=== block 1 ===
Fig. 1: block 1, zoomed window
Bar = 10 um. Region (31, 14) to (56, 39) um. Cells in gray, sequential cells in the stronger gray; small squares are vias.
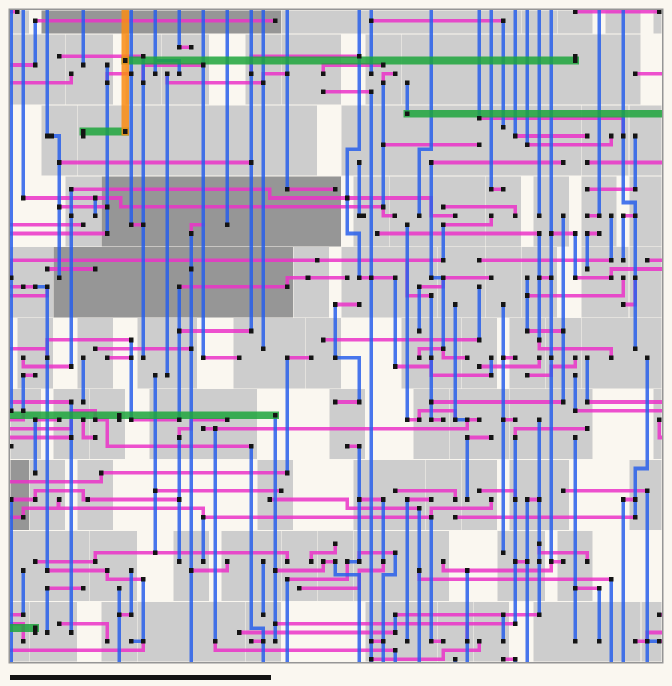
File: config.mk
export PLATFORM = sky130hd
export DESIGN_NAME = bfloat16_normalizer_flat
export DESIGN_NICKNAME = d
export VERILOG_FILES = /design/src/rtl/bfloat16_pkg.sv /design/src/rtl/bfloat16_normalizer_if.sv /design/src/rtl/bfloat16_round.sv /design/src/rtl/bfloat16_normalizer.sv /design/src/flat_wrapper.sv
export SDC_FILE = /design/constraint.sdc
export NUM_CORES = 1
export LEC_CHECK = 0
export ABC_AREA = 1
export CAP_MARGIN = 10
export CORE_MARGIN = 2
export CORE_UTILIZATION = 45
export CTS_BUF_LIST = sky130_fd_sc_hd__clkbuf_16
export CTS_CLUSTER_SIZE = 12
export DETAILED_ROUTE_END_ITERATION = 10
export HOLD_SLACK_MARGIN = 0.1
export PLACE_DENSITY = 0.74
export SYNTH_ARGS = -nofsm -noshare
export SYNTH_HDL_FRONTEND = slang
export SYNTH_SLANG_ARGS = --single-unit
File: constraint.sdc
create_clock -name clock -period 2.28 [get_ports clock]
set_input_delay 0.456 -clock clock [delete_from_list [all_inputs] [get_ports clock]]
set_output_delay 0.456 -clock clock [all_outputs]
set_load 0.02 [all_outputs]
File: src/rtl/bfloat16_pkg.sv
// bfloat16_pkg: shared widths, raw-mantissa bit positions, state encoding and
// IEEE-style constants for the bfloat16 adder back end.
package bfloat16_pkg;

  localparam int MANT_W = 11;  // {carry, hidden, frac[6:0], guard, sticky}
  localparam int EXP_W  = 8;
  localparam int FRAC_W = 7;

  // Bit positions inside the raw mantissa
  localparam int CARRY_BIT  = 10;
  localparam int HIDDEN_BIT = 9;
  localparam int FRAC_HI    = 8;
  localparam int FRAC_LO    = 2;
  localparam int GUARD_BIT  = 1;
  localparam int STICKY_BIT = 0;

  typedef enum logic [1:0] {
    IDLE  = 2'd0,
    NORM  = 2'd1,
    ROUND = 2'd2,
    DONE  = 2'd3
  } state_e;

  localparam logic [15:0]      POS_INF = 16'h7F80;
  localparam logic [15:0]      NEG_INF = 16'hFF80;
  localparam logic [15:0]      QNAN    = 16'h7FC0;
  localparam logic [EXP_W-1:0] EXP_MAX = 8'hFF;
  localparam int               BIAS    = 127;

endpackage

File: src/rtl/bfloat16_normalizer_if.sv
// bfloat16_normalizer_if: raw-sum input channel and packed-result output
// channel of the normalizer, each with a valid/ready handshake.
//   slave  : the normalizer's view (consumes in_*, produces out_*)
//   master : the environment's view (adder upstream + result consumer)
interface bfloat16_normalizer_if;
  import bfloat16_pkg::*;

  logic              in_valid;
  logic              in_ready;
  logic              in_sign;
  logic [EXP_W-1:0]  in_exponent;
  logic [MANT_W-1:0] in_mantissa;
  logic              in_special;
  logic [15:0]       in_special_value;
  logic              out_valid;
  logic              out_ready;
  logic [15:0]       out_result;
  logic              out_overflow;
  logic              out_underflow;
  logic              out_inexact;

  modport slave (
    input  in_valid, in_sign, in_exponent, in_mantissa, in_special,
           in_special_value, out_ready,
    output in_ready, out_valid, out_result, out_overflow, out_underflow,
           out_inexact
  );

  modport master (
    output in_valid, in_sign, in_exponent, in_mantissa, in_special,
           in_special_value, out_ready,
    input  in_ready, out_valid, out_result, out_overflow, out_underflow,
           out_inexact
  );
endinterface

File: src/rtl/bfloat16_round.sv
// bfloat16_round: combinational round-to-nearest-even and packing.
// Inputs : sign_i, exp_i (9-bit, never wraps), hidden_i, frac_i, guard_i,
//          sticky_i, subnormal_i (exponent bottomed out with hidden clear)
// Outputs: result_o (packed bfloat16), overflow_o, inexact_o, underflow_o
module bfloat16_round
  import bfloat16_pkg::*;
(
  input  logic              sign_i,
  input  logic [EXP_W:0]    exp_i,
  input  logic              hidden_i,
  input  logic [FRAC_W-1:0] frac_i,
  input  logic              guard_i,
  input  logic              sticky_i,
  input  logic              subnormal_i,
  output logic [15:0]       result_o,
  output logic              overflow_o,
  output logic              inexact_o,
  output logic              underflow_o
);

  logic            denorm;
  logic            round_up;
  logic            inexact_raw;
  logic [FRAC_W:0] frac_inc;  // MSB is the carry out of the fraction
  logic [EXP_W:0]  exp_rnd;

  assign denorm      = subnormal_i | ~hidden_i;
  assign inexact_raw = guard_i | sticky_i;
  assign round_up    = guard_i & (sticky_i | frac_i[0]);
  assign frac_inc    = {1'b0, frac_i} + {{FRAC_W{1'b0}}, round_up};

  // NOTE: every output gets a value before any branch so no latch is inferred.
  always_comb begin
    result_o    = '0;
    overflow_o  = 1'b0;
    inexact_o   = inexact_raw;
    underflow_o = 1'b0;
    // A subnormal that rounds past 0x7F gains the hidden bit: stored exp 1.
    if (denorm) exp_rnd = frac_inc[FRAC_W] ? 9'd1 : 9'd0;
    else        exp_rnd = exp_i + {{EXP_W{1'b0}}, frac_inc[FRAC_W]};

    if (!denorm && exp_rnd >= {1'b0, EXP_MAX}) begin
      result_o   = sign_i ? NEG_INF : POS_INF;
      overflow_o = 1'b1;
      inexact_o  = 1'b1;
    end else begin
      result_o    = {sign_i, exp_rnd[EXP_W-1:0], frac_inc[FRAC_W-1:0]};
      underflow_o = denorm & inexact_raw;
    end
  end

endmodule

File: src/rtl/bfloat16_normalizer.sv
// bfloat16_normalizer: turns the adder's raw sum into a packed bfloat16.
// Ports: clock, n_reset (async, active low), bus (slave modport):
//   in_*  raw sum {sign, exponent, carry/hidden/frac/guard/sticky mantissa}
//         or an already-resolved special value, valid/ready handshake
//   out_* packed result plus overflow/underflow/inexact, valid/ready
// One right shift or up to nine left shifts (one per cycle), then one
// rounding cycle; the result is held in DONE until the consumer takes it.
module bfloat16_normalizer
  import bfloat16_pkg::*;
(
  input  logic                  clock,
  input  logic                  n_reset,
  bfloat16_normalizer_if.slave  bus
);

  localparam logic [1:0] S_IDLE  = IDLE;
  localparam logic [1:0] S_NORM  = NORM;
  localparam logic [1:0] S_ROUND = ROUND;
  localparam logic [1:0] S_DONE  = DONE;

  logic [1:0]        state_q,  state_d;
  logic              sign_q,   sign_d;
  logic [EXP_W:0]    exp_q,    exp_d;    // 9 bits: 255/256 visible without wrap
  logic              hid_q,    hid_d;
  logic [FRAC_W-1:0] frac_q,   frac_d;
  logic              guard_q,  guard_d;
  logic              sticky_q, sticky_d;
  logic              sub_q,    sub_d;
  logic [15:0]       result_q, result_d;
  logic              ovf_q,    ovf_d;
  logic              unf_q,    unf_d;
  logic              inx_q,    inx_d;

  logic [EXP_W:0]    exp_in;
  logic [15:0]       rnd_result;
  logic              rnd_ovf, rnd_inx, rnd_unf;

  // A zero exponent on a non-special sum behaves like exponent 1.
  assign exp_in = (bus.in_exponent == '0) ? 9'd1 : {1'b0, bus.in_exponent};

  bfloat16_round u_round (
    .sign_i      (sign_q),
    .exp_i       (exp_q),
    .hidden_i    (hid_q),
    .frac_i      (frac_q),
    .guard_i     (guard_q),
    .sticky_i    (sticky_q),
    .subnormal_i (sub_q),
    .result_o    (rnd_result),
    .overflow_o  (rnd_ovf),
    .inexact_o   (rnd_inx),
    .underflow_o (rnd_unf)
  );

  always_comb begin
    state_d  = state_q;
    sign_d   = sign_q;
    exp_d    = exp_q;
    hid_d    = hid_q;
    frac_d   = frac_q;
    guard_d  = guard_q;
    sticky_d = sticky_q;
    sub_d    = sub_q;
    result_d = result_q;
    ovf_d    = ovf_q;
    unf_d    = unf_q;
    inx_d    = inx_q;

    case (state_q)
      S_IDLE: begin
        if (bus.in_valid) begin
          sign_d = bus.in_sign;
          sub_d  = 1'b0;
          ovf_d  = 1'b0;
          unf_d  = 1'b0;
          inx_d  = 1'b0;
          if (bus.in_special) begin
            result_d = bus.in_special_value;
            state_d  = S_DONE;
          end else if (bus.in_mantissa == '0) begin
            result_d = 16'h0000;  // exact cancellation gives +0
            state_d  = S_DONE;
          end else if (bus.in_mantissa[CARRY_BIT]) begin
            hid_d    = 1'b1;
            frac_d   = bus.in_mantissa[HIDDEN_BIT:FRAC_LO+1];
            guard_d  = bus.in_mantissa[FRAC_LO];
            sticky_d = bus.in_mantissa[GUARD_BIT] | bus.in_mantissa[STICKY_BIT];
            exp_d    = exp_in + 9'd1;
            state_d  = S_ROUND;
          end else begin
            hid_d    = bus.in_mantissa[HIDDEN_BIT];
            frac_d   = bus.in_mantissa[FRAC_HI:FRAC_LO];
            guard_d  = bus.in_mantissa[GUARD_BIT];
            sticky_d = bus.in_mantissa[STICKY_BIT];
            exp_d    = exp_in;
            state_d  = S_NORM;
          end
        end
      end
      S_NORM: begin
        if (hid_q) begin
          state_d = S_ROUND;
        end else if (exp_q == 9'd1) begin
          sub_d   = 1'b1;
          state_d = S_ROUND;
        end else begin
          {hid_d, frac_d, guard_d} = {frac_q, guard_q, sticky_q};
          sticky_d = 1'b0;
          exp_d    = exp_q - 9'd1;
        end
      end
      S_ROUND: begin
        result_d = rnd_result;
        ovf_d    = rnd_ovf;
        unf_d    = rnd_unf;
        inx_d    = rnd_inx;
        state_d  = S_DONE;
      end
      default: begin  // S_DONE
        if (bus.out_ready) state_d = S_IDLE;
      end
    endcase
  end

  // NOTE: datapath registers are reset too, so out_result reads 0 after any
  // reset instead of a stale value; this is a flop bank, not a memory.
  always_ff @(posedge clock or negedge n_reset) begin
    if (!n_reset) begin
      state_q  <= S_IDLE;
      sign_q   <= 1'b0;
      exp_q    <= '0;
      hid_q    <= 1'b0;
      frac_q   <= '0;
      guard_q  <= 1'b0;
      sticky_q <= 1'b0;
      sub_q    <= 1'b0;
      result_q <= '0;
      ovf_q    <= 1'b0;
      unf_q    <= 1'b0;
      inx_q    <= 1'b0;
    end else begin
      // NOTE: non-blocking so every register samples the pre-edge values.
      state_q  <= state_d;
      sign_q   <= sign_d;
      exp_q    <= exp_d;
      hid_q    <= hid_d;
      frac_q   <= frac_d;
      guard_q  <= guard_d;
      sticky_q <= sticky_d;
      sub_q    <= sub_d;
      result_q <= result_d;
      ovf_q    <= ovf_d;
      unf_q    <= unf_d;
      inx_q    <= inx_d;
    end
  end

  // Handshake outputs are pure state decodes: no input-to-output path.
  assign bus.in_ready      = (state_q == S_IDLE);
  assign bus.out_valid     = (state_q == S_DONE);
  assign bus.out_result    = result_q;
  assign bus.out_overflow  = ovf_q;
  assign bus.out_underflow = unf_q;
  assign bus.out_inexact   = inx_q;

endmodule

File: src/flat_wrapper.sv
// flat-port wrapper written by rule: the top's interface ports become plain ports
module bfloat16_normalizer_flat import bfloat16_pkg::*;
  (clock, n_reset, bus_in_valid, bus_in_sign, bus_in_exponent, bus_in_mantissa, bus_in_special, bus_in_special_value, bus_out_ready, bus_in_ready, bus_out_valid, bus_out_result, bus_out_overflow, bus_out_underflow, bus_out_inexact);
  bfloat16_normalizer_if bus_i ();
  input  logic clock;
  input  logic n_reset;
  input wire logic [$bits(bus_i.in_valid)-1:0] bus_in_valid;
  input wire logic [$bits(bus_i.in_sign)-1:0] bus_in_sign;
  input wire logic [$bits(bus_i.in_exponent)-1:0] bus_in_exponent;
  input wire logic [$bits(bus_i.in_mantissa)-1:0] bus_in_mantissa;
  input wire logic [$bits(bus_i.in_special)-1:0] bus_in_special;
  input wire logic [$bits(bus_i.in_special_value)-1:0] bus_in_special_value;
  input wire logic [$bits(bus_i.out_ready)-1:0] bus_out_ready;
  output wire logic [$bits(bus_i.in_ready)-1:0] bus_in_ready;
  output wire logic [$bits(bus_i.out_valid)-1:0] bus_out_valid;
  output wire logic [$bits(bus_i.out_result)-1:0] bus_out_result;
  output wire logic [$bits(bus_i.out_overflow)-1:0] bus_out_overflow;
  output wire logic [$bits(bus_i.out_underflow)-1:0] bus_out_underflow;
  output wire logic [$bits(bus_i.out_inexact)-1:0] bus_out_inexact;
  assign bus_i.in_valid = bus_in_valid;
  assign bus_i.in_sign = bus_in_sign;
  assign bus_i.in_exponent = bus_in_exponent;
  assign bus_i.in_mantissa = bus_in_mantissa;
  assign bus_i.in_special = bus_in_special;
  assign bus_i.in_special_value = bus_in_special_value;
  assign bus_i.out_ready = bus_out_ready;
  assign bus_in_ready = bus_i.in_ready;
  assign bus_out_valid = bus_i.out_valid;
  assign bus_out_result = bus_i.out_result;
  assign bus_out_overflow = bus_i.out_overflow;
  assign bus_out_underflow = bus_i.out_underflow;
  assign bus_out_inexact = bus_i.out_inexact;
  bfloat16_normalizer u_core (.clock(clock), .n_reset(n_reset), .bus(bus_i));
endmodule
==> results.tsv <==
stage	metric	value	unit
yosys	Yosys reg bits	42	
run	max cap viols	0	
final_layout	Commonest Layout Cell	nand2_1	
final_timing	Tmin final	2.410	ns
pwr	internal power	3.028	mW
grt	met1 global-route usage	28.58	%
final_timing	PnR worst setup slack	-0.1300	ns
final_timing	Highest Clock Rate	414.9	MHz
grt	GR Layer Usage met2	34.20	%
clock_tree	# Post-CTS Setup Buffers	4	
final_timing	Setup TNS Final	-1.212	ns
yosys	simple share	33.27	%
yosys	top cells by count	nand2_1 (104), nor2_1 (50), dfrtp_1 (42)	
route	iteration-0 DRC count of the detailed router	127	
status	outcome	finished, violations left	
yosys	Post-synth ARST share	100.0	%
placement	Place WS	-0.1087	ns
critical_path	Crit-path slowest cell	dfrtp_1	
clock_tree	Insertion Delay late pin	0.28	ns
yosys	Post-Syn Area per Cell	6.891	sq um
route	DRC violations left	0	
placement	Placed Cells	608	
status	failing checks	setup timing	
yosys	post-synthesis instance total	447	
critical_path	critical path class	reg -> reg	
yosys	Syn Std Cell Area	3080	sq um
yosys	YS warnings	0	
yosys	area share, top type	34.12	%
pwr	PwrDens	1282	nW/um^2
final_layout	most numerous logic cells after layout	nand2_1 (95), clkdlybuf4s50_1 (59), buf_4 (46)	
final_layout	max FFs per register	16	
route	met3 routed WL	376	um
yosys	# Cells Yosys	447	
route	Post-Route M1 WL	3688	um
grt	antenna violations before repair	0	
critical_path	Bufs and invs on worst path	4	
final_layout	Inverters	48	
worst_hold_path	Hold WC Path Type	in -> async	
critical_path	Crit. path cell count	19	
pwr	sw power	2.605	mW
yosys	post-synth top area cell	dfrtp_1	
final_layout	layout cells sized above 1	23.22	%
route	via density per instance	5.062	
final_timing	worst hold margin	0.2339	ns
clock_tree	clk slew on worst S/H paths	0.06	ns
grt	busiest grt layer	met2	
final_layout	Layout clock area frac	3.134	%
yosys	Cell Type Count	38	
final_layout	# fillers	560	
yosys	top cells by area	dfrtp_1 (34%), nand2_1 (13%), nor2_1 (6.1%), o21ai_0 (5.8%), a21oi_1 (5.5%)	
final_timing	final setup fails	16	
route	Total Wirelength	7809	um
yosys	number of enable flip-flop cells	0	
placement	placed cell area	4009	sq um
final_layout	final instance area	4392	sq um
critical_path	largest fanout on the critical path	3	
Notes on Fig. 1 above:
- metal 1: magenta
- metal 4: orange
- metal 2: blue
- metal 3: green
- cells with their middle in the window: 70
- netlist names of flops here include: u_core.exp_q (1), u_core.frac_q (1)
- most frequent: nand2_1 (15), nor2_1 (13), inv_1 (5)
- sequential cells in the window: 2


=== block 2 ===
Fig. 2: block 2, routed clock nets over the placement
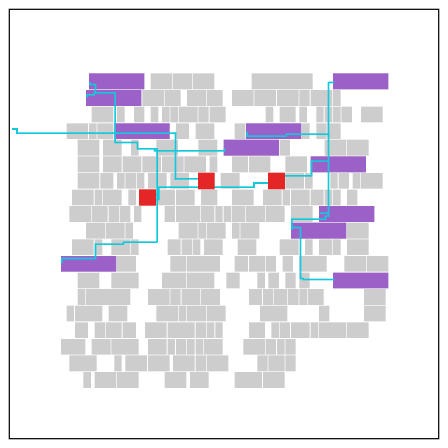
Fig. 3: block 2, zoomed window
Bar = 10 um. Region (23, 9) to (48, 34) um. Cells in gray, sequential cells in the stronger gray; small squares are vias.
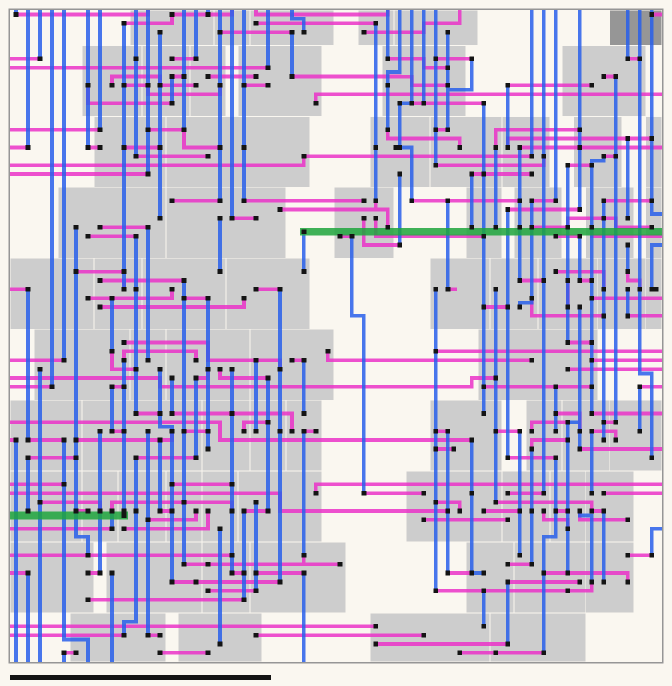
## config.mk

```make
export PLATFORM = sky130hd
export DESIGN_NAME = ctrn
export DESIGN_NICKNAME = d
export VERILOG_FILES = /design/src/rtl/ctr_pkg.sv /design/src/rtl/ctr_addsub.sv /design/src/rtl/ctrn.sv
export SDC_FILE = /design/constraint.sdc
export NUM_CORES = 1
export LEC_CHECK = 0
export CORE_MARGIN = 8
export CORE_UTILIZATION = 50
export DETAILED_ROUTE_END_ITERATION = 10
export PLACE_DENSITY_LB_ADDON = 0.05
export RECOVER_POWER = 100
export SYNTH_ARGS = -nofsm -noshare
export SYNTH_HDL_FRONTEND = slang
export SYNTH_SLANG_ARGS = --single-unit
```

## constraint.sdc

```tcl
create_clock -name clk -period 8.9 [get_ports clk]
set_input_delay 1.335 -clock clk [delete_from_list [all_inputs] [get_ports clk]]
set_output_delay 1.335 -clock clk [all_outputs]
set_load 0.01 [all_outputs]
```

## src/rtl/ctr_pkg.sv

```systemverilog
// Shared types and constants for the ctrn step counter family.
package ctr_pkg;

  localparam int unsigned CTR_DEFAULT_WIDTH = 8;

  typedef enum logic {
    DIR_UP   = 1'b0,
    DIR_DOWN = 1'b1
  } ctr_dir_t;

  typedef enum logic {
    MODE_WRAP = 1'b0,
    MODE_SAT  = 1'b1
  } ctr_mode_t;

endpackage : ctr_pkg

```

## src/rtl/ctr_addsub.sv

```systemverilog
// Combinational add/subtract with carry-out (carry on add, borrow on subtract).
// Ports:
//   a, b    operands, WIDTH bits, unsigned
//   sub     0 = a+b, 1 = a-b
//   result  low WIDTH bits of the sum/difference
//   co      carry out (add) or borrow out (sub)
module ctr_addsub #(
  parameter int unsigned WIDTH = 8
) (
  input  logic [WIDTH-1:0] a,
  input  logic [WIDTH-1:0] b,
  input  logic             sub,
  output logic [WIDTH-1:0] result,
  output logic             co
);

  logic [WIDTH:0] ext_sum;

  // One extra bit: on subtract the top bit of the zero-extended difference is the borrow.
  always_comb begin
    ext_sum = '0;
    if (sub) begin
      ext_sum = {1'b0, a} - {1'b0, b};
    end else begin
      ext_sum = {1'b0, a} + {1'b0, b};
    end
  end

  assign result = ext_sum[WIDTH-1:0];
  assign co     = ext_sum[WIDTH];

endmodule : ctr_addsub

```

## src/rtl/ctrn.sv

```systemverilog
// Parametrised step counter/accumulator with wrap/saturate, synchronous load,
// overflow pulse, sticky overflow flag and registered compare match.
// Ports:
//   clk, reset   rising-edge clock, asynchronous active-low reset
//   en, load, d  count enable, synchronous load (priority over en), load value
//   x, dir, sat  step magnitude, 0=up/1=down, 0=wrap/1=saturate
//   cmp, clr_ovf compare value, clear sticky overflow
//   y, ovf, ovf_sticky, match   registered outputs
module ctrn
  import ctr_pkg::*;
#(
  parameter int unsigned WIDTH = CTR_DEFAULT_WIDTH
) (
  input  logic             clk,
  input  logic             reset,
  input  logic             en,
  input  logic             load,
  input  logic [WIDTH-1:0] d,
  input  logic [WIDTH-1:0] x,
  input  logic             dir,
  input  logic             sat,
  input  logic [WIDTH-1:0] cmp,
  input  logic             clr_ovf,
  output logic [WIDTH-1:0] y,
  output logic             ovf,
  output logic             ovf_sticky,
  output logic             match
);

  ctr_dir_t  dir_e;
  ctr_mode_t mode_e;

  logic [WIDTH-1:0] y_q, y_d;
  logic             ovf_q, ovf_d;
  logic             sticky_q, sticky_d;
  logic             match_q, match_d;

  logic [WIDTH-1:0] as_result;
  logic             as_co;
  logic [WIDTH-1:0] clamp_val;

  assign dir_e  = ctr_dir_t'(dir);
  assign mode_e = ctr_mode_t'(sat);

  ctr_addsub #(
    .WIDTH (WIDTH)
  ) u_addsub (
    .a      (y_q),
    .b      (x),
    .sub    (dir_e == DIR_DOWN),
    .result (as_result),
    .co     (as_co)
  );

  // Saturation rail depends on direction: all-ones going up, zero going down.
  assign clamp_val = (dir_e == DIR_DOWN) ? '0 : '1;

  // Next-state: load > en > hold; sticky set beats clear; match tracks y_d.
  always_comb begin
    y_d      = y_q;
    ovf_d    = 1'b0;
    sticky_d = sticky_q;
    match_d  = 1'b0;

    if (load) begin
      y_d = d;
    end else if (en) begin
      ovf_d = as_co;
      if (as_co && (mode_e == MODE_SAT)) begin
        y_d = clamp_val;
      end else begin
        y_d = as_result;
      end
    end

    if (ovf_d) begin
      sticky_d = 1'b1;
    end else if (clr_ovf) begin
      sticky_d = 1'b0;
    end

    match_d = (y_d == cmp);
  end

  always_ff @(posedge clk or negedge reset) begin
    if (!reset) begin
      y_q      <= '0;
      ovf_q    <= 1'b0;
      sticky_q <= 1'b0;
      match_q  <= 1'b0;
    end else begin
      y_q      <= y_d;
      ovf_q    <= ovf_d;
      sticky_q <= sticky_d;
      match_q  <= match_d;
    end
  end

  assign y          = y_q;
  assign ovf        = ovf_q;
  assign ovf_sticky = sticky_q;
  assign match      = match_q;

endmodule : ctrn

```

==> results.tsv <==
stage	metric	value	unit
status	outcome	completed	
yosys	MUX share of area	4.604	%
yosys	dominant register cell	dfrtp_1	
grt	grt met3 use	4.802	%
yosys	Yosys reg bits	11	
worst_hold_path	Hold WC Path Type	reg -> reg	
grt	largest net degree at the start of global routing	21	
final_layout	Inverters	12	
grt	GR Layer Usage met2	29.04	%
pwr	Gate power share	64.5	%
yosys	Compound Share, Synth	29.50	%
final_layout	max FFs per register	8	
pwr	internal power	160.8	uW
pwr	sw power	128.6	uW
yosys	YS chip area	1468	sq um
final_timing	Final period util	59.08	%
final_layout	multi-input gates	158	
placement	Place WS	3.764	ns
yosys	Syn Std Cell Area	1468	sq um
clock_tree	# Post-CTS Setup Buffers	0	
final_layout	layout net count	268	
yosys	Syn Nets	228	
critical_path	largest fanout on the critical path	6	
final_layout	Ant. Diodes	0	
final_timing	PnR worst setup slack	3.642	ns
final_layout	Seq cells	11	
yosys	Cell Type Count	48	
placement	Placed Cells	253	
final_timing	final slew viol count	0	
yosys	number of enable flip-flop cells	0	
die	FP Util	52.77	%
critical_path	FF-to-FF setup slack	5.46	ns
final_layout	flop share of the area	14.42	%
grt	antenna violations before repair	0	
worst_hold_path	Hold Path Sink	ovf_sticky	
die	total core area	2781	sq um
final_layout	Final Util	68.65	%
pwr	PwrDens	151.5	nW/um^2
critical_path	Crit-path slowest cell	dlygate4sd3_1	
final_layout	Area-dominant class	logic gates	
yosys	Post-Syn Area per Cell	7.848	sq um
final_timing	Tmin final	5.258	ns
run	max cap viols	0	
yosys	area share, top type	18.76	%
critical_path	Largest delay share family, worst path	simple AND/OR/NAND/NOR gates	
final_timing	Final Hold Vio Count	0	
final_layout	Layout clock area frac	1.376	%
clock_tree	H-tree depth	1	
yosys	Adders+Majority by Area	9.037	%
critical_path	R2R Path Start	y[2]	
yosys	post-synth top area cell	dfrtp_1	
final_timing	Tightest Pin Transition	0.6410	ns
final_layout	sequential cell area	275.3	sq um
final_timing	RSZ-0062 raised after global routing	no	
route	WL/cell	16.51	um
yosys	top cells by area	dfrtp_1 (19%), ha_1 (7.7%), nor2_1 (7.4%), xor2_1 (5.4%), xnor2_1 (4.8%)	
clock_tree	clock tree buffer depth	2	
final_layout	Commonest Layout Cell	nor2_1	
final_layout	logic share of the area	58.32	%
About Fig. 2:
- clock wires: cyan (length 212 um)
- flip-flops: purple (count 11)
- clock drivers: red (count 3)
- routed clock nets: 4
clock distribution power: 37.5 uW
Insertion Delay late pin: 0.27 ns
Clock Skews: 0.0007198 ns

About Fig. 3:
- metal 2: blue
- metal 1: magenta
- metal 3: green
- sequential cells in the window: 0
- most frequent: nor2_1 (9), xnor2_1 (7)
- cells with their middle in the window: 61


=== block 3 ===
Fig. 4: block 3, routed clock nets over the placement
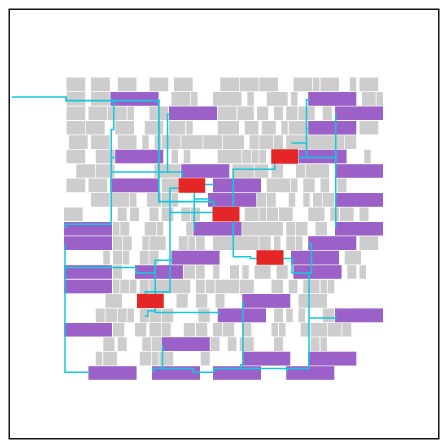
### src/rtl/mux_pkg.sv
// Shared types and constants for the scanning N:1 mux: FSM state encoding
// and the i_mode encoding.
package mux_pkg;

    typedef enum logic [1:0] {
        ST_MANUAL = 2'd0,
        ST_SCAN   = 2'd1,
        ST_HOLD   = 2'd2
    } state_t;

    localparam logic MODE_MANUAL = 1'b0;
    localparam logic MODE_SCAN   = 1'b1;

    // Width of a channel index; never narrower than one bit.
    function automatic int ch_width(input int n_ch);
        return (n_ch > 1) ? $clog2(n_ch) : 1;
    endfunction

endpackage

### src/rtl/tick_gen.sv
// Auto-scan divider: counts 0..SCAN_DIV-1 while enabled and flags the
// terminal count combinationally; holds its value while disabled.
module tick_gen #(
    parameter int SCAN_DIV = 50000000
) (
    input  logic iCLK,
    input  logic iRST,
    input  logic enable,
    input  logic clear,
    output logic tick
);

    localparam int CNT_W = (SCAN_DIV > 1) ? $clog2(SCAN_DIV) : 1;
    localparam logic [CNT_W-1:0] LP_LAST = CNT_W'(SCAN_DIV - 1);

    logic [CNT_W-1:0] r_cnt;

    assign tick = enable && (r_cnt == LP_LAST);

    always_ff @(posedge iCLK or posedge iRST) begin
        if (iRST) begin
            r_cnt <= '0;
        end else if (clear) begin
            r_cnt <= '0;
        end else if (enable) begin
            r_cnt <= tick ? '0 : r_cnt + CNT_W'(1);
        end
    end

endmodule

### src/rtl/mux_nx1_scan.sv
// Registered N:1 channel mux with manual select, timed auto-scan and a
// freeze input; hold takes priority over mode.
module mux_nx1_scan
    import mux_pkg::*;
#(
    parameter int WIDTH    = 4,
    parameter int N_CH     = 4,
    parameter int SCAN_DIV = 50000000,
    localparam int CW      = ch_width(N_CH)
) (
    input  logic                  iCLK,
    input  logic                  iRST,
    input  logic [N_CH*WIDTH-1:0] i_data,
    input  logic [CW-1:0]         i_sel,
    input  logic                  i_mode,
    input  logic                  i_hold,
    output logic [WIDTH-1:0]      out_mux,
    output logic [CW-1:0]         out_ch,
    output logic                  out_step,
    output logic                  out_err,
    output state_t                o_dbg_state
);

    localparam logic [CW:0]   LP_NCH     = (CW + 1)'(N_CH);
    localparam logic [CW-1:0] LP_LAST_CH = CW'(N_CH - 1);

    state_t            r_state;
    state_t            w_next_state;
    logic [WIDTH-1:0]  r_mux;
    logic [CW-1:0]     r_ch;
    logic              r_step;
    logic              r_err;
    logic [CW-1:0]     w_next_ch;
    logic              w_next_step;
    logic              w_next_err;
    logic [WIDTH-1:0]  w_mux_data;
    logic              w_scan_en;
    logic              w_clr;
    logic              w_tick;

    // Divider controls come straight from the inputs so the terminal-count
    // flag has no path back through the next-state logic.
    assign w_scan_en = ~i_hold & (i_mode == MODE_SCAN);
    assign w_clr     = ~i_hold & (i_mode == MODE_MANUAL);

    tick_gen #(.SCAN_DIV(SCAN_DIV)) u_tick_gen (
        .iCLK   (iCLK),
        .iRST   (iRST),
        .enable (w_scan_en),
        .clear  (w_clr),
        .tick   (w_tick)
    );

    always_ff @(posedge iCLK or posedge iRST) begin
        if (iRST) begin
            r_state <= ST_MANUAL;
        end else begin
            r_state <= w_next_state;
        end
    end

    always_comb begin
        w_next_state = ST_MANUAL;
        w_next_ch    = r_ch;
        w_next_step  = 1'b0;
        w_next_err   = 1'b0;
        if (i_hold) begin
            w_next_state = ST_HOLD;
        end else if (i_mode == MODE_SCAN) begin
            w_next_state = ST_SCAN;
            if (w_tick) begin
                w_next_ch   = (r_ch == LP_LAST_CH) ? '0 : r_ch + CW'(1);
                w_next_step = 1'b1;
            end
        end else begin
            if ({1'b0, i_sel} < LP_NCH) begin
                w_next_ch = i_sel;
            end else begin
                w_next_err = 1'b1;
            end
        end
    end

    always_comb begin
        w_mux_data = '0;
        for (int k = 0; k < N_CH; k++) begin
            if (w_next_ch == CW'(k)) begin
                w_mux_data = i_data[k*WIDTH +: WIDTH];
            end
        end
    end

    always_ff @(posedge iCLK or posedge iRST) begin
        if (iRST) begin
            r_mux  <= '0;
            r_ch   <= '0;
            r_step <= 1'b0;
            r_err  <= 1'b0;
        end else begin
            r_step <= w_next_step;
            r_err  <= w_next_err;
            if (w_next_state != ST_HOLD) begin
                r_ch  <= w_next_ch;
                r_mux <= w_mux_data;
            end
        end
    end

    assign out_mux     = r_mux;
    assign out_ch      = r_ch;
    assign out_step    = r_step;
    assign out_err     = r_err;
    assign o_dbg_state = r_state;

endmodule

### config.mk
export PLATFORM = sky130hd
export DESIGN_NAME = mux_nx1_scan
export DESIGN_NICKNAME = d
export VERILOG_FILES = /design/src/rtl/mux_pkg.sv /design/src/rtl/tick_gen.sv /design/src/rtl/mux_nx1_scan.sv
export SDC_FILE = /design/constraint.sdc
export NUM_CORES = 1
export LEC_CHECK = 0
export CORE_MARGIN = 10
export CORE_UTILIZATION = 56
export CTS_CLUSTER_SIZE = 25
export DETAILED_ROUTE_END_ITERATION = 10
export PLACE_DENSITY = 0.8
export SYNTH_ARGS = -nofsm -noshare
export SYNTH_HDL_FRONTEND = slang
export SYNTH_SLANG_ARGS = --single-unit
### constraint.sdc
create_clock -name iCLK -period 4.26 [get_ports iCLK]
set_input_delay 0.852 -clock iCLK [delete_from_list [all_inputs] [get_ports iCLK]]
set_output_delay 0.852 -clock iCLK [all_outputs]
set_load 0.02 [all_outputs]
==> results.tsv <==
stage	metric	value	unit
status	outcome	completed	
die	die y size	80.66	um
pwr	top power group	registers	
final_layout	layout net count	276	
critical_path	FF-to-FF setup slack	2.01	ns
final_layout	multi-input gates	167	
yosys	most common cell in the synthesized netlist	o21ai_0	
pwr	Seq pwr share	44.6	%
yosys	YS warnings	0	
worst_hold_path	Hold WC Path Type	reg -> reg	
route	Post-Route M1 WL	2040	um
critical_path	WP data required	4.43	ns
clock_tree	Root Driver	clkbuf_8	
critical_path	R2R Path Start	u_tick_gen.r_cnt[0]	
final_timing	max_slew headroom	62.26	%
clock_tree	post_cts resized	0	
final_layout	Non-clk bufs	34	
placement	Placed Cells	291	
yosys	Adders+Majority by Area	1.214	%
yosys	Post-synth ARST share	100.0	%
route	WL/cell	15.64	um
Notes on Fig. 4 above:
- clock drivers: red (count 5)
- flip-flops: purple (count 35)
- clock wires: cyan (length 420 um)
- routed clock nets: 6
clock share of power: 37.8%
clock distribution power: 305 uW
Insertion Delay late pin: 0.28 ns
Clock Skews: 0.008805 ns


=== block 4 ===
Fig. 5: block 4, cell outlines without signal wires
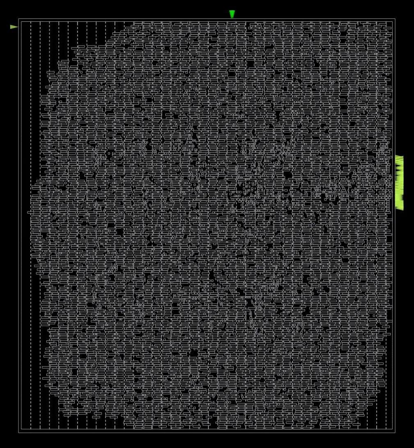
Fig. 6: block 4, zoomed window
Bar = 10 um. Region (266, 171) to (291, 196) um. Cells in gray, sequential cells in the stronger gray; small squares are vias.
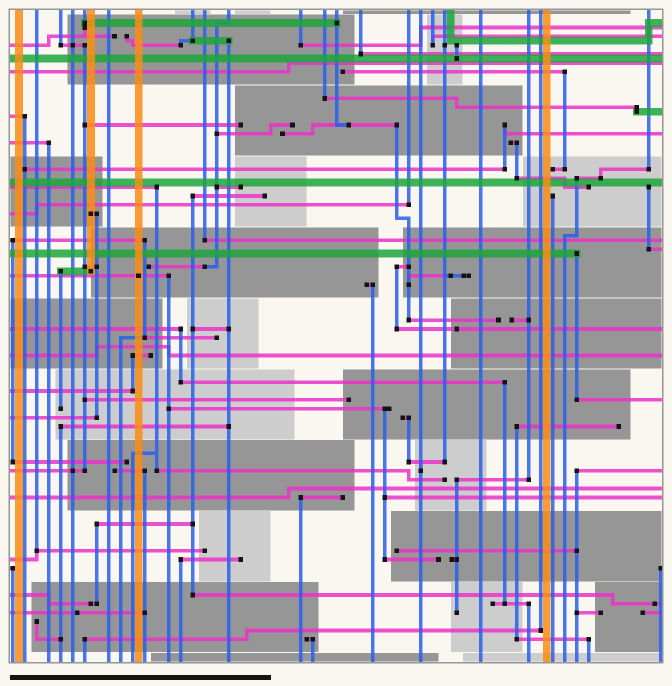
<file path="config.mk">
export PLATFORM = sky130hd
export DESIGN_NAME = xm_mem_responder
export DESIGN_NICKNAME = d
export VERILOG_FILES = /design/src/rtl/xm_mem_responder.sv
export SDC_FILE = /design/constraint.sdc
export NUM_CORES = 2
export LEC_CHECK = 0
export CAP_MARGIN = 5
export CELL_PAD_IN_SITES_DETAIL_PLACEMENT = 1
export CELL_PAD_IN_SITES_GLOBAL_PLACEMENT = 1
export CORE_ASPECT_RATIO = 1.1
export CORE_MARGIN = 4
export CORE_UTILIZATION = 48
export CTS_CLUSTER_SIZE = 28
export DETAILED_ROUTE_END_ITERATION = 16
export MAX_ROUTING_LAYER = met4
export PLACE_DENSITY_LB_ADDON = 0.1
export RECOVER_POWER = 25
export SLEW_MARGIN = 20
export SYNTH_ARGS = -nofsm -noshare
export SYNTH_HDL_FRONTEND = slang
export SYNTH_SLANG_ARGS = --single-unit
</file>
<file path="constraint.sdc">
create_clock -name clk_i -period 17.52 [get_ports clk_i]
set_input_delay 4.38 -clock clk_i [delete_from_list [all_inputs] [get_ports clk_i]]
set_output_delay 4.38 -clock clk_i [all_outputs]
set_load 0.01 [all_outputs]
</file>
<file path="src/rtl/xm_mem_responder.sv">
// Memory-side responder: accepts word/byte read/write requests from the CPU
// controller, stalls it through a configurable wait period and then performs
// the access on an internal RAM.
module xm_mem_responder #(
  parameter int unsigned WORD        = 16,
  parameter int unsigned DEPTH       = 256,
  parameter int unsigned WAIT_STATES = 1
) (
  input  logic            clk_i,
  input  logic            arst_i,
  input  logic            memEn_i,
  input  logic            memRW_i,
  input  logic            byteOp_i,
  input  logic [WORD-1:0] adr_i,
  input  logic [WORD-1:0] data_i,
  output logic [WORD-1:0] data_o,
  output logic            memBusy_o,
  output logic            memWr_o,
  output logic            memErr_o
);

  localparam int unsigned AW = (DEPTH > 1) ? $clog2(DEPTH) : 1;
  localparam int unsigned IW = WORD - 1;
  localparam int unsigned CW = 4;
  localparam logic [CW-1:0] WS_LAST = CW'(WAIT_STATES - 1);

  localparam logic [1:0] S_IDLE   = 2'd0;
  localparam logic [1:0] S_WAIT   = 2'd1;
  localparam logic [1:0] S_ACCESS = 2'd2;

  logic [1:0]      state_q, state_d;
  logic [CW-1:0]   cnt_q, cnt_d;
  logic [WORD-1:0] adr_q, adr_d;
  logic [WORD-1:0] wdata_q, wdata_d;
  logic            rw_q, rw_d;
  logic            byte_q, byte_d;
  logic [WORD-1:0] data_q, data_d;
  logic            err_q, err_d;

  logic [WORD-1:0] ram_q [DEPTH];
  logic [IW-1:0]   word_idx;
  logic [AW-1:0]   ram_idx;
  logic            in_range;
  logic [WORD-1:0] cur_word;
  logic [7:0]      lane;
  logic [WORD-1:0] rd_val;
  logic [WORD-1:0] ram_wdata;
  logic            ram_we;

  // Address decode and read/merge data for the latched request
  always_comb begin
    word_idx  = adr_q[WORD-1:1];
    ram_idx   = word_idx[AW-1:0];
    in_range  = (32'(word_idx) < DEPTH);
    cur_word  = ram_q[ram_idx];
    lane      = adr_q[0] ? cur_word[15:8] : cur_word[7:0];
    rd_val    = byte_q ? WORD'(lane) : cur_word;
    ram_wdata = wdata_q;
    if (byte_q) begin
      ram_wdata = cur_word;
      if (adr_q[0]) ram_wdata[15:8] = wdata_q[7:0];
      else          ram_wdata[7:0]  = wdata_q[7:0];
    end
  end

  // Next-state logic: IDLE -> (WAIT) -> ACCESS -> IDLE
  always_comb begin
    state_d = state_q;
    cnt_d   = cnt_q;
    adr_d   = adr_q;
    wdata_d = wdata_q;
    rw_d    = rw_q;
    byte_d  = byte_q;
    data_d  = data_q;
    err_d   = 1'b0;
    ram_we  = 1'b0;
    case (state_q)
      S_IDLE: begin
        if (memEn_i) begin
          adr_d   = adr_i;
          wdata_d = data_i;
          rw_d    = memRW_i;
          byte_d  = byteOp_i;
          cnt_d   = '0;
          state_d = (WAIT_STATES == 0) ? S_ACCESS : S_WAIT;
        end
      end
      S_WAIT: begin
        if (cnt_q == WS_LAST) begin
          cnt_d   = '0;
          state_d = S_ACCESS;
        end else begin
          cnt_d = cnt_q + CW'(1);
        end
      end
      S_ACCESS: begin
        state_d = S_IDLE;
        err_d   = ~in_range;
        if (rw_q) ram_we = in_range;
        else      data_d = in_range ? rd_val : '0;
      end
      default: state_d = S_IDLE;
    endcase
  end

  // Control and datapath registers; reset aborts any access in flight
  always_ff @(posedge clk_i or negedge arst_i) begin
    if (!arst_i) begin
      state_q <= S_IDLE;
      cnt_q   <= '0;
      adr_q   <= '0;
      wdata_q <= '0;
      rw_q    <= 1'b0;
      byte_q  <= 1'b0;
      data_q  <= '0;
      err_q   <= 1'b0;
    end else begin
      state_q <= state_d;
      cnt_q   <= cnt_d;
      adr_q   <= adr_d;
      wdata_q <= wdata_d;
      rw_q    <= rw_d;
      byte_q  <= byte_d;
      data_q  <= data_d;
      err_q   <= err_d;
    end
  end

  // RAM array write port (contents survive reset)
  always_ff @(posedge clk_i) begin
    if (ram_we) ram_q[ram_idx] <= ram_wdata;
  end

  // Busy/write flags include the request cycle so the controller stalls at once
  always_comb begin
    data_o    = data_q;
    memErr_o  = err_q;
    memBusy_o = arst_i & ((state_q != S_IDLE) | memEn_i);
    memWr_o   = arst_i & ((state_q == S_IDLE) ? (memEn_i & memRW_i) : rw_q);
  end

endmodule

</file>
==> results.tsv <==
stage	metric	value	unit
status	outcome	finished, violations left	
status	failing checks	capacitance limit, slew limit	
pwr	Gate power share	21.8	%
critical_path	Bufs and invs on worst path	6	
final_layout	Inverters	15	
run	max cap viols	51	
route	Post-Route M1 WL	188100	um
yosys	Post-Syn Area per Cell	23.02	sq um
worst_hold_path	Hold Path Sink	adr_q[12]	
yosys	YS chip area	158600	sq um
yosys	MUX share of area	16.00	%
placement	Placed Cells	11340	
yosys	top cells by count	edfxtp_1 (4096), mux4_2 (1081), nor2_1 (290)	
grt	GRT overflow	0	
route	DRT Pass-1 Iters	7	
final_timing	Highest Clock Rate	71.11	MHz
yosys	Adders+Majority by Area	0.01578	%
final_layout	multi-input gates	2328	
placement	DPL Wire Length	284400	um
clock_tree	CTS Sinks	4153	
route	met3 routed WL	39570	um
clock_tree	CTS Buf Count	412	
final_timing	final slew viol count	842	
yosys	Syn Nets	6928	
placement	Place WS	6.556	ns
final_layout	most numerous logic cells after layout	edfxtp_1 (4096), mux4_2 (1081), clkbuf_16 (421)	
yosys	Post-synth ARST share	1.373	%
route	ANT nets after route	0	
final_timing	RSZ-0062 raised after global routing	no	
worst_hold_path	hold path startpoint	adr_q[12]	
final_timing	Tightest Pin Transition	6.023	ns
pwr	clock share of power	32.0	%
clock_tree	post_cts resized	0	
pwr	Seq. pwr	12.5	mW
clock_tree	# Post-CTS Setup Buffers	0	
final_layout	most flop-heavy register	ram_q	
critical_path	Crit Reg-Reg Endpoint	ram_q[211][4]	
clock_tree	Post-CTS Hold Fix Bufs	0	
pwr	Seq pwr share	46.3	%
pwr	Comb group	5.86	mW
critical_path	Crit. path cell count	13	
final_layout	buffer share of cell area	2.098	%
critical_path	CP most frequent cell	buf_4	
placement	GPL Wtd Cong	0.8672	
yosys	post-synthesis instance total	6889	
clock_tree	H-tree depth	5	
clock_tree	CTS tree	yes	
critical_path	CP Data Arrival Time	14.67	ns
## Picture notes: Fig. 5
num rows: 221
flop share of the area: 69.41%
Seq cells: 4153
total core area: 329300 sq um

## Picture notes: Fig. 6
- metal 4: orange
- metal 3: green
- metal 2: blue
- metal 1: magenta
- netlist names of flops here include: ram_q (10)
- most frequent: edfxtp_1 (10), buf_4 (5)
- cells with their middle in the window: 18
- sequential cells in the window: 10


=== block 5 ===
## src/rtl/ll_fifo_scheduler.sv

```systemverilog
// Round-robin push/pop sequencer for a shared linked-list FIFO with a 1-entry registered dequeue stage.
// Optional per-queue quota enabled by defining LL_SCHED_QUOTA_EN.
module ll_fifo_scheduler #(
  parameter int WIDTH     = 8,
  parameter int DEPTH     = 4,
  parameter int NUM_FIFOS = 2,
  parameter int QUOTA     = 3,
  parameter int SEL_WIDTH = $clog2(NUM_FIFOS),
  parameter int CNT_WIDTH = $clog2(DEPTH + 1)
) (
  input  logic                           clk,
  input  logic                           rst,
  input  logic [NUM_FIFOS-1:0]           req_push,
  input  logic [NUM_FIFOS*WIDTH-1:0]     req_data,
  output logic [NUM_FIFOS-1:0]           req_grant,
  output logic                           deq_valid,
  input  logic                           deq_ready,
  output logic [WIDTH-1:0]               deq_data,
  output logic [SEL_WIDTH-1:0]           deq_sel,
  output logic                           ll_push,
  output logic                           ll_pop,
  output logic [SEL_WIDTH-1:0]           ll_push_sel,
  output logic [SEL_WIDTH-1:0]           ll_pop_sel,
  output logic [WIDTH-1:0]               ll_data_in,
  input  logic                           ll_full,
  input  logic [NUM_FIFOS-1:0]           ll_empty,
  input  logic [WIDTH-1:0]               ll_data_out,
  output logic [NUM_FIFOS*CNT_WIDTH-1:0] occ
);

  logic [SEL_WIDTH-1:0] push_ptr_q, push_ptr_d;
  logic [SEL_WIDTH-1:0] pop_ptr_q, pop_ptr_d;
  logic                 deq_valid_q, deq_valid_d;
  logic [WIDTH-1:0]     deq_data_q, deq_data_d;
  logic [SEL_WIDTH-1:0] deq_sel_q, deq_sel_d;
  logic [CNT_WIDTH-1:0] occ_q [NUM_FIFOS];
  logic [CNT_WIDTH-1:0] occ_d [NUM_FIFOS];

  logic [NUM_FIFOS-1:0] push_elig;
  logic [SEL_WIDTH:0]   push_pick, pop_pick;
  logic                 can_load;
  logic                 do_push, do_pop;
  logic [SEL_WIDTH-1:0] push_idx, pop_idx;
  int                   occ_sum;

  // Returns {found, index}: first set bit of elig at or after ptr, wrapping.
  function automatic logic [SEL_WIDTH:0] rr_pick(input logic [NUM_FIFOS-1:0] elig,
                                                  input logic [SEL_WIDTH-1:0] ptr);
    logic                 found;
    logic [SEL_WIDTH-1:0] idx;
    found = 1'b0;
    idx   = '0;
    for (int k = NUM_FIFOS - 1; k >= 0; k--) begin
      int c;
      c = (int'(ptr) + k) % NUM_FIFOS;
      if (elig[c]) begin
        found = 1'b1;
        idx   = SEL_WIDTH'(c);
      end
    end
    return {found, idx};
  endfunction

  function automatic logic [SEL_WIDTH-1:0] rr_next(input logic [SEL_WIDTH-1:0] idx);
    return SEL_WIDTH'((int'(idx) + 1) % NUM_FIFOS);
  endfunction

  always_comb begin
    for (int i = 0; i < NUM_FIFOS; i++) begin
      push_elig[i] = req_push[i] & ~ll_full;
`ifdef LL_SCHED_QUOTA_EN
      push_elig[i] = push_elig[i] & (occ_q[i] < CNT_WIDTH'(QUOTA));
`endif
    end
  end

  assign push_pick = rr_pick(push_elig, push_ptr_q);
  assign pop_pick  = rr_pick(~ll_empty, pop_ptr_q);
  assign can_load  = ~deq_valid_q | deq_ready;
  assign do_push   = ~rst & push_pick[SEL_WIDTH];
  assign do_pop    = ~rst & can_load & pop_pick[SEL_WIDTH];
  assign push_idx  = push_pick[SEL_WIDTH-1:0];
  assign pop_idx   = pop_pick[SEL_WIDTH-1:0];

  always_comb begin
    req_grant   = '0;
    ll_push     = 1'b0;
    ll_push_sel = '0;
    ll_data_in  = '0;
    ll_pop      = 1'b0;
    ll_pop_sel  = '0;
    if (do_push) begin
      req_grant[push_idx] = 1'b1;
      ll_push             = 1'b1;
      ll_push_sel         = push_idx;
      ll_data_in          = req_data[push_idx*WIDTH +: WIDTH];
    end
    if (do_pop) begin
      ll_pop     = 1'b1;
      ll_pop_sel = pop_idx;
    end
  end

  always_comb begin
    push_ptr_d  = do_push ? rr_next(push_idx) : push_ptr_q;
    pop_ptr_d   = pop_ptr_q;
    deq_valid_d = deq_valid_q;
    deq_data_d  = deq_data_q;
    deq_sel_d   = deq_sel_q;
    if (do_pop) begin
      pop_ptr_d   = rr_next(pop_idx);
      deq_valid_d = 1'b1;
      deq_data_d  = ll_data_out;
      deq_sel_d   = pop_idx;
    end else if (can_load && deq_ready) begin
      deq_valid_d = 1'b0;
    end
  end

  // A push and a pop on the same queue cancel out.
  always_comb begin
    for (int i = 0; i < NUM_FIFOS; i++) begin
      occ_d[i] = occ_q[i];
      if (do_push && (push_idx == SEL_WIDTH'(i))) occ_d[i] = occ_d[i] + CNT_WIDTH'(1);
      if (do_pop && (pop_idx == SEL_WIDTH'(i)))   occ_d[i] = occ_d[i] - CNT_WIDTH'(1);
    end
  end

  always_ff @(posedge clk or posedge rst) begin
    if (rst) begin
      push_ptr_q  <= '0;
      pop_ptr_q   <= '0;
      deq_valid_q <= 1'b0;
      deq_data_q  <= '0;
      deq_sel_q   <= '0;
      for (int i = 0; i < NUM_FIFOS; i++) occ_q[i] <= '0;
    end else begin
      push_ptr_q  <= push_ptr_d;
      pop_ptr_q   <= pop_ptr_d;
      deq_valid_q <= deq_valid_d;
      deq_data_q  <= deq_data_d;
      deq_sel_q   <= deq_sel_d;
      for (int i = 0; i < NUM_FIFOS; i++) occ_q[i] <= occ_d[i];
    end
  end

  assign deq_valid = deq_valid_q;
  assign deq_data  = deq_data_q;
  assign deq_sel   = deq_sel_q;

  always_comb begin
    occ     = '0;
    occ_sum = 0;
    for (int i = 0; i < NUM_FIFOS; i++) begin
      occ[i*CNT_WIDTH +: CNT_WIDTH] = occ_q[i];
      occ_sum = occ_sum + int'(occ_q[i]);
    end
  end

  // Counters must mirror the FIFO's own per-queue state exactly.
  always @(posedge clk) begin
    if (!rst) begin
      assert (QUOTA >= 1 && QUOTA <= DEPTH);
      assert (!(ll_pop && ll_empty[ll_pop_sel]));
      assert (!(ll_push && ll_full));
      assert (occ_sum <= DEPTH);
      assert (!(ll_full && occ_sum != DEPTH));
      for (int i = 0; i < NUM_FIFOS; i++) begin
        assert (ll_empty[i] == (occ_q[i] == '0));
        assert (!(do_pop && pop_idx == SEL_WIDTH'(i) && occ_q[i] == '0));
      end
    end
  end

endmodule

```

## config.mk

```make
export PLATFORM = sky130hd
export DESIGN_NAME = ll_fifo_scheduler
export DESIGN_NICKNAME = d
export VERILOG_FILES = /design/src/rtl/ll_fifo_scheduler.sv
export SDC_FILE = /design/constraint.sdc
export NUM_CORES = 1
export LEC_CHECK = 0
export CAP_MARGIN = 20
export CORE_MARGIN = 1.5
export CORE_UTILIZATION = 32
export CTS_BUF_LIST = sky130_fd_sc_hd__clkbuf_16
export DETAILED_ROUTE_END_ITERATION = 10
export PLACE_DENSITY = 0.83
export SLEW_MARGIN = 20
export SYNTH_ARGS = -nofsm -noshare
export SYNTH_HDL_FRONTEND = slang
export SYNTH_SLANG_ARGS = --single-unit
```

## constraint.sdc

```tcl
create_clock -name clk -period 1.6 [get_ports clk]
set_clock_uncertainty 0.1 [all_clocks]
set_input_delay 0.16 -clock clk [delete_from_list [all_inputs] [get_ports clk]]
set_output_delay 0.16 -clock clk [all_outputs]
set_load 0.02 [all_outputs]
```

Fig. 7: block 5, zoomed window
Bar = 10 um. Region (17, 5) to (42, 30) um. Cells in gray, sequential cells in the stronger gray; small squares are vias.
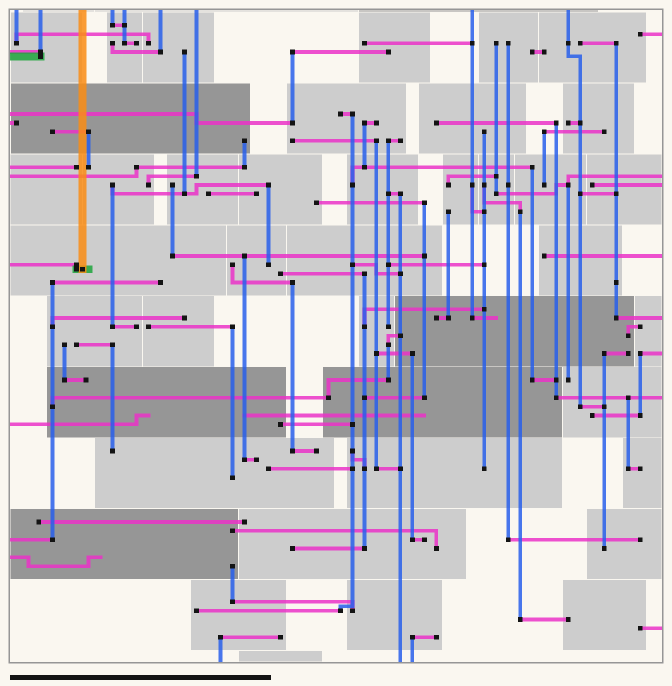
- metal 4: orange
- metal 3: green
- metal 1: magenta
- metal 2: blue
- sequential cells in the window: 5
- cells with their middle in the window: 38
- most frequent: buf_4 (7), dfrtp_1 (5), clkdlybuf4s50_1 (4)
- netlist names of flops here include: occ (3)

Fig. 8: block 5, signal metal coverage by tile
The die is cut into 12 by 12 equal tiles; black is low, pale yellow is high, scaled to the fullest tile. Values are wire area over tile area, all layers added.
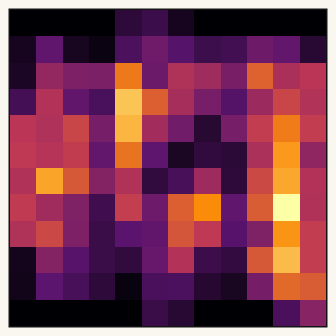
- fullest tile: 0.44
- mean over tiles: 0.14
- densest ninth of the die: right middle
- nearly empty tiles: 12%
- tiles over half the peak: 24%
gr usage total: 17.53%
Total Wirelength: 2919 um

Fig. 9: block 5, selected gate families
Bar = 20 um.
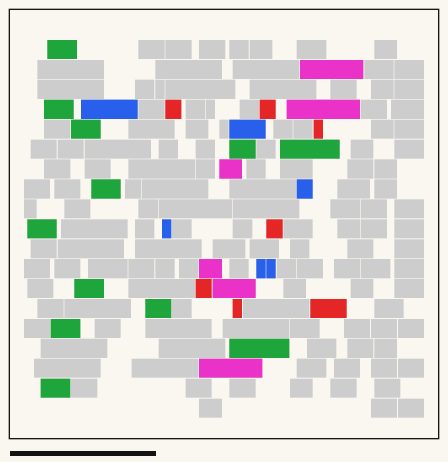
- mux cells: green (cells 12; most used mux2_2)
- xor and xnor cells: magenta (cells 6)
- nor cells: blue (cells 6; most used nor2_1)
- nand cells: red (cells 7; most used nand2_2)
Commonest Layout Cell: clkdlybuf4s50_1
logic share of the area: 29.59%

==> results.tsv <==
stage	metric	value	unit
pwr	Gate power share	53.8	%
final_layout	Layout Cells excl Fill	193	
placement	placed cell area	1770	sq um
pwr	Comb group	1.38	mW
route	WL/cell	15.12	um
final_layout	Layout area overhead	106.0	%
critical_path	Crit-path slowest cell	dfrtp_1	
grt	vias in the first global route	1008	
pwr	clock share of power	19.5	%
final_timing	max_slew headroom	74.69	%
yosys	Cell Type Count	25	
final_timing	final setup fails	11	
critical_path	crit end category	output pin	
final_layout	layout net count	199	
die	FP Util	34.76	%
clock_tree	# Post-CTS Setup Buffers	4	
clock_tree	post_cts resized	74	
yosys	Top logic family	AND-OR/OR-AND gates	
critical_path	Max stage delay on crit path	0.38	ns
final_layout	flop share of the area	22.30	%
yosys	Syn Std Cell Area	983.4	sq um
final_timing	Tmin final	1.696	ns
final_timing	PnR worst setup slack	-0.09622	ns
status	failing checks	setup timing	
final_layout	buffer share of cell area	41.63	%
yosys	Yosys reg bits	18	
grt	GRT overflow	0	
yosys	YS chip area	983.4	sq um
pwr	clock distribution power	499	uW
critical_path	R2R Path Start	push_ptr_q	
grt	grt met3 use	4.615	%
clock_tree	H-tree depth	1	
yosys	simple share	9.288	%
yosys	Post-synth ARST share	100.0	%
yosys	area share, top type	45.80	%
final_timing	Final period util	106.0	%
critical_path	WP data required	1.34	ns
pwr	top power group	combinational logic	
final_layout	most numerous logic cells after layout	clkdlybuf4s50_1 (42), buf_4 (19), dfrtp_1 (17), buf_6 (17)	
pwr	Seq. pwr	685	uW
critical_path	crit-path cells	buf_6, nand2_2, and3_4, buf_6, a22o_1, buf_6	
run	tool warnings	29	
status	outcome	finished, violations left	
grt	first-pass GRT wire length	4471	um

=== block 6 ===
Fig. 10: block 6, cell outlines without signal wires
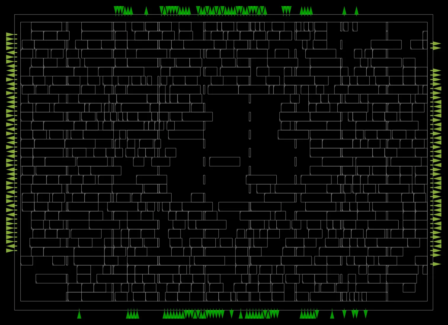
Fig. 11: block 6, routed clock nets over the placement
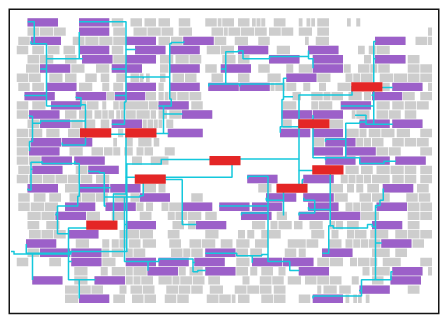
## src/rtl/exponent_mm_master.sv

```systemverilog
// Avalon-MM initiator that drives the exponent accelerator: writes BASE/EXP/GO, polls STATUS, reads RESULT.
// Optional poll timeout with an error output: define EXP_MASTER_TIMEOUT_EN.
module exponent_mm_master #(
    parameter int                ADDR_W     = 24,
    parameter int                DATA_W     = 32,
    parameter logic [ADDR_W-1:0] SLV_BASE   = '0,
    parameter int                POLL_LIMIT = 1024
) (
    input  logic              clock,
    input  logic              reset_n,
    input  logic              start,
    input  logic [DATA_W-1:0] base,
    input  logic [DATA_W-1:0] exp,
    output logic              busy,
    output logic              done,
    output logic [DATA_W-1:0] result,
    output logic [ADDR_W-1:0] avm_address,
    output logic              avm_write,
    output logic [DATA_W-1:0] avm_writedata,
    output logic              avm_read,
    input  logic [DATA_W-1:0] avm_readdata,
    input  logic              avm_waitrequest
`ifdef EXP_MASTER_TIMEOUT_EN
    ,
    output logic              error
`endif
);

    localparam logic [ADDR_W-1:0] A_BASE = SLV_BASE;
    localparam logic [ADDR_W-1:0] A_EXP  = SLV_BASE + ADDR_W'(1);
    localparam logic [ADDR_W-1:0] A_CTRL = SLV_BASE + ADDR_W'(2);
    localparam logic [ADDR_W-1:0] A_STAT = SLV_BASE + ADDR_W'(3);
    localparam logic [ADDR_W-1:0] A_RES  = SLV_BASE + ADDR_W'(4);

    typedef enum logic [2:0] {
        S_IDLE, S_WR_BASE, S_WR_EXP, S_WR_GO, S_RD_STAT, S_RD_GAP, S_RD_RES, S_DONE
    } state_t;

    state_t            r_state;
    logic [DATA_W-1:0] r_exp;
`ifdef EXP_MASTER_TIMEOUT_EN
    localparam int CNT_W = $clog2(POLL_LIMIT + 1);
    logic [CNT_W-1:0]  r_poll_cnt;
`endif

    always_ff @(posedge clock or negedge reset_n) begin
        if (!reset_n) begin
            r_state       <= S_IDLE;
            r_exp         <= '0;
            busy          <= 1'b0;
            done          <= 1'b0;
            result        <= '0;
            avm_address   <= '0;
            avm_write     <= 1'b0;
            avm_writedata <= '0;
            avm_read      <= 1'b0;
`ifdef EXP_MASTER_TIMEOUT_EN
            r_poll_cnt    <= '0;
            error         <= 1'b0;
`endif
        end else begin
            done <= 1'b0;
            case (r_state)
                S_IDLE: begin
                    if (start) begin
                        // base lives in avm_writedata for the whole WR_BASE transfer
                        r_exp         <= exp;
                        busy          <= 1'b1;
                        avm_write     <= 1'b1;
                        avm_address   <= A_BASE;
                        avm_writedata <= base;
                        r_state       <= S_WR_BASE;
`ifdef EXP_MASTER_TIMEOUT_EN
                        error         <= 1'b0;
`endif
                    end
                end
                S_WR_BASE: begin
                    if (!avm_waitrequest) begin
                        avm_address   <= A_EXP;
                        avm_writedata <= r_exp;
                        r_state       <= S_WR_EXP;
                    end
                end
                S_WR_EXP: begin
                    if (!avm_waitrequest) begin
                        avm_address   <= A_CTRL;
                        avm_writedata <= DATA_W'(1);
                        r_state       <= S_WR_GO;
                    end
                end
                S_WR_GO: begin
                    if (!avm_waitrequest) begin
                        avm_write   <= 1'b0;
                        avm_read    <= 1'b1;
                        avm_address <= A_STAT;
                        r_state     <= S_RD_STAT;
`ifdef EXP_MASTER_TIMEOUT_EN
                        r_poll_cnt  <= '0;
`endif
                    end
                end
                S_RD_STAT: begin
                    if (!avm_waitrequest) begin
                        if (avm_readdata[0]) begin
                            avm_address <= A_RES;
                            r_state     <= S_RD_RES;
                        end else begin
                            avm_read <= 1'b0;
`ifdef EXP_MASTER_TIMEOUT_EN
                            if (r_poll_cnt == CNT_W'(POLL_LIMIT - 1)) begin
                                result  <= '1;
                                error   <= 1'b1;
                                done    <= 1'b1;
                                r_state <= S_DONE;
                            end else begin
                                r_poll_cnt <= r_poll_cnt + CNT_W'(1);
                                r_state    <= S_RD_GAP;
                            end
`else
                            r_state  <= S_RD_GAP;
`endif
                        end
                    end
                end
                S_RD_GAP: begin
                    avm_read <= 1'b1;
                    r_state  <= S_RD_STAT;
                end
                S_RD_RES: begin
                    if (!avm_waitrequest) begin
                        avm_read <= 1'b0;
                        result   <= avm_readdata;
                        done     <= 1'b1;
                        r_state  <= S_DONE;
                    end
                end
                S_DONE: begin
                    busy    <= 1'b0;
                    r_state <= S_IDLE;
                end
                default: r_state <= S_IDLE;
            endcase
        end
    end

endmodule
```

## config.mk

```make
export PLATFORM = sky130hd
export DESIGN_NAME = exponent_mm_master
export DESIGN_NICKNAME = d
export VERILOG_FILES = /design/src/rtl/exponent_mm_master.sv
export SDC_FILE = /design/constraint.sdc
export NUM_CORES = 1
export LEC_CHECK = 0
export ABC_AREA = 0
export CAP_MARGIN = 25
export CORE_ASPECT_RATIO = 0.7
export CORE_MARGIN = 1.5
export CORE_UTILIZATION = 48
export DETAILED_ROUTE_END_ITERATION = 12
export PLACE_DENSITY = 0.95
export SLEW_MARGIN = 40
export SYNTH_ARGS = -nofsm -noshare
export SYNTH_HDL_FRONTEND = slang
export SYNTH_SLANG_ARGS = --single-unit
```

## constraint.sdc

```tcl
create_clock -name clock -period 4.07 [get_ports clock]
set_input_delay 0.814 -clock clock [delete_from_list [all_inputs] [get_ports clock]]
set_output_delay 0.814 -clock clock [all_outputs]
set_load 0.02 [all_outputs]
```

==> results.tsv <==
stage	metric	value	unit
final_timing	PnR worst setup slack	1.370	ns
final_layout	Commonest Layout Cell	clkdlybuf4s50_1	
pwr	Power, Total	5.626	mW
placement	Placed Cells	671	
yosys	Compound Share, Synth	8.982	%
final_timing	Final Hold Vio Count	0	
yosys	Post-synth ARST share	100.0	%
yosys	Post-synth seq share	51.88	%
yosys	XOR/XNOR Area Share	0.1713	%
run	max cap viols	0	
final_layout	buffer share of cell area	25.02	%
final_timing	Tightest Pin Transition	0.7026	ns
die	I/O pins	192	
yosys	Post-Syn Area per Cell	12.94	sq um
yosys	Cell Type Count	35	
die	Die Span X	126.4	um
route	Vias	3710	
run	tool warnings	26	
grt	first-pass GRT wire length	19180	um
die	total core area	10360	sq um
route	DR WL met2	5880	um
critical_path	crit end category	register	
clock_tree	CTS Sinks	106	
placement	Place WS	1.020	ns
yosys	YS chip area	5112	sq um
critical_path	Crit-path slowest cell	and4_1	
clock_tree	Post-CTS Hold Fix Bufs	0	
grt	busiest grt layer	met2	
route	DRC violations left	0	
critical_path	WP data required	4.29	ns
pwr	sw power	2.063	mW
die	FP Util	49.37	%
final_layout	Seq cells	106	
yosys	number of enable flip-flop cells	0	
route	Max Used Layer	met4	
grt	vias in the first global route	3815	
yosys	most common cell in the synthesized netlist	dfrtp_1	
critical_path	critical path class	in -> reg	
final_layout	most numerous logic cells after layout	clkdlybuf4s50_1 (169), dfrtp_1 (105), mux2_2 (78)	
final_layout	Ant. Diodes	0	
pwr	Gate power share	50.9	%
yosys	top cells by area	dfrtp_1 (52%), mux2_2 (17%), a221o_1 (6.1%), and2_1 (3.8%), and3_1 (3.8%)	
yosys	Top logic family	multiplexers	
final_layout	layout net count	650	
yosys	simple share	9.618	%
final_layout	clock buffers	12	
final_layout	sequential cell area	2656	sq um
placement	PortBufs	170	
yosys	post-synthesis instance total	395	
route	DRT Pass-1 Iters	4	
grt	GR Layer Usage met2	38.30	%
placement	placed cell area	6778	sq um
critical_path	Crit Reg-Reg Endpoint	result[17]	
status	outcome	completed	
final_layout	final instance area	7047	sq um
## Picture notes: Fig. 10
Layout Cells excl Fill: 687
tap cells: 132
Final Util: 68.04%
flop share of the area: 37.70%

## Picture notes: Fig. 11
- clock drivers: red (count 9)
- clock wires: cyan (length 1180 um)
- flip-flops: purple (count 106)
- flops lie: all over the die
Insertion Delay late pin: 0.33 ns
clock distribution power: 787 uW


=== block 7 ===
Fig. 12: block 7, routed clock nets over the placement
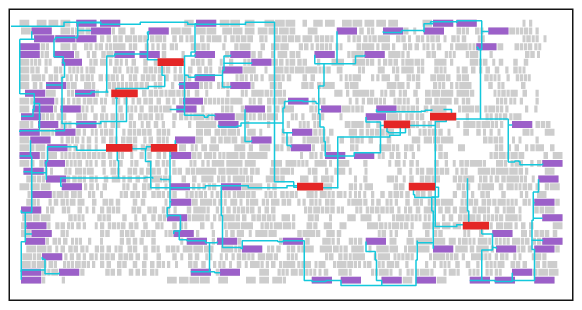
Fig. 13: block 7, selected gate families
Bar = 50 um.
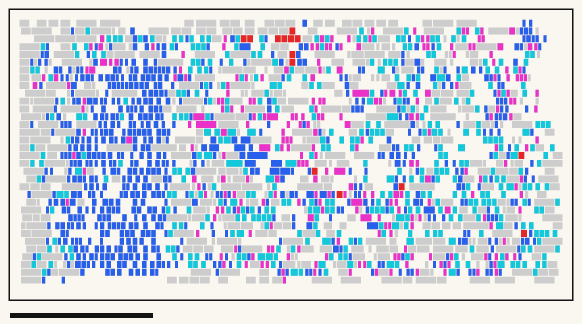
Fig. 14: block 7, signal metal coverage by tile
The die is cut into 39 by 20 equal tiles; black is low, pale yellow is high, scaled to the fullest tile. Values are wire area over tile area, all layers added.
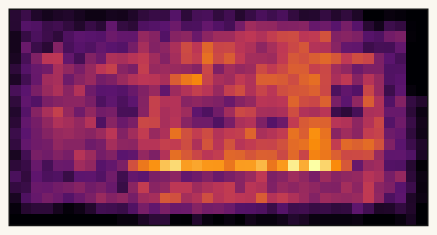
**src/rtl/gcd_iter.sv**
```systemverilog
// Sequential binary (Stein) GCD engine, one reduction step per clock, valid/ready on both sides.
// Optional CALC-cycle counter output `cycles` is built when GCD_ITER_CYCLES_EN is defined.
module gcd_iter #(
  parameter  int WIDTH = 32,
  localparam int CW    = $clog2(4*WIDTH+4)
) (
  input  logic             clk,
  input  logic             rst,
  input  logic             in_valid,
  output logic             in_ready,
  input  logic [WIDTH-1:0] a,
  input  logic [WIDTH-1:0] b,
  output logic             out_valid,
  input  logic             out_ready,
`ifdef GCD_ITER_CYCLES_EN
  output logic [CW-1:0]    cycles,
`endif
  output logic [WIDTH-1:0] gcd_result
);

  localparam int KW = $clog2(WIDTH+1);

  typedef enum logic [1:0] {IDLE, CALC, DONE} state_t;

  state_t           state_q, state_d;
  logic [WIDTH-1:0] x_q, x_d, y_q, y_d, res_q, res_d;
  logic [KW-1:0]    k_q, k_d;
  logic             accept, finish;

  assign accept = (state_q == IDLE) && in_valid;
  assign finish = (state_q == CALC) && ((x_q == '0) || (y_q == '0));

  always_ff @(posedge clk) begin
    if (rst) state_q <= IDLE;
    else     state_q <= state_d;
  end

  always_comb begin
    state_d = state_q;
    case (state_q)
      IDLE:    if (in_valid)  state_d = CALC;
      CALC:    if (finish)    state_d = DONE;
      DONE:    if (out_ready) state_d = IDLE;
      default:                state_d = IDLE;
    endcase
  end

  always_comb begin
    in_ready  = (state_q == IDLE) && !rst;
    out_valid = (state_q == DONE);
  end

  // One Stein step; rule order matters (zero checks before parity).
  always_comb begin
    x_d   = x_q;
    y_d   = y_q;
    k_d   = k_q;
    res_d = res_q;
    if (accept) begin
      x_d = a;
      y_d = b;
      k_d = '0;
    end else if (state_q == CALC) begin
      if (x_q == '0) begin
        res_d = y_q << k_q;
      end else if (y_q == '0) begin
        res_d = x_q << k_q;
      end else if (!x_q[0] && !y_q[0]) begin
        x_d = x_q >> 1;
        y_d = y_q >> 1;
        k_d = k_q + KW'(1);
      end else if (!x_q[0]) begin
        x_d = x_q >> 1;
      end else if (!y_q[0]) begin
        y_d = y_q >> 1;
      end else if (x_q >= y_q) begin
        x_d = x_q - y_q;
      end else begin
        y_d = y_q - x_q;
      end
    end
  end

  always_ff @(posedge clk) begin
    if (rst) begin
      x_q   <= '0;
      y_q   <= '0;
      k_q   <= '0;
      res_q <= '0;
    end else begin
      x_q   <= x_d;
      y_q   <= y_d;
      k_q   <= k_d;
      res_q <= res_d;
    end
  end

  assign gcd_result = res_q;

`ifdef GCD_ITER_CYCLES_EN
  logic [CW-1:0] cnt_q, cnt_d, cyc_q, cyc_d;

  // The terminating CALC cycle is counted, hence +1 when latching.
  always_comb begin
    cnt_d = cnt_q;
    cyc_d = cyc_q;
    if (accept)                 cnt_d = '0;
    else if (state_q == CALC)   cnt_d = cnt_q + CW'(1);
    if (finish)                 cyc_d = cnt_q + CW'(1);
  end

  always_ff @(posedge clk) begin
    if (rst) begin
      cnt_q <= '0;
      cyc_q <= '0;
    end else begin
      cnt_q <= cnt_d;
      cyc_q <= cyc_d;
    end
  end

  assign cycles = cyc_q;
`endif

endmodule

```
**config.mk**
```make
export PLATFORM = sky130hd
export DESIGN_NAME = gcd_iter
export DESIGN_NICKNAME = d
export VERILOG_FILES = /design/src/rtl/gcd_iter.sv
export SDC_FILE = /design/constraint.sdc
export NUM_CORES = 1
export LEC_CHECK = 0
export ABC_AREA = 1
export CAP_MARGIN = 20
export CORE_ASPECT_RATIO = 0.5
export CORE_MARGIN = 3
export CORE_UTILIZATION = 60
export DETAILED_ROUTE_END_ITERATION = 16
export HOLD_SLACK_MARGIN = 0.02
export PLACE_DENSITY = 0.84
export SYNTH_ARGS = -nofsm -noshare
export SYNTH_HDL_FRONTEND = slang
export SYNTH_SLANG_ARGS = --single-unit
```
**constraint.sdc**
```tcl
create_clock -name clk -period 4.3 [get_ports clk]
set_input_delay 1.075 -clock clk [delete_from_list [all_inputs] [get_ports clk]]
set_output_delay 1.075 -clock clk [all_outputs]
set_load 0.05 [all_outputs]
```
==> results.tsv <==
stage	metric	value	unit
status	outcome	completed	
placement	DPL Wire Length	33590	um
yosys	Top logic family	simple AND/OR/NAND/NOR gates	
critical_path	Max stage delay on crit path	0.73	ns
pwr	top power group	combinational logic	
yosys	MUX share of area	0	%
clock_tree	Root Driver	clkbuf_16	
final_timing	Setup TNS Final	0	ns
final_layout	Area-dominant class	logic gates	
grt	largest net degree at the start of global routing	87	
die	FP Util	61.91	%
critical_path	FF-to-FF setup slack	0.73	ns
placement	GPL Wtd Cong	1.158	
critical_path	Bufs and invs on worst path	1	
yosys	Syn Nets	1965	
grt	vias in the first global route	11720	
final_layout	buffer share of cell area	9.283	%
critical_path	end of the critical path	y_q[21]	
pwr	Sw Share	54.26	%
final_layout	Final Util	68.59	%
critical_path	Crit. path cell count	12	
pwr	Power, Total	5.373	mW
yosys	Syn Std Cell Area	10880	sq um
yosys	Post-Syn Area per Cell	5.944	sq um
yosys	YS warnings	0	
final_layout	multi-input gates	1474	
die	die y size	101.2	um
critical_path	R2R Path Start	x_q[9]	
final_layout	Non-clk bufs	116	
yosys	Post-synth seq share	19.14	%
yosys	Cell Type Count	50	
pwr	Leakage	5.319	nW
critical_path	CP Launch Type	register	
die	total core area	17570	sq um
final_timing	Tightest Pin Transition	1.119	ns
critical_path	Worst R2R Path Depth	12	
final_timing	max_slew headroom	25.10	%
critical_path	Crit-path slowest cell	o21ai_0	
grt	GR Layer Usage met2	58.43	%
yosys	Compound Share, Synth	20.48	%
Notes on Fig. 12 above:
- clock drivers: red (count 9)
- clock wires: cyan (length 1700 um)
- flip-flops: purple (count 104)
- flops lie: all over the die
Insertion Delay late pin: 0.38 ns
clock share of power: 16.7%

Notes on Fig. 13 above:
- nand cells: blue (cells 684; most used nand2_1; where all over the die)
- aoi and oai cells: cyan (cells 403; most used a21oi_1; where all over the die)
- nor cells: magenta (cells 248; most used nor2_1)
- and/or cells: red (cells 14; most used or2_2)
Commonest Layout Cell: nand2_1
Layout Cells excl Fill: 2099

Notes on Fig. 14 above:
- tiles over half the peak: 21%
- fullest tile: 1.2
- nearly empty tiles: 5.1%
WL/cell: 20.68 um
Vias: 13.24k
Total Wirelength: 43410 um
gr usage total: 42.33%


=== block 8 ===
Fig. 15: block 8, routed clock nets over the placement
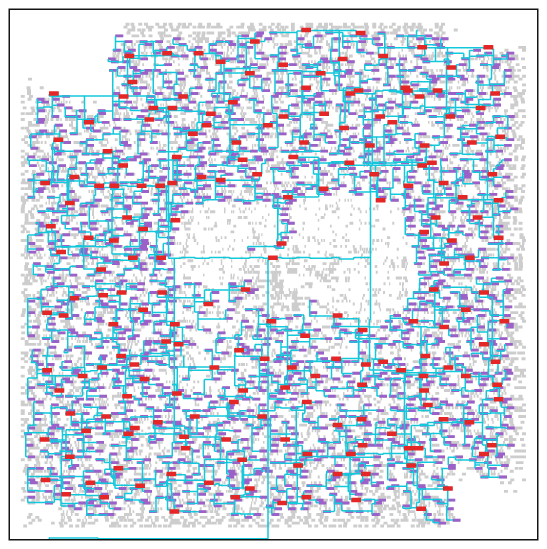
Fig. 16: block 8, signal metal coverage by tile
The die is cut into 25 by 25 equal tiles; black is low, pale yellow is high, scaled to the fullest tile. Values are wire area over tile area, all layers added.
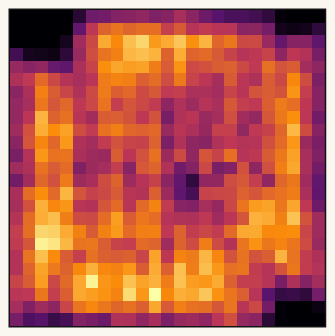
<file path="src/rtl/dsp_io_bank.sv">
// Frame I/O bank between the audio sample interfaces and the uDSP engine.
// Captures inputs into a shadow bank on each accepted frame, publishes the
// double-buffered DSP results, launches the DSP and counts frame overruns.
// The DSP sees the shadow bank as a read window and the back buffer as a
// write window on its data-memory ports.
module dsp_io_bank #(
  parameter int unsigned NCH     = 16,
  parameter int unsigned DWW     = 36,
  parameter int unsigned DAW     = 10,
  parameter logic [2:0]  IN_SEG  = 3'd6,
  parameter logic [2:0]  OUT_SEG = 3'd7,
  parameter int unsigned CW      = 16
) (
  input  logic                     clk_i,
  input  logic                     reset_i,
  input  logic                     frame_start_i,
  input  logic                     bypass_i,
  input  logic [NCH-1:0][DWW-1:0]  inputs_i,
  output logic [NCH-1:0][DWW-1:0]  outputs_o,
  output logic                     dsp_start_o,
  input  logic                     dsp_done_i,
  output logic                     busy_o,
  input  logic [DAW-1:0]           rd_addr_i,
  output logic [DWW-1:0]           rd_data_o,
  output logic                     rd_hit_o,
  input  logic                     wr_en_i,
  input  logic [DAW-1:0]           wr_addr_i,
  input  logic [DWW-1:0]           wr_data_i,
  output logic [CW-1:0]            overrun_count_o
);

  localparam int unsigned IW = DAW - 3;
  // Channel count widened by one bit so NCH == 2**IW still compares correctly.
  localparam logic [IW:0] NchL = NCH[IW:0];

  localparam logic [1:0] StIdle   = 2'd0;
  localparam logic [1:0] StLaunch = 2'd1;
  localparam logic [1:0] StRun    = 2'd2;

  logic [1:0]              state_q, state_d;
  logic [NCH-1:0][DWW-1:0] shadow_q, shadow_d;
  logic [NCH-1:0][DWW-1:0] back_q, back_d;
  logic [NCH-1:0][DWW-1:0] outputs_q, outputs_d;
  logic [DWW-1:0]          rd_data_q, rd_data_d;
  logic                    rd_hit_q, rd_hit_d;
  logic [CW-1:0]           ovr_q, ovr_d;

  logic [2:0]    rd_seg, wr_seg;
  logic [IW-1:0] rd_idx, wr_idx;
  logic          wr_hit;
  logic          accept, overrun;

  assign rd_seg = rd_addr_i[DAW-1:DAW-3];
  assign rd_idx = rd_addr_i[IW-1:0];
  assign wr_seg = wr_addr_i[DAW-1:DAW-3];
  assign wr_idx = wr_addr_i[IW-1:0];
  assign wr_hit = wr_en_i && (wr_seg == OUT_SEG) && ({1'b0, wr_idx} < NchL);

  // A frame is taken when idle, or when it coincides with the DSP finishing.
  assign accept  = frame_start_i &&
                   ((state_q == StIdle) || ((state_q == StRun) && dsp_done_i));
  assign overrun = frame_start_i && !accept;

  // Frame sequencing: launch one cycle after accept, then wait for dsp_done.
  always_comb begin
    state_d = state_q;
    case (state_q)
      StIdle:   if (accept) state_d = StLaunch;
      StLaunch: state_d = StRun;
      StRun: begin
        if (accept)          state_d = StLaunch;
        else if (dsp_done_i) state_d = StIdle;
      end
      default:  state_d = StIdle;
    endcase
  end

  // Back buffer writes, frame capture and output swap (write forwarded on accept).
  always_comb begin
    back_d    = back_q;
    shadow_d  = shadow_q;
    outputs_d = outputs_q;
    for (int i = 0; i < NCH; i++) begin
      if (wr_hit && (wr_idx == IW'(i))) back_d[i] = wr_data_i;
    end
    if (accept) begin
      shadow_d = inputs_i;
      for (int i = 0; i < NCH; i++) begin
        outputs_d[i] = bypass_i ? inputs_i[i] : back_d[i];
      end
    end
  end

  // Input window decode; reads see the shadow bank as of this cycle.
  always_comb begin
    rd_hit_d  = (rd_seg == IN_SEG) && ({1'b0, rd_idx} < NchL);
    rd_data_d = '0;
    for (int i = 0; i < NCH; i++) begin
      if (rd_hit_d && (rd_idx == IW'(i))) rd_data_d = shadow_q[i];
    end
  end

  // Saturating overrun counter.
  always_comb begin
    ovr_d = ovr_q;
    if (overrun && (ovr_q != {CW{1'b1}})) ovr_d = ovr_q + CW'(1);
  end

  // State registers with synchronous reset.
  always_ff @(posedge clk_i) begin
    if (reset_i) begin
      state_q   <= StIdle;
      shadow_q  <= '0;
      back_q    <= '0;
      outputs_q <= '0;
      rd_data_q <= '0;
      rd_hit_q  <= 1'b0;
      ovr_q     <= '0;
    end else begin
      state_q   <= state_d;
      shadow_q  <= shadow_d;
      back_q    <= back_d;
      outputs_q <= outputs_d;
      rd_data_q <= rd_data_d;
      rd_hit_q  <= rd_hit_d;
      ovr_q     <= ovr_d;
    end
  end

  assign outputs_o       = outputs_q;
  assign dsp_start_o     = (state_q == StLaunch);
  assign busy_o          = (state_q == StLaunch) || (state_q == StRun);
  assign rd_data_o       = rd_data_q;
  assign rd_hit_o        = rd_hit_q;
  assign overrun_count_o = ovr_q;

endmodule

</file>
<file path="config.mk">
export PLATFORM = sky130hd
export DESIGN_NAME = dsp_io_bank
export DESIGN_NICKNAME = d
export VERILOG_FILES = /design/src/rtl/dsp_io_bank.sv
export SDC_FILE = /design/constraint.sdc
export NUM_CORES = 2
export LEC_CHECK = 0
export ABC_AREA = 1
export CAP_MARGIN = 20
export CORE_AREA = 10 10 487 489
export CTS_CLUSTER_SIZE = 28
export DETAILED_ROUTE_END_ITERATION = 8
export DIE_AREA = 0 0 497 499
export GPL_TIMING_DRIVEN = 1
export PLACE_DENSITY = 0.49
export SYNTH_ARGS = -nofsm -noshare
export SYNTH_HDL_FRONTEND = slang
export SYNTH_SLANG_ARGS = --single-unit
</file>
<file path="constraint.sdc">
create_clock -name clk_i -period 4.14 [get_ports clk_i]
set_input_delay 0.828 -clock clk_i [delete_from_list [all_inputs] [get_ports clk_i]]
set_output_delay 0.828 -clock clk_i [all_outputs]
set_load 0.02 [all_outputs]
</file>
==> results.tsv <==
stage	metric	value	unit
status	outcome	completed	
critical_path	Largest delay share family, worst path	simple AND/OR/NAND/NOR gates	
die	I/O pins	1269	
route	DRC violations left	0	
yosys	post-synth top area cell	dfxtp_1	
final_layout	clock buffers	312	
critical_path	Worst R2R Path Depth	10	
route	iteration-0 DRC count of the detailed router	7705	
clock_tree	post_cts resized	0	
yosys	number of enable flip-flop cells	0	
grt	first-pass GRT wire length	588400	um
yosys	dominant register cell	dfxtp_1	
yosys	# Cells Yosys	9993	
critical_path	critical path class	in -> reg	
critical_path	FF-to-FF setup slack	1.27	ns
grt	GRT overflow	0	
pwr	Comb group	8.25	mW
clock_tree	clk slew on worst S/H paths	0.07	ns
final_layout	Commonest Layout Cell	dfxtp_1	
pwr	Gate power share	17.6	%
final_timing	Setup TNS Final	0	ns
yosys	Yosys reg bits	1783	
final_layout	flop share of the area	37.75	%
critical_path	Bufs and invs on worst path	4	
grt	grt met3 use	7.255	%
yosys	Adders+Majority by Area	0.08775	%
yosys	post-synthesis instance total	9993	
final_timing	PnR worst setup slack	0.8308	ns
critical_path	crit-path cells	clkdlybuf4s50_1, inv_1, nand2_4, nor2_8, nand2_1, inv_2, a21oi_1, nand4_1, nor2_1, nand4_1, nor2_1, nand4_1, nand2_1, inv_1	
final_timing	final setup fails	0	
placement	PortBufs	1268	
final_timing	Highest Clock Rate	302.2	MHz
run	tool warnings	66	
placement	DPL Wire Length	329200	um
critical_path	CP Launch Type	primary input	
pwr	clock share of power	40.1	%
critical_path	Worst Setup SP	rd_addr_i[6]	
placement	Place WS	0.01858	ns
final_layout	layout cells sized above 1	6.142	%
final_timing	final slew viol count	0	
yosys	Syn Std Cell Area	71290	sq um
yosys	most common cell in the synthesized netlist	dfxtp_1	
clock_tree	CTS Sinks	1783	
die	num rows	175	
grt	met1 global-route usage	42.20	%
die	chip area	248000	sq um
final_timing	RSZ-0062 raised after global routing	no	
yosys	area share, top type	50.07	%
route	DRT Pass-1 Iters	6	
clock_tree	Post-CTS Hold Fix Bufs	0	
Notes on Fig. 15 above:
- clock wires: cyan (length 25.3 mm)
- clock drivers: red (count 200)
- flip-flops: purple (count 1783)
- routed clock nets: 201
Clock Skews: 0.04562 ns
Insertion Delay late pin: 0.89 ns

Notes on Fig. 16 above:
- emptiest ninth of the die: top left
- tiles over half the peak: 60%
- fullest tile: 0.55
- nearly empty tiles: 4.0%
- mean over tiles: 0.30
WL/cell: 30.94 um
Total Wirelength: 437100 um
gr usage total: 33.21%
Vias: 75.68k


=== block 9 ===
File: src/rtl/vldrdy_fork_n_if.sv
// Upstream and downstream handshake bundle for the N-way valid/ready fork.
interface vldrdy_fork_n_if #(
    parameter int unsigned N  = 4,
    parameter int unsigned DW = 32,
    parameter int unsigned CW = 16
);
    logic          up_valid;
    logic          up_ready;
    logic [DW-1:0] up_data;
    logic [N-1:0]  up_mask;
    logic [N-1:0]  dn_valid;
    logic [N-1:0]  dn_ready;
    logic [DW-1:0] dn_data;
    logic [N-1:0]  pending;
    logic [CW-1:0] xfer_cnt;

    modport slave (
        input  up_valid, up_data, up_mask, dn_ready,
        output up_ready, dn_valid, dn_data, pending, xfer_cnt
    );

    modport master (
        output up_valid, up_data, up_mask, dn_ready,
        input  up_ready, dn_valid, dn_data, pending, xfer_cnt
    );
endinterface

File: src/rtl/vldrdy_fork_n.sv
// Forks one upstream valid/ready transfer to a masked set of N channels;
// each channel fires once, and upstream completes when the last one fires.
module vldrdy_fork_n #(
    parameter int unsigned N  = 4,
    parameter int unsigned DW = 32,
    parameter int unsigned CW = 16
) (
    input  logic           clock,
    input  logic           resetn,
    vldrdy_fork_n_if.slave bus
);
    logic [N-1:0]  done_q;
    logic [N-1:0]  done_d;
    logic [CW-1:0] cnt_q;
    logic [CW-1:0] cnt_d;
    logic [N-1:0]  dn_valid_c;
    logic [N-1:0]  dn_fire_c;
    logic [N-1:0]  need_c;
    logic [N-1:0]  pending_c;
    logic          up_ready_c;
    logic [DW-1:0] data_c;

    // Handshake decode and next-state; an upstream fire wins over channel fires.
    always_comb begin
        dn_valid_c = '0;
        dn_fire_c  = '0;
        need_c     = '0;
        pending_c  = '0;
        up_ready_c = 1'b0;
        done_d     = done_q;
        cnt_d      = cnt_q;

        dn_valid_c = {N{bus.up_valid}} & bus.up_mask & ~done_q;
        dn_fire_c  = dn_valid_c & bus.dn_ready;
        need_c     = bus.up_mask & ~done_q & ~dn_fire_c;
        pending_c  = {N{bus.up_valid}} & bus.up_mask & ~done_q;
        up_ready_c = bus.up_valid & (need_c == '0);

        if (up_ready_c) begin
            done_d = '0;
            cnt_d  = cnt_q + CW'(1);
        end else begin
            done_d = done_q | dn_fire_c;
        end
    end

    always_ff @(posedge clock or negedge resetn) begin
        if (!resetn) begin
            done_q <= '0;
            cnt_q  <= '0;
        end else begin
            done_q <= done_d;
            cnt_q  <= cnt_d;
        end
    end

    assign data_c       = bus.up_data;
    assign bus.dn_data  = data_c;
    assign bus.dn_valid = dn_valid_c;
    assign bus.up_ready = up_ready_c;
    assign bus.pending  = pending_c;
    assign bus.xfer_cnt = cnt_q;
endmodule

File: src/flat_wrapper.sv
// flat-port wrapper written by rule: the top's interface ports become plain ports
module vldrdy_fork_n_flat 
#(
    parameter int unsigned N  = 4,
    parameter int unsigned DW = 32,
    parameter int unsigned CW = 16
)
  (clock, resetn, bus_up_valid, bus_up_data, bus_up_mask, bus_dn_ready, bus_up_ready, bus_dn_valid, bus_dn_data, bus_pending, bus_xfer_cnt);
  vldrdy_fork_n_if #(.N(N), .DW(DW), .CW(CW)) bus_i ();
  input  logic clock;
  input  logic resetn;
  input wire logic [$bits(bus_i.up_valid)-1:0] bus_up_valid;
  input wire logic [$bits(bus_i.up_data)-1:0] bus_up_data;
  input wire logic [$bits(bus_i.up_mask)-1:0] bus_up_mask;
  input wire logic [$bits(bus_i.dn_ready)-1:0] bus_dn_ready;
  output wire logic [$bits(bus_i.up_ready)-1:0] bus_up_ready;
  output wire logic [$bits(bus_i.dn_valid)-1:0] bus_dn_valid;
  output wire logic [$bits(bus_i.dn_data)-1:0] bus_dn_data;
  output wire logic [$bits(bus_i.pending)-1:0] bus_pending;
  output wire logic [$bits(bus_i.xfer_cnt)-1:0] bus_xfer_cnt;
  assign bus_i.up_valid = bus_up_valid;
  assign bus_i.up_data = bus_up_data;
  assign bus_i.up_mask = bus_up_mask;
  assign bus_i.dn_ready = bus_dn_ready;
  assign bus_up_ready = bus_i.up_ready;
  assign bus_dn_valid = bus_i.dn_valid;
  assign bus_dn_data = bus_i.dn_data;
  assign bus_pending = bus_i.pending;
  assign bus_xfer_cnt = bus_i.xfer_cnt;
  vldrdy_fork_n #(.N(N), .DW(DW), .CW(CW)) u_core (.clock(clock), .resetn(resetn), .bus(bus_i));
endmodule
File: config.mk
export PLATFORM = sky130hd
export DESIGN_NAME = vldrdy_fork_n_flat
export DESIGN_NICKNAME = d
export VERILOG_FILES = /design/src/rtl/vldrdy_fork_n_if.sv /design/src/rtl/vldrdy_fork_n.sv /design/src/flat_wrapper.sv
export SDC_FILE = /design/constraint.sdc
export NUM_CORES = 1
export LEC_CHECK = 0
export ABC_AREA = 1
export CORE_MARGIN = 8
export CORE_UTILIZATION = 38
export DETAILED_ROUTE_END_ITERATION = 8
export HOLD_SLACK_MARGIN = 0.08
export PLACE_DENSITY_LB_ADDON = 0.3
export SETUP_SLACK_MARGIN = 0.02
export SYNTH_ARGS = -nofsm -noshare
export SYNTH_HDL_FRONTEND = slang
export SYNTH_SLANG_ARGS = --single-unit
export TNS_END_PERCENT = 30
File: constraint.sdc
create_clock -name clock -period 2.2 [get_ports clock]
set_input_delay 0.22 -clock clock [delete_from_list [all_inputs] [get_ports clock]]
set_output_delay 0.22 -clock clock [all_outputs]
set_load 0.01 [all_outputs]
Fig. 17: block 9, signal metal coverage by tile
The die is cut into 16 by 16 equal tiles; black is low, pale yellow is high, scaled to the fullest tile. Values are wire area over tile area, all layers added.
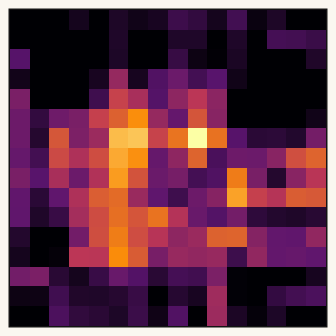
- fullest tile: 0.33
- tiles over half the peak: 15%
- emptiest ninth of the die: top right
- mean over tiles: 0.080
- nearly empty tiles: 24%
Total Wirelength: 2968 um
Vias: 1174
WL/cell: 11.37 um

==> results.tsv <==
stage	metric	value	unit
final_layout	logic area	555.5	sq um
pwr	clock distribution power	239	uW
clock_tree	CTS Sinks	20	
final_layout	Inverters	28	
final_layout	Layout clock area frac	2.491	%
final_layout	Seq cells	20	
critical_path	R2R Path Start	u_core.bus.xfer_cnt[0]	
yosys	Yosys reg bits	20	
run	tool warnings	26	
critical_path	Bufs and invs on worst path	4	
final_layout	Final Util	44.95	%
final_layout	Commonest Layout Cell	nand2_1	
final_layout	max FFs per register	16	
yosys	Post-synth seq share	34.07	%
pwr	internal power	790.6	uW
final_layout	clock buffers	3	
critical_path	Crit. path cell count	5	
final_layout	Non-clk bufs	41	
status	outcome	completed	
final_timing	RSZ-0062 raised after global routing	no	
yosys	Post-synth ARST share	100.0	%
critical_path	CP Launch Type	primary input	
yosys	post-synthesis instance total	209	
pwr	Gate power share	38.4	%
die	Die Span X	78.18	um
final_timing	Highest Clock Rate	474.5	MHz
run	max cap viols	0	
final_timing	max_slew headroom	77.25	%
grt	met1 global-route usage	12.59	%
die	I/O pins	100	
clock_tree	Insertion Delay late pin	0.26	ns
final_layout	Layout Cells excl Fill	261	
pwr	sw power	422.1	uW
yosys	most common cell in the synthesized netlist	nand2_1	
pwr	PwrDens	731.5	nW/um^2
final_timing	final slew viol count	0	

=== block 10 ===
Fig. 18: block 10, routed clock nets over the placement
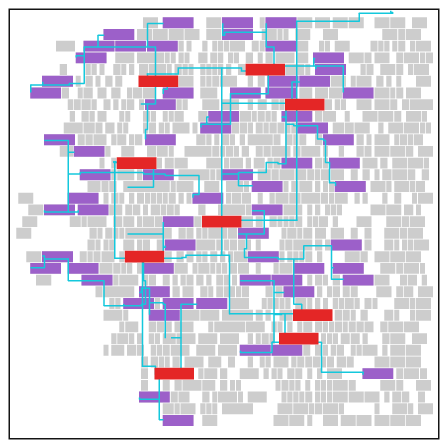
Fig. 19: block 10, selected gate families
Bar = 20 um.
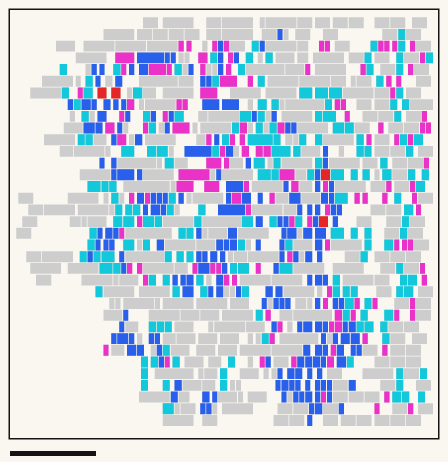
==> src/rtl/game_draw_sequencer.sv <==
// Game screen draw sequencer.
// Per-round player dots and a timer-bar pixel are plotted until the timer
// expires. The screen is then cleared in raster order, and one result box per
// ranked slot is drawn.
// Output strobe: x, y and colour are meaningful only on cycles where plot=1.
// There is no ready/backpressure. The consumer must accept one pixel on every
// plot cycle.
module game_draw_sequencer #(
  parameter int NUM_PLAYERS = 4,
  parameter int X_W         = 8,
  parameter int Y_W         = 7,
  parameter int SCREEN_W    = 160,
  parameter int SCREEN_H    = 120,
  parameter int TIMER_ROW   = 119,
  parameter int BOX_W       = 5,
  parameter int BOX_H       = 7,
  parameter int BOX_X0      = 33,
  parameter int BOX_PITCH   = 30,
  parameter int BOX_Y0      = 42
) (
  input  logic                               CLOCK_50,
  input  logic                               reset,
  input  logic                               start,
  input  logic                               tick,
  input  logic [NUM_PLAYERS*(X_W+Y_W)-1:0]   pos,
  input  logic [NUM_PLAYERS*3-1:0]           pcolour,
  input  logic [NUM_PLAYERS*3-1:0]           rank,
  output logic [X_W-1:0]                     x,
  output logic [Y_W-1:0]                     y,
  output logic [2:0]                         colour,
  output logic                               plot,
  output logic                               game_started,
  output logic                               running,
  output logic                               done,
  output logic [2:0]                         dbg_state
);

  localparam int PW = X_W + Y_W;

  localparam logic [2:0] S_IDLE   = 3'd0;
  localparam logic [2:0] S_PLAYER = 3'd1;
  localparam logic [2:0] S_TIMER  = 3'd2;
  localparam logic [2:0] S_CLEAR  = 3'd3;
  localparam logic [2:0] S_BOX    = 3'd4;
  localparam logic [2:0] S_END    = 3'd5;

  logic [2:0]     state_q, state_d;
  logic [2:0]     p_q, p_d;
  logic [X_W-1:0] timer_x_q, timer_x_d;
  logic           running_q, running_d;
  logic [X_W-1:0] cx_q, cx_d;
  logic [Y_W-1:0] cy_q, cy_d;
  logic [2:0]     k_q, k_d;
  logic [X_W-1:0] dx_q, dx_d;
  logic [Y_W-1:0] dy_q, dy_d;
  logic [X_W-1:0] x_q, x_d;
  logic [Y_W-1:0] y_q, y_d;
  logic [2:0]     colour_q, colour_d;
  logic           plot_q, plot_d;

  logic [PW-1:0]  pos_sel;
  logic [2:0]     rank_sel;
  logic [2:0]     box_colour;

  // Player slice p and rank slot k; both indices stay below NUM_PLAYERS.
  assign pos_sel  = pos[int'(p_q)*PW +: PW];
  assign rank_sel = rank[int'(k_q)*3 +: 3];

  // Colour of the player named by rank slot k; out-of-range ranks give black.
  always_comb begin
    box_colour = 3'b000;
    for (int i = 0; i < NUM_PLAYERS; i++) begin
      if (rank_sel == 3'(i)) box_colour = pcolour[i*3 +: 3];
    end
  end

  // Next-state, timer and pixel generation for every state.
  always_comb begin
    state_d   = state_q;
    p_d       = p_q;
    timer_x_d = timer_x_q;
    running_d = running_q;
    cx_d      = cx_q;
    cy_d      = cy_q;
    k_d       = k_q;
    dx_d      = dx_q;
    dy_d      = dy_q;
    x_d       = '0;
    y_d       = '0;
    colour_d  = 3'b000;
    plot_d    = 1'b0;

    // Ticks only count while the game loop is active; the bar never wraps.
    if ((state_q == S_PLAYER || state_q == S_TIMER) && running_q && tick) begin
      if (timer_x_q == X_W'(SCREEN_W-2)) begin
        timer_x_d = X_W'(SCREEN_W-1);
        running_d = 1'b0;
      end else begin
        timer_x_d = timer_x_q + X_W'(1);
      end
    end

    case (state_q)
      S_IDLE: begin
        if (start) begin
          state_d   = S_PLAYER;
          p_d       = 3'd0;
          timer_x_d = '0;
          running_d = 1'b1;
        end
      end
      S_PLAYER: begin
        plot_d   = 1'b1;
        x_d      = pos_sel[PW-1:Y_W];
        y_d      = pos_sel[Y_W-1:0];
        colour_d = pcolour[int'(p_q)*3 +: 3];
        if (p_q == 3'(NUM_PLAYERS-1)) begin
          state_d = S_TIMER;
          p_d     = 3'd0;
        end else begin
          p_d = p_q + 3'd1;
        end
      end
      S_TIMER: begin
        plot_d   = 1'b1;
        x_d      = timer_x_q;
        y_d      = Y_W'(TIMER_ROW);
        colour_d = 3'b111;
        // Uses the registered running so the round in flight always finishes.
        if (running_q) begin
          state_d = S_PLAYER;
          p_d     = 3'd0;
        end else begin
          state_d = S_CLEAR;
          cx_d    = '0;
          cy_d    = '0;
        end
      end
      S_CLEAR: begin
        plot_d   = 1'b1;
        x_d      = cx_q;
        y_d      = cy_q;
        colour_d = 3'b000;
        if (cx_q == X_W'(SCREEN_W-1)) begin
          cx_d = '0;
          if (cy_q == Y_W'(SCREEN_H-1)) begin
            state_d = S_BOX;
            cy_d    = '0;
            k_d     = 3'd0;
            dx_d    = '0;
            dy_d    = '0;
          end else begin
            cy_d = cy_q + Y_W'(1);
          end
        end else begin
          cx_d = cx_q + X_W'(1);
        end
      end
      S_BOX: begin
        plot_d   = 1'b1;
        x_d      = X_W'(BOX_X0) + X_W'(k_q) * X_W'(BOX_PITCH) + dx_q;
        y_d      = Y_W'(BOX_Y0) + dy_q;
        colour_d = box_colour;
        if (dx_q == X_W'(BOX_W-1)) begin
          dx_d = '0;
          if (dy_q == Y_W'(BOX_H-1)) begin
            dy_d = '0;
            if (k_q == 3'(NUM_PLAYERS-1)) begin
              state_d = S_END;
              k_d     = 3'd0;
            end else begin
              k_d = k_q + 3'd1;
            end
          end else begin
            dy_d = dy_q + Y_W'(1);
          end
        end else begin
          dx_d = dx_q + X_W'(1);
        end
      end
      S_END: begin
        // Terminal until reset; start and tick have no effect here.
      end
      default: state_d = S_IDLE;
    endcase
  end

  // State, counters and registered pixel outputs; reset wins over everything.
  always_ff @(posedge CLOCK_50) begin
    if (reset) begin
      state_q   <= S_IDLE;
      p_q       <= 3'd0;
      timer_x_q <= '0;
      running_q <= 1'b1;
      cx_q      <= '0;
      cy_q      <= '0;
      k_q       <= 3'd0;
      dx_q      <= '0;
      dy_q      <= '0;
      x_q       <= '0;
      y_q       <= '0;
      colour_q  <= 3'b000;
      plot_q    <= 1'b0;
    end else begin
      state_q   <= state_d;
      p_q       <= p_d;
      timer_x_q <= timer_x_d;
      running_q <= running_d;
      cx_q      <= cx_d;
      cy_q      <= cy_d;
      k_q       <= k_d;
      dx_q      <= dx_d;
      dy_q      <= dy_d;
      x_q       <= x_d;
      y_q       <= y_d;
      colour_q  <= colour_d;
      plot_q    <= plot_d;
    end
  end

  assign x            = x_q;
  assign y            = y_q;
  assign colour       = colour_q;
  assign plot         = plot_q;
  assign running      = running_q;
  assign game_started = (state_q != S_IDLE);
  assign done         = (state_q == S_END);
  assign dbg_state    = state_q;

endmodule

==> config.mk <==
export PLATFORM = sky130hd
export DESIGN_NAME = game_draw_sequencer
export DESIGN_NICKNAME = d
export VERILOG_FILES = /design/src/rtl/game_draw_sequencer.sv
export SDC_FILE = /design/constraint.sdc
export NUM_CORES = 1
export LEC_CHECK = 0
export ABC_AREA = 1
export CAP_MARGIN = 25
export CORE_UTILIZATION = 51
export CTS_BUF_LIST = sky130_fd_sc_hd__clkbuf_16
export CTS_CLUSTER_DIAMETER = 150
export DETAILED_ROUTE_END_ITERATION = 10
export PLACE_DENSITY = 0.89
export SETUP_SLACK_MARGIN = 0.2
export SLEW_MARGIN = 20
export SYNTH_ARGS = -nofsm -noshare
export SYNTH_HDL_FRONTEND = slang
export SYNTH_SLANG_ARGS = --single-unit
export TNS_END_PERCENT = 30
==> constraint.sdc <==
create_clock -name CLOCK_50 -period 4.3 [get_ports CLOCK_50]
set_clock_uncertainty 0.1 [all_clocks]
set_input_delay 0.86 -clock CLOCK_50 [delete_from_list [all_inputs] [get_ports CLOCK_50]]
set_output_delay 0.86 -clock CLOCK_50 [all_outputs]
set_load 0.01 [all_outputs]
==> results.tsv <==
stage	metric	value	unit
status	outcome	completed	
clock_tree	# Post-CTS Setup Buffers	0	
yosys	number of enable flip-flop cells	0	
yosys	area share, top type	27.65	%
critical_path	largest fanout on the critical path	12	
grt	vias in the first global route	5197	
final_layout	clock buffers	9	
critical_path	Crit Reg-Reg Endpoint	x[5]	
pwr	PwrDens	439.3	nW/um^2
placement	placed cell area	6041	sq um
critical_path	Crit-path slowest cell	dfxtp_1	
run	max cap viols	0	
critical_path	crit-path cells	fa_1, ha_1, fa_1, ha_1, ha_1, a21oi_1, o21ai_0, o21ai_0, a21oi_1, a21oi_1, a21oi_1	
final_timing	PnR worst setup slack	0.7129	ns
critical_path	Largest delay share family, worst path	adder cells	
critical_path	end of the critical path	x[5]	
final_layout	Commonest Layout Cell	nand2_1	
critical_path	WP data required	4.40	ns
pwr	Comb group	1.23	mW
grt	largest net degree at the start of global routing	40	
pwr	Seq pwr share	28.0	%
grt	GR Layer Usage met2	52.62	%
yosys	Post-Syn Area per Cell	6.709	sq um
critical_path	Crit. path cell count	11	
die	Die Span X	99.53	um
run	tool warnings	32	
final_layout	flop share of the area	21.04	%
grt	antenna violations before repair	0	
die	die y size	99.53	um
clock_tree	clock tree buffer depth	2	
clock_tree	clk slew on worst S/H paths	0.05	ns
route	Vias	5470	
clock_tree	Root Driver	clkbuf_16	
final_timing	worst hold margin	0.3815	ns
pwr	Power, Total	2.800	mW
die	tap cells	129	
final_layout	buffer share of cell area	18.17	%
yosys	YS warnings	0	
yosys	top cells by area	dfxtp_1 (28%), nand2_1 (10%), nor2_1 (7.9%), o21ai_0 (7.3%), ha_1 (7.2%)	
final_layout	Final Util	68.99	%
placement	PortBufs	112	
placement	GPL Wtd Cong	0.9770	
final_timing	Highest Clock Rate	278.8	MHz
yosys	YS chip area	4851	sq um
placement	Place WS	0.8077	ns
yosys	Syn Nets	843	
worst_hold_path	Hold WC Path Type	reg -> reg	
critical_path	Worst R2R Path Depth	11	
grt	busiest grt layer	met2	
critical_path	Worst Setup SP	k_q[0]	
final_layout	multi-input gates	555	
route	WL/cell	15.32	um
critical_path	FF-to-FF setup slack	0.71	ns
worst_hold_path	Hold Path Sink	cx_q[7]	
die	total core area	9240	sq um
yosys	dominant register cell	dfxtp_1	
final_timing	final slew viol count	0	
final_timing	Tmin final	3.587	ns
yosys	Yosys reg bits	67	
worst_hold_path	hold path startpoint	cx_q[7]	
yosys	Cell Type Count	46	
critical_path	crit end category	register	
route	DRC violations left	0	
final_layout	layout cells sized above 1	7.349	%
yosys	XOR/XNOR Area Share	2.528	%
final_layout	# fillers	731	
About Fig. 18:
- flip-flops: purple (count 67)
- clock drivers: red (count 9)
- clock wires: cyan (length 909 um)
- flops lie: all over the die
- routed clock nets: 10
clock share of power: 28.2%
Insertion Delay late pin: 0.34 ns
clock distribution power: 791 uW

About Fig. 19:
- nor cells: magenta (cells 126; most used nor2_1; where all over the die)
- aoi and oai cells: cyan (cells 177; most used o21ai_0; where all over the die)
- nand cells: blue (cells 199; most used nand2_1)
- and/or cells: red (cells 4; most used or2_2)
Layout Cells excl Fill: 959
logic share of the area: 48.68%


=== block 11 ===
Fig. 20: block 11, cell outlines without signal wires
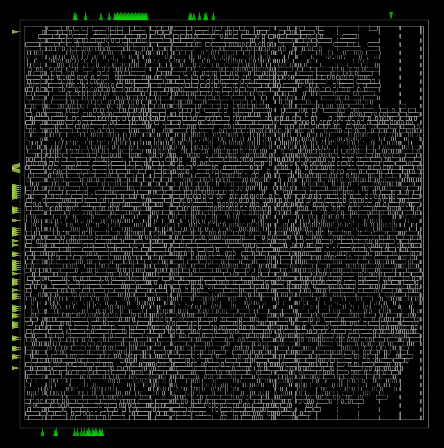
Fig. 21: block 11, signal metal coverage by tile
The die is cut into 27 by 27 equal tiles; black is low, pale yellow is high, scaled to the fullest tile. Values are wire area over tile area, all layers added.
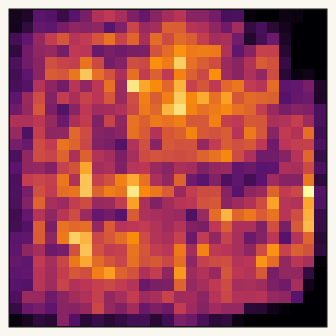
File: src/rtl/fp_mul_pipe.sv
// fp_mul_pipe: parametrised IEEE-754-style floating-point multiplier.
// Multi-cycle FSM, one operation in flight, round-to-nearest-even,
// full special-case handling and exception flags.
//
// Parameters:
//   EXP_W   exponent field width (>= 3)
//   MAN_W   stored fraction width (>= 2); word width W = 1+EXP_W+MAN_W
// Ports:
//   clk, rst_n          rising-edge clock, asynchronous active-low reset
//   in_valid/in_ready   operand handshake (in_ready only in IDLE)
//   x_data, y_data      operands {sign, exponent, fraction}
//   z_data              result, stable while out_valid is high
//   z_flags             {invalid, overflow, underflow, inexact}
//   out_valid/out_ready result handshake
// Build option:
//   FP_MUL_SUBNORMAL_EN defined  -> subnormal inputs normalised (NORM),
//                                   subnormal outputs produced (DENORM)
//   FP_MUL_SUBNORMAL_EN undefined-> subnormal inputs read as signed zero,
//                                   tiny results flushed to signed zero
module fp_mul_pipe #(
    parameter int EXP_W = 8,
    parameter int MAN_W = 23
) (
    input  logic                   clk,
    input  logic                   rst_n,
    input  logic                   in_valid,
    output logic                   in_ready,
    input  logic [EXP_W+MAN_W:0]   x_data,
    input  logic [EXP_W+MAN_W:0]   y_data,
    output logic [EXP_W+MAN_W:0]   z_data,
    output logic [3:0]             z_flags,
    output logic                   out_valid,
    input  logic                   out_ready
);
    localparam int W    = 1 + EXP_W + MAN_W;
    localparam int EW   = EXP_W + 2;
    localparam int MW1  = MAN_W + 1;
    localparam int PW   = 2 * MW1;
    localparam int BIAS = (1 << (EXP_W - 1)) - 1;
    localparam logic signed [EW-1:0] EMIN  = EW'(1 - BIAS);
    localparam logic signed [EW-1:0] EBIAS = EW'(BIAS);
    localparam logic signed [EW-1:0] EOVF  = EW'((1 << EXP_W) - 1);
    localparam logic signed [EW-1:0] ONE   = EW'(1);
    localparam logic [W-1:0] QNAN = {1'b0, {EXP_W{1'b1}}, 1'b1, {(MAN_W-1){1'b0}}};
`ifdef FP_MUL_SUBNORMAL_EN
    localparam int CNT_W = $clog2(MAN_W + 4);
    localparam logic [CNT_W-1:0] DCAP = CNT_W'(MAN_W + 3);
`endif

    typedef enum logic [3:0] {
        S_IDLE,
        S_UNPACK,
        S_SPECIAL,
`ifdef FP_MUL_SUBNORMAL_EN
        S_NORM,
        S_DENORM,
`endif
        S_MUL,
        S_ALIGN,
        S_ROUND,
        S_PACK,
        S_DONE
    } state_t;

    state_t state, state_n;

    logic [W-1:0]           x_r, y_r;
    logic                   xs, ys, zs;
    logic signed [EW-1:0]   xe, ye, ze;
    logic [MW1-1:0]         xm, ym, zm;
    logic [PW-1:0]          prod;
    logic                   g, r, st, tiny, inx;
`ifdef FP_MUL_SUBNORMAL_EN
    logic [CNT_W-1:0]       dcnt;
    logic [MW1-1:0]         xm_sh, ym_sh;
`endif

    logic [EXP_W-1:0]       x_exp, y_exp;
    logic [MAN_W-1:0]       x_frac, y_frac;
    logic                   x_nan, y_nan, x_inf, y_inf, x_zero, y_zero, is_special;
    logic signed [EW-1:0]   ze_al, e_b;
    logic                   rnd_inc;
    logic [MW1:0]           rsum;

    assign x_exp  = x_r[W-2 -: EXP_W];
    assign y_exp  = y_r[W-2 -: EXP_W];
    assign x_frac = x_r[MAN_W-1:0];
    assign y_frac = y_r[MAN_W-1:0];
    assign x_nan  = (&x_exp) && (|x_frac);
    assign y_nan  = (&y_exp) && (|y_frac);
    assign x_inf  = (&x_exp) && !(|x_frac);
    assign y_inf  = (&y_exp) && !(|y_frac);
`ifdef FP_MUL_SUBNORMAL_EN
    assign x_zero = (x_exp == '0) && (x_frac == '0);
    assign y_zero = (y_exp == '0) && (y_frac == '0);
    assign xm_sh  = xm[MAN_W] ? xm : (xm << 1);
    assign ym_sh  = ym[MAN_W] ? ym : (ym << 1);
`else
    assign x_zero = (x_exp == '0);
    assign y_zero = (y_exp == '0);
`endif
    assign is_special = x_nan | y_nan | x_inf | y_inf | x_zero | y_zero;

    // Product of two [1,2) significands lies in [1,4); MSB set means >= 2.
    assign ze_al   = prod[PW-1] ? (ze + ONE) : ze;
    assign rnd_inc = g & (r | st | zm[0]);
    assign rsum    = {1'b0, zm} + {{MW1{1'b0}}, rnd_inc};
    assign e_b     = ze + EBIAS;

    assign in_ready  = (state == S_IDLE);
    assign out_valid = (state == S_DONE);

    always_ff @(posedge clk or negedge rst_n) begin
        if (!rst_n) state <= S_IDLE;
        else        state <= state_n;
    end

    always_comb begin
        state_n = state;
        case (state)
            S_IDLE:    if (in_valid) state_n = S_UNPACK;
            S_UNPACK:  state_n = S_SPECIAL;
            S_SPECIAL: begin
                if (is_special)                   state_n = S_DONE;
`ifdef FP_MUL_SUBNORMAL_EN
                else if (!xm[MAN_W] || !ym[MAN_W]) state_n = S_NORM;
`endif
                else                              state_n = S_MUL;
            end
`ifdef FP_MUL_SUBNORMAL_EN
            S_NORM:    if (xm_sh[MAN_W] && ym_sh[MAN_W]) state_n = S_MUL;
            S_DENORM:  if ((ze + ONE) >= EMIN || dcnt == DCAP - 1'b1) state_n = S_ROUND;
`endif
            S_MUL:     state_n = S_ALIGN;
`ifdef FP_MUL_SUBNORMAL_EN
            S_ALIGN:   state_n = (ze_al < EMIN) ? S_DENORM : S_ROUND;
`else
            S_ALIGN:   state_n = S_ROUND;
`endif
            S_ROUND:   state_n = S_PACK;
            S_PACK:    state_n = S_DONE;
            S_DONE:    if (out_ready) state_n = S_IDLE;
            default:   state_n = S_IDLE;
        endcase
    end

    always_ff @(posedge clk or negedge rst_n) begin
        if (!rst_n) begin
            x_r <= '0; y_r <= '0;
            xs <= 1'b0; ys <= 1'b0; zs <= 1'b0;
            xe <= '0; ye <= '0; ze <= '0;
            xm <= '0; ym <= '0; zm <= '0;
            prod <= '0;
            g <= 1'b0; r <= 1'b0; st <= 1'b0; tiny <= 1'b0; inx <= 1'b0;
`ifdef FP_MUL_SUBNORMAL_EN
            dcnt <= '0;
`endif
            z_data <= '0;
            z_flags <= '0;
        end else begin
            case (state)
                S_IDLE: if (in_valid) begin
                    x_r <= x_data;
                    y_r <= y_data;
                end
                S_UNPACK: begin
                    xs <= x_r[W-1];
                    ys <= y_r[W-1];
                    xe <= (x_exp == '0) ? EMIN : (signed'({2'b00, x_exp}) - EBIAS);
                    ye <= (y_exp == '0) ? EMIN : (signed'({2'b00, y_exp}) - EBIAS);
                    xm <= {x_exp != '0, x_frac};
                    ym <= {y_exp != '0, y_frac};
`ifdef FP_MUL_SUBNORMAL_EN
                    dcnt <= '0;
`endif
                end
                S_SPECIAL: begin
                    if (x_nan || y_nan || ((x_inf || y_inf) && (x_zero || y_zero))) begin
                        z_data  <= QNAN;
                        z_flags <= 4'b1000;
                    end else if (x_inf || y_inf) begin
                        z_data  <= {xs ^ ys, {EXP_W{1'b1}}, {MAN_W{1'b0}}};
                        z_flags <= 4'b0000;
                    end else if (x_zero || y_zero) begin
                        z_data  <= {xs ^ ys, {(W-1){1'b0}}};
                        z_flags <= 4'b0000;
                    end
                end
`ifdef FP_MUL_SUBNORMAL_EN
                S_NORM: begin
                    xm <= xm_sh;
                    ym <= ym_sh;
                    if (!xm[MAN_W]) xe <= xe - ONE;
                    if (!ym[MAN_W]) ye <= ye - ONE;
                end
`endif
                S_MUL: begin
                    ze   <= xe + ye;
                    zs   <= xs ^ ys;
                    prod <= PW'(xm) * PW'(ym);
                end
                S_ALIGN: begin
                    ze   <= ze_al;
                    tiny <= (ze_al < EMIN);
                    if (prod[PW-1]) begin
                        zm <= prod[PW-1 -: MW1];
                        g  <= prod[PW-1-MW1];
                        r  <= prod[PW-2-MW1];
                        st <= |prod[PW-3-MW1:0];
                    end else begin
                        zm <= prod[PW-2 -: MW1];
                        g  <= prod[PW-2-MW1];
                        r  <= prod[PW-3-MW1];
                        st <= |prod[PW-4-MW1:0];
                    end
                end
`ifdef FP_MUL_SUBNORMAL_EN
                S_DENORM: begin
                    dcnt <= dcnt + 1'b1;
                    // On the last permitted shift every significand bit has
                    // already passed into sticky; pin the exponent at EMIN.
                    if (dcnt == DCAP - 1'b1 && (ze + ONE) < EMIN) begin
                        zm <= '0; g <= 1'b0; r <= 1'b0; st <= 1'b1;
                        ze <= EMIN;
                    end else begin
                        zm <= zm >> 1;
                        g  <= zm[0];
                        r  <= g;
                        st <= st | r;
                        ze <= ze + ONE;
                    end
                end
`endif
                S_ROUND: begin
                    inx <= g | r | st;
                    if (rsum[MW1]) begin
                        zm <= rsum[MW1:1];
                        ze <= ze + ONE;
                    end else begin
                        zm <= rsum[MW1-1:0];
                    end
                end
                S_PACK: begin
                    if (e_b >= EOVF) begin
                        z_data  <= {zs, {EXP_W{1'b1}}, {MAN_W{1'b0}}};
                        z_flags <= 4'b0101;
                    end
`ifndef FP_MUL_SUBNORMAL_EN
                    else if (ze < EMIN) begin
                        z_data  <= {zs, {(W-1){1'b0}}};
                        z_flags <= 4'b0011;
                    end
`endif
                    else if (!zm[MAN_W]) begin
                        z_data  <= {zs, {EXP_W{1'b0}}, zm[MAN_W-1:0]};
                        z_flags <= {2'b00, tiny & inx, inx};
                    end else begin
                        z_data  <= {zs, e_b[EXP_W-1:0], zm[MAN_W-1:0]};
                        z_flags <= {2'b00, tiny & inx, inx};
                    end
                end
                default: ;
            endcase
        end
    end
endmodule

File: config.mk
export PLATFORM = sky130hd
export DESIGN_NAME = fp_mul_pipe
export DESIGN_NICKNAME = d
export VERILOG_FILES = /design/src/rtl/fp_mul_pipe.sv
export SDC_FILE = /design/constraint.sdc
export NUM_CORES = 2
export LEC_CHECK = 0
export ABC_AREA = 1
export CAP_MARGIN = 30
export CELL_PAD_IN_SITES_DETAIL_PLACEMENT = 1
export CELL_PAD_IN_SITES_GLOBAL_PLACEMENT = 1
export CORE_MARGIN = 3
export CORE_UTILIZATION = 48
export CTS_CLUSTER_SIZE = 25
export DETAILED_ROUTE_END_ITERATION = 6
export HOLD_SLACK_MARGIN = 0.06
export PLACE_DENSITY_LB_ADDON = 0.1
export SLEW_MARGIN = 20
export SYNTH_ARGS = -nofsm -noshare
export SYNTH_HDL_FRONTEND = slang
export SYNTH_SLANG_ARGS = --single-unit
File: constraint.sdc
create_clock -name clk -period 7.7 [get_ports clk]
set_clock_uncertainty 0.1 [all_clocks]
set_input_delay 1.925 -clock clk [delete_from_list [all_inputs] [get_ports clk]]
set_output_delay 1.925 -clock clk [all_outputs]
set_load 0.01 [all_outputs]
==> results.tsv <==
stage	metric	value	unit
clock_tree	post_cts resized	0	
final_timing	final slew viol count	0	
die	I/O pins	106	
yosys	YS warnings	0	
status	outcome	completed	
critical_path	critical path class	reg -> reg	
final_timing	Tightest Pin Transition	0.9516	ns
grt	grt met3 use	2.980	%
final_layout	Inverters	1170	
die	Die Span X	270.7	um
final_timing	Setup TNS Final	0	ns
worst_hold_path	hold path startpoint	z_data[12]	
route	via density per instance	5.152	
final_timing	worst hold margin	0.3843	ns
critical_path	Max stage delay on crit path	0.87	ns
yosys	post-synth top area cell	fa_1	
final_layout	sequential cell area	6481	sq um
grt	met1 global-route usage	37.77	%
route	met3 routed WL	4211	um
critical_path	CP Launch Type	register	
clock_tree	clock tree buffer depth	3	
placement	DPL Wire Length	84290	um
die	num rows	96	
final_layout	Layout area overhead	8.734	%
final_timing	Final Hold Vio Count	0	
final_layout	Ant. Diodes	0	
grt	GRT overflow	0	
route	DR WL met2	51140	um
yosys	Post-Syn Area per Cell	7.442	sq um
worst_hold_path	Hold WC Path Type	reg -> reg	
route	DRT Pass-1 Iters	5	
final_layout	Non-clk bufs	165	
critical_path	Bufs and invs on worst path	6	
final_layout	logic share of the area	59.87	%
yosys	dominant register cell	dfrtp_1	
final_layout	most numerous logic cells after layout	nand2_1 (1317), inv_1 (1155), fa_1 (483)	
## Picture notes: Fig. 20
tap cells: 931
Seq cells: 259
Final Util: 53.03%
# fillers: 8744

## Picture notes: Fig. 21
- tiles over half the peak: 40%
- mean over tiles: 0.22
- densest ninth of the die: top middle
Total Wirelength: 102500 um
gr usage total: 28.95%
Vias: 28.13k
WL/cell: 18.76 um


=== block 12 ===
Fig. 22: block 12, zoomed window
Bar = 10 um. Region (14, 3) to (39, 28) um. Cells in gray, sequential cells in the stronger gray; small squares are vias.
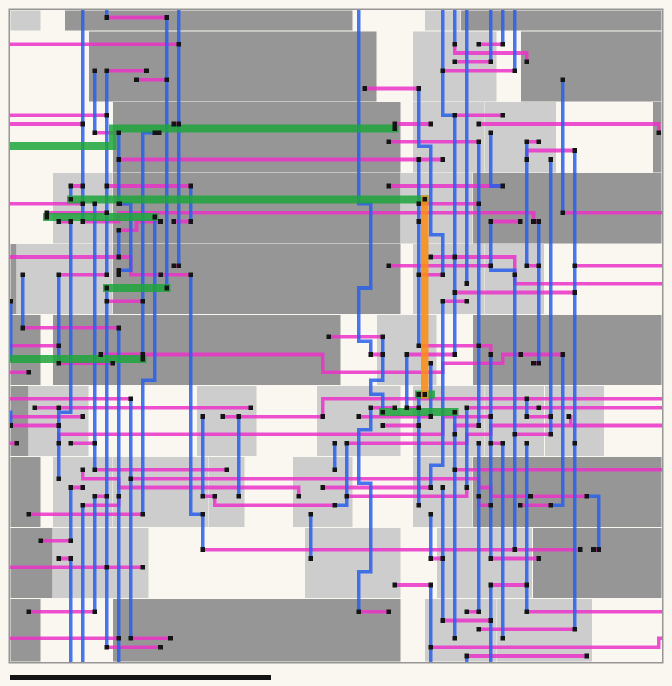
Fig. 23: block 12, signal metal coverage by tile
The die is cut into 11 by 11 equal tiles; black is low, pale yellow is high, scaled to the fullest tile. Values are wire area over tile area, all layers added.
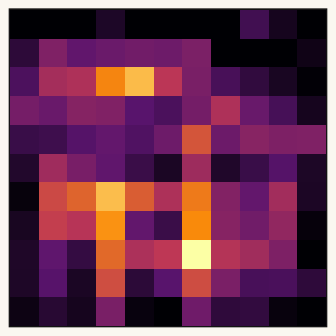
## src/rtl/pipe_out_buffer.sv

```systemverilog
// pipe_out_buffer: credit-based output buffer for a fixed-depth, free-running
// M-lane pipeline. Words accepted upstream are tracked through the pipeline by
// a valid shadow register and captured into a first-word-fall-through FIFO as
// they emerge. Credits cover the FIFO plus everything in flight, so the FIFO
// can never overflow.
// Optional occupancy high-water mark: define PIPE_OUT_BUFFER_STATS_EN.
module pipe_out_buffer #(
   parameter int M     = 3,
   parameter int N     = 4,
   parameter int DEPTH = N + 2
) (
   input  logic                         clk,
   input  logic                         rst_n,
   input  logic                         in_valid,
   input  logic [M-1:0]                 in_data,
   output logic                         in_ready,
   output logic [M-1:0]                 pipe_in,
   input  logic [M-1:0]                 pipe_out,
   output logic                         out_valid,
   output logic [M-1:0]                 out_data,
   input  logic                         out_ready,
   output logic [$clog2(DEPTH+1)-1:0]   max_level
);

   localparam int CW = $clog2(DEPTH + 1);
   localparam int PW = (DEPTH > 1) ? $clog2(DEPTH) : 1;

   logic [N-1:0]  r_vshadow;
   logic [CW-1:0] r_credit;
   logic [CW-1:0] r_count;
   logic [PW-1:0] r_wr_ptr;
   logic [PW-1:0] r_rd_ptr;
   logic [M-1:0]  r_mem [DEPTH];

   logic          w_accept;
   logic          w_write;
   logic          w_pop;
   logic [N:0]    w_vs_ext;
   logic [CW-1:0] w_count_nxt;
   logic [CW-1:0] w_credit_nxt;

   // Pointer advance with wrap at DEPTH (DEPTH need not be a power of two)
   function automatic logic [PW-1:0] f_wrap_inc(input logic [PW-1:0] p);
      return (p == PW'(DEPTH - 1)) ? '0 : p + 1'b1;
   endfunction

   assign pipe_in   = in_data;
   assign in_ready  = (r_credit != '0);
   assign w_accept  = in_valid & in_ready;
   assign w_write   = r_vshadow[N-1];
   assign out_valid = (r_count != '0);
   assign w_pop     = out_valid & out_ready;
   // Head is forced to zero while empty so reset and idle present out_data = 0
   assign out_data  = out_valid ? r_mem[r_rd_ptr] : '0;
   assign w_vs_ext  = {r_vshadow, w_accept};

   // Next-state for FIFO occupancy and credit; simultaneous events cancel
   always_comb begin
      w_count_nxt  = r_count;
      w_credit_nxt = r_credit;
      if (w_write && !w_pop) begin
         w_count_nxt = r_count + 1'b1;
      end else if (!w_write && w_pop) begin
         w_count_nxt = r_count - 1'b1;
      end
      if (w_accept && !w_pop) begin
         w_credit_nxt = r_credit - 1'b1;
      end else if (!w_accept && w_pop) begin
         w_credit_nxt = r_credit + 1'b1;
      end
   end

   // Valid shadow, pointers, occupancy and credit; reset drops in-flight words
   always_ff @(posedge clk or negedge rst_n) begin
      if (!rst_n) begin
         r_vshadow <= '0;
         r_wr_ptr  <= '0;
         r_rd_ptr  <= '0;
         r_count   <= '0;
         r_credit  <= CW'(DEPTH);
      end else begin
         r_vshadow <= w_vs_ext[N-1:0];
         r_count   <= w_count_nxt;
         r_credit  <= w_credit_nxt;
         if (w_write) begin
            r_wr_ptr <= f_wrap_inc(r_wr_ptr);
         end
         if (w_pop) begin
            r_rd_ptr <= f_wrap_inc(r_rd_ptr);
         end
      end
   end

   // FIFO storage captures the pipeline output as the tracked word emerges
   always_ff @(posedge clk) begin
      if (w_write) begin
         r_mem[r_wr_ptr] <= pipe_out;
      end
   end

`ifdef PIPE_OUT_BUFFER_STATS_EN
   logic [CW-1:0] r_max_level;

   // High-water mark of post-update FIFO occupancy, held until reset
   always_ff @(posedge clk or negedge rst_n) begin
      if (!rst_n) begin
         r_max_level <= '0;
      end else if (w_count_nxt > r_max_level) begin
         r_max_level <= w_count_nxt;
      end
   end

   assign max_level = r_max_level;
`else
   assign max_level = '0;
`endif

endmodule

```

## config.mk

```make
export PLATFORM = sky130hd
export DESIGN_NAME = pipe_out_buffer
export DESIGN_NICKNAME = d
export VERILOG_FILES = /design/src/rtl/pipe_out_buffer.sv
export SDC_FILE = /design/constraint.sdc
export NUM_CORES = 1
export LEC_CHECK = 0
export CORE_MARGIN = 1
export CORE_UTILIZATION = 57
export CTS_BUF_LIST = sky130_fd_sc_hd__clkbuf_4 sky130_fd_sc_hd__clkbuf_8 sky130_fd_sc_hd__clkbuf_16
export DETAILED_ROUTE_END_ITERATION = 8
export HOLD_SLACK_MARGIN = 0.12
export PLACE_DENSITY = 0.81
export SKIP_CTS_REPAIR_TIMING = 1
export SYNTH_ARGS = -nofsm -noshare
export SYNTH_HDL_FRONTEND = slang
export SYNTH_SLANG_ARGS = --single-unit
```

## constraint.sdc

```tcl
create_clock -name clk -period 3.8 [get_ports clk]
set_input_delay 0.76 -clock clk [delete_from_list [all_inputs] [get_ports clk]]
set_output_delay 0.76 -clock clk [all_outputs]
set_load 0.05 [all_outputs]
```

==> results.tsv <==
stage	metric	value	unit
die	die y size	52.64	um
grt	grt met3 use	9.275	%
pwr	IR drop worst, VDD	0.5148	mV
die	I/O pins	21	
final_timing	max_slew headroom	45.77	%
route	via density per instance	5.779	
final_layout	layout cells sized above 1	10.26	%
die	Die Span X	52.64	um
final_timing	Setup TNS Final	0	ns
final_layout	sequential cell area	943.4	sq um
final_timing	final slew viol count	0	
worst_hold_path	hold depth	0	
yosys	Top logic family	simple AND/OR/NAND/NOR gates	
critical_path	CP Data Arrival Time	2.31	ns
status	outcome	completed	
critical_path	Worst R2R Path Depth	9	
clock_tree	Insertion Delay late pin	0.32	ns
grt	largest net degree at the start of global routing	17	
grt	GRT overflow	0	
About Fig. 22:
- metal 1: magenta
- metal 3: green
- metal 2: blue
- metal 4: orange
- sequential cells in the window: 10
- cells with their middle in the window: 35
- most frequent: edfxtp_1 (9), clkdlybuf4s50_1 (6)
- netlist names of flops here include: r_mem (9), r_rd_ptr (1)

About Fig. 23:
- emptiest ninth of the die: top right
- tiles over half the peak: 12%
- fullest tile: 0.49
- mean over tiles: 0.13
Vias: 838
Total Wirelength: 2279 um



==> notes/layouts.md <==
Pictures saved along the way, in no particular order.

Zoomed window.
(a)
Bar = 10 um. Region (236, 137) to (261, 162) um. Cells in gray, sequential cells in the stronger gray; small squares are vias.
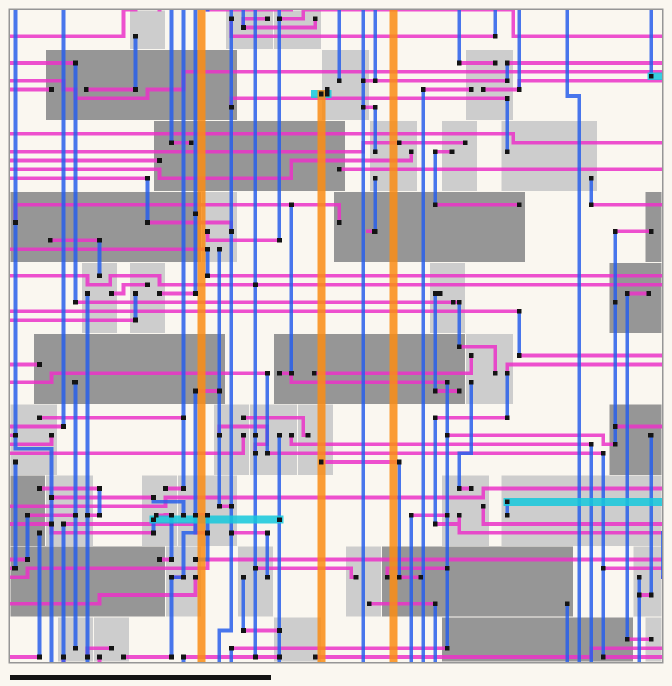
(b)
Bar = 10 um. Region (37, 17) to (62, 42) um. Cells in gray, sequential cells in the stronger gray; small squares are vias.
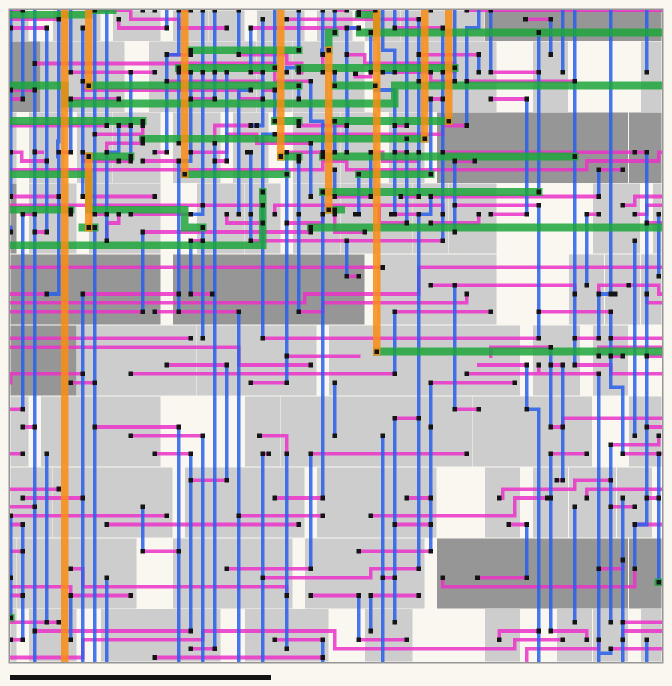
(c)
Bar = 10 um. Region (123, 69) to (148, 94) um. Cells in gray, sequential cells in the stronger gray; small squares are vias.
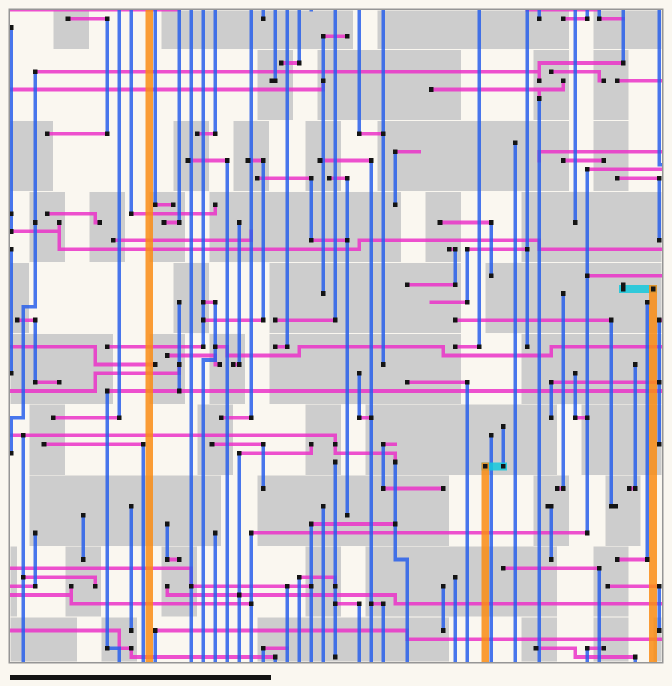
(d)
Bar = 10 um. Region (86, 18) to (111, 43) um. Cells in gray, sequential cells in the stronger gray; small squares are vias.
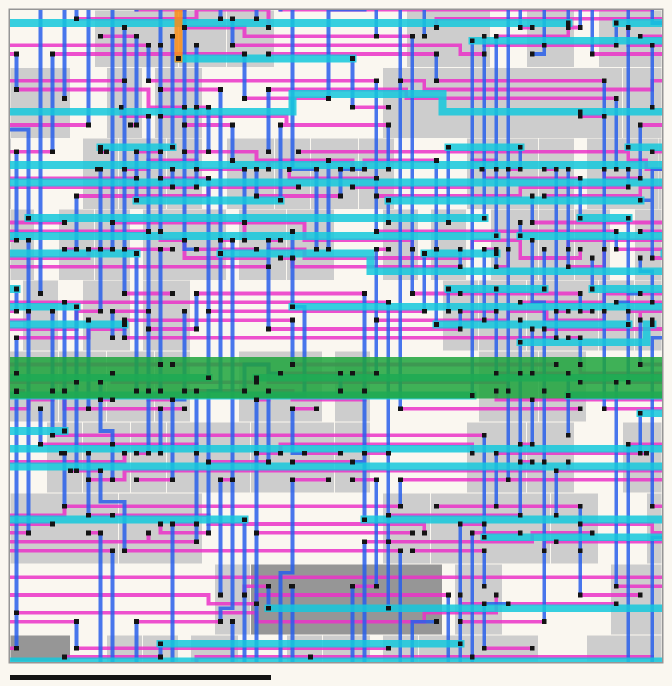
(e)
Bar = 10 um. Region (51, 14) to (76, 39) um. Cells in gray, sequential cells in the stronger gray; small squares are vias.
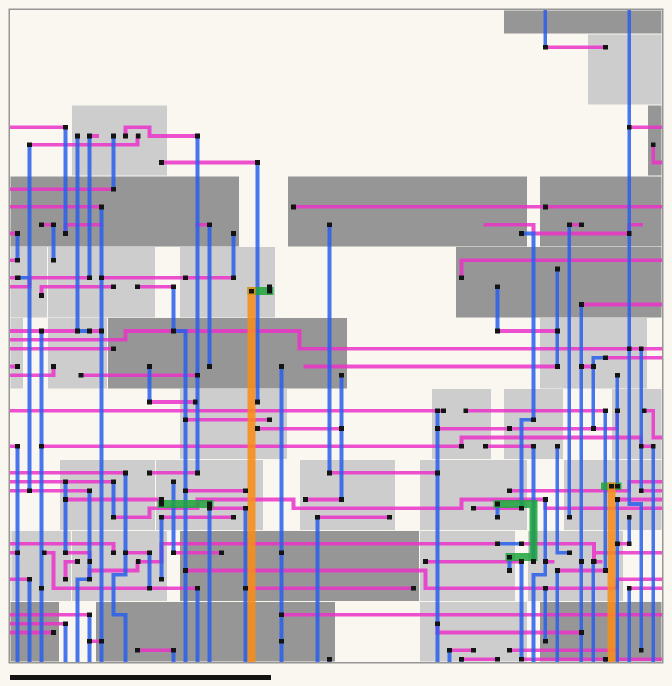
(f)
Bar = 10 um. Region (27, 11) to (52, 36) um. Cells in gray, sequential cells in the stronger gray; small squares are vias.
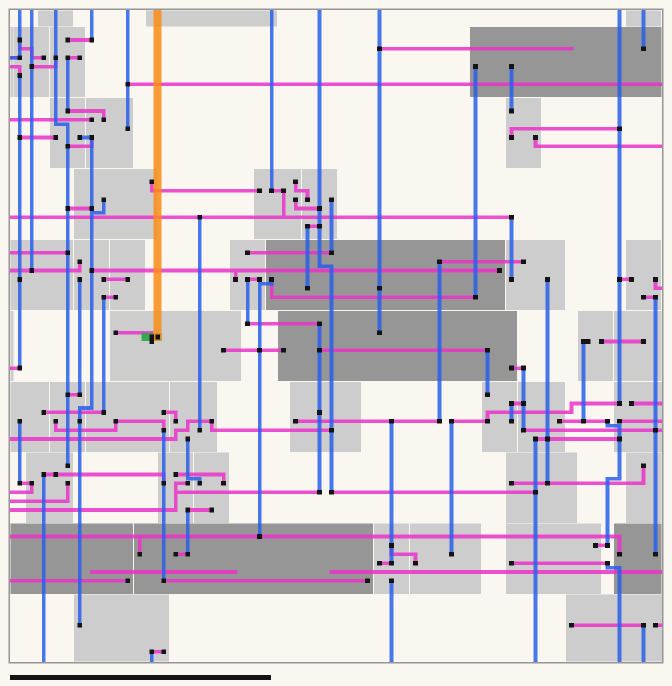
| picture | from |
|---|---|
| (a) | block 8 |
| (c) | block 11 |
| (d) | block 7 |
| (b) | block 10 |
| (f) | block 9 |
| (e) | block 6 |
Of these, largest die: (a)

Key to (b):
- metal 4: orange
- metal 2: blue
- metal 1: magenta
- metal 3: green
- netlist names of flops here include: dx_q (3), k_q (1)
- most frequent: ha_1 (12), nand2_1 (10), nor2_1 (9)
- cells with their middle in the window: 64
- sequential cells in the window: 4


==> layout pictures side by side <==
Cell outlines without signal wires.
Plate I
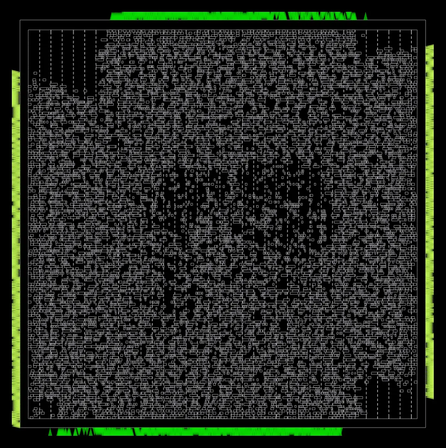
Plate II
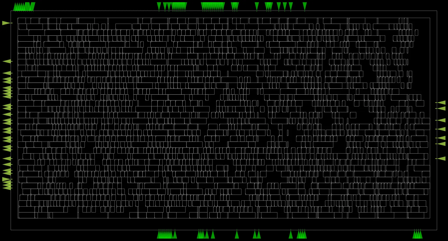
- Plate II = block 7
- Plate I = block 8
- most cells: Plate I
- highest utilization: Plate II

Power is estimated from default activity; no workload was simulated.
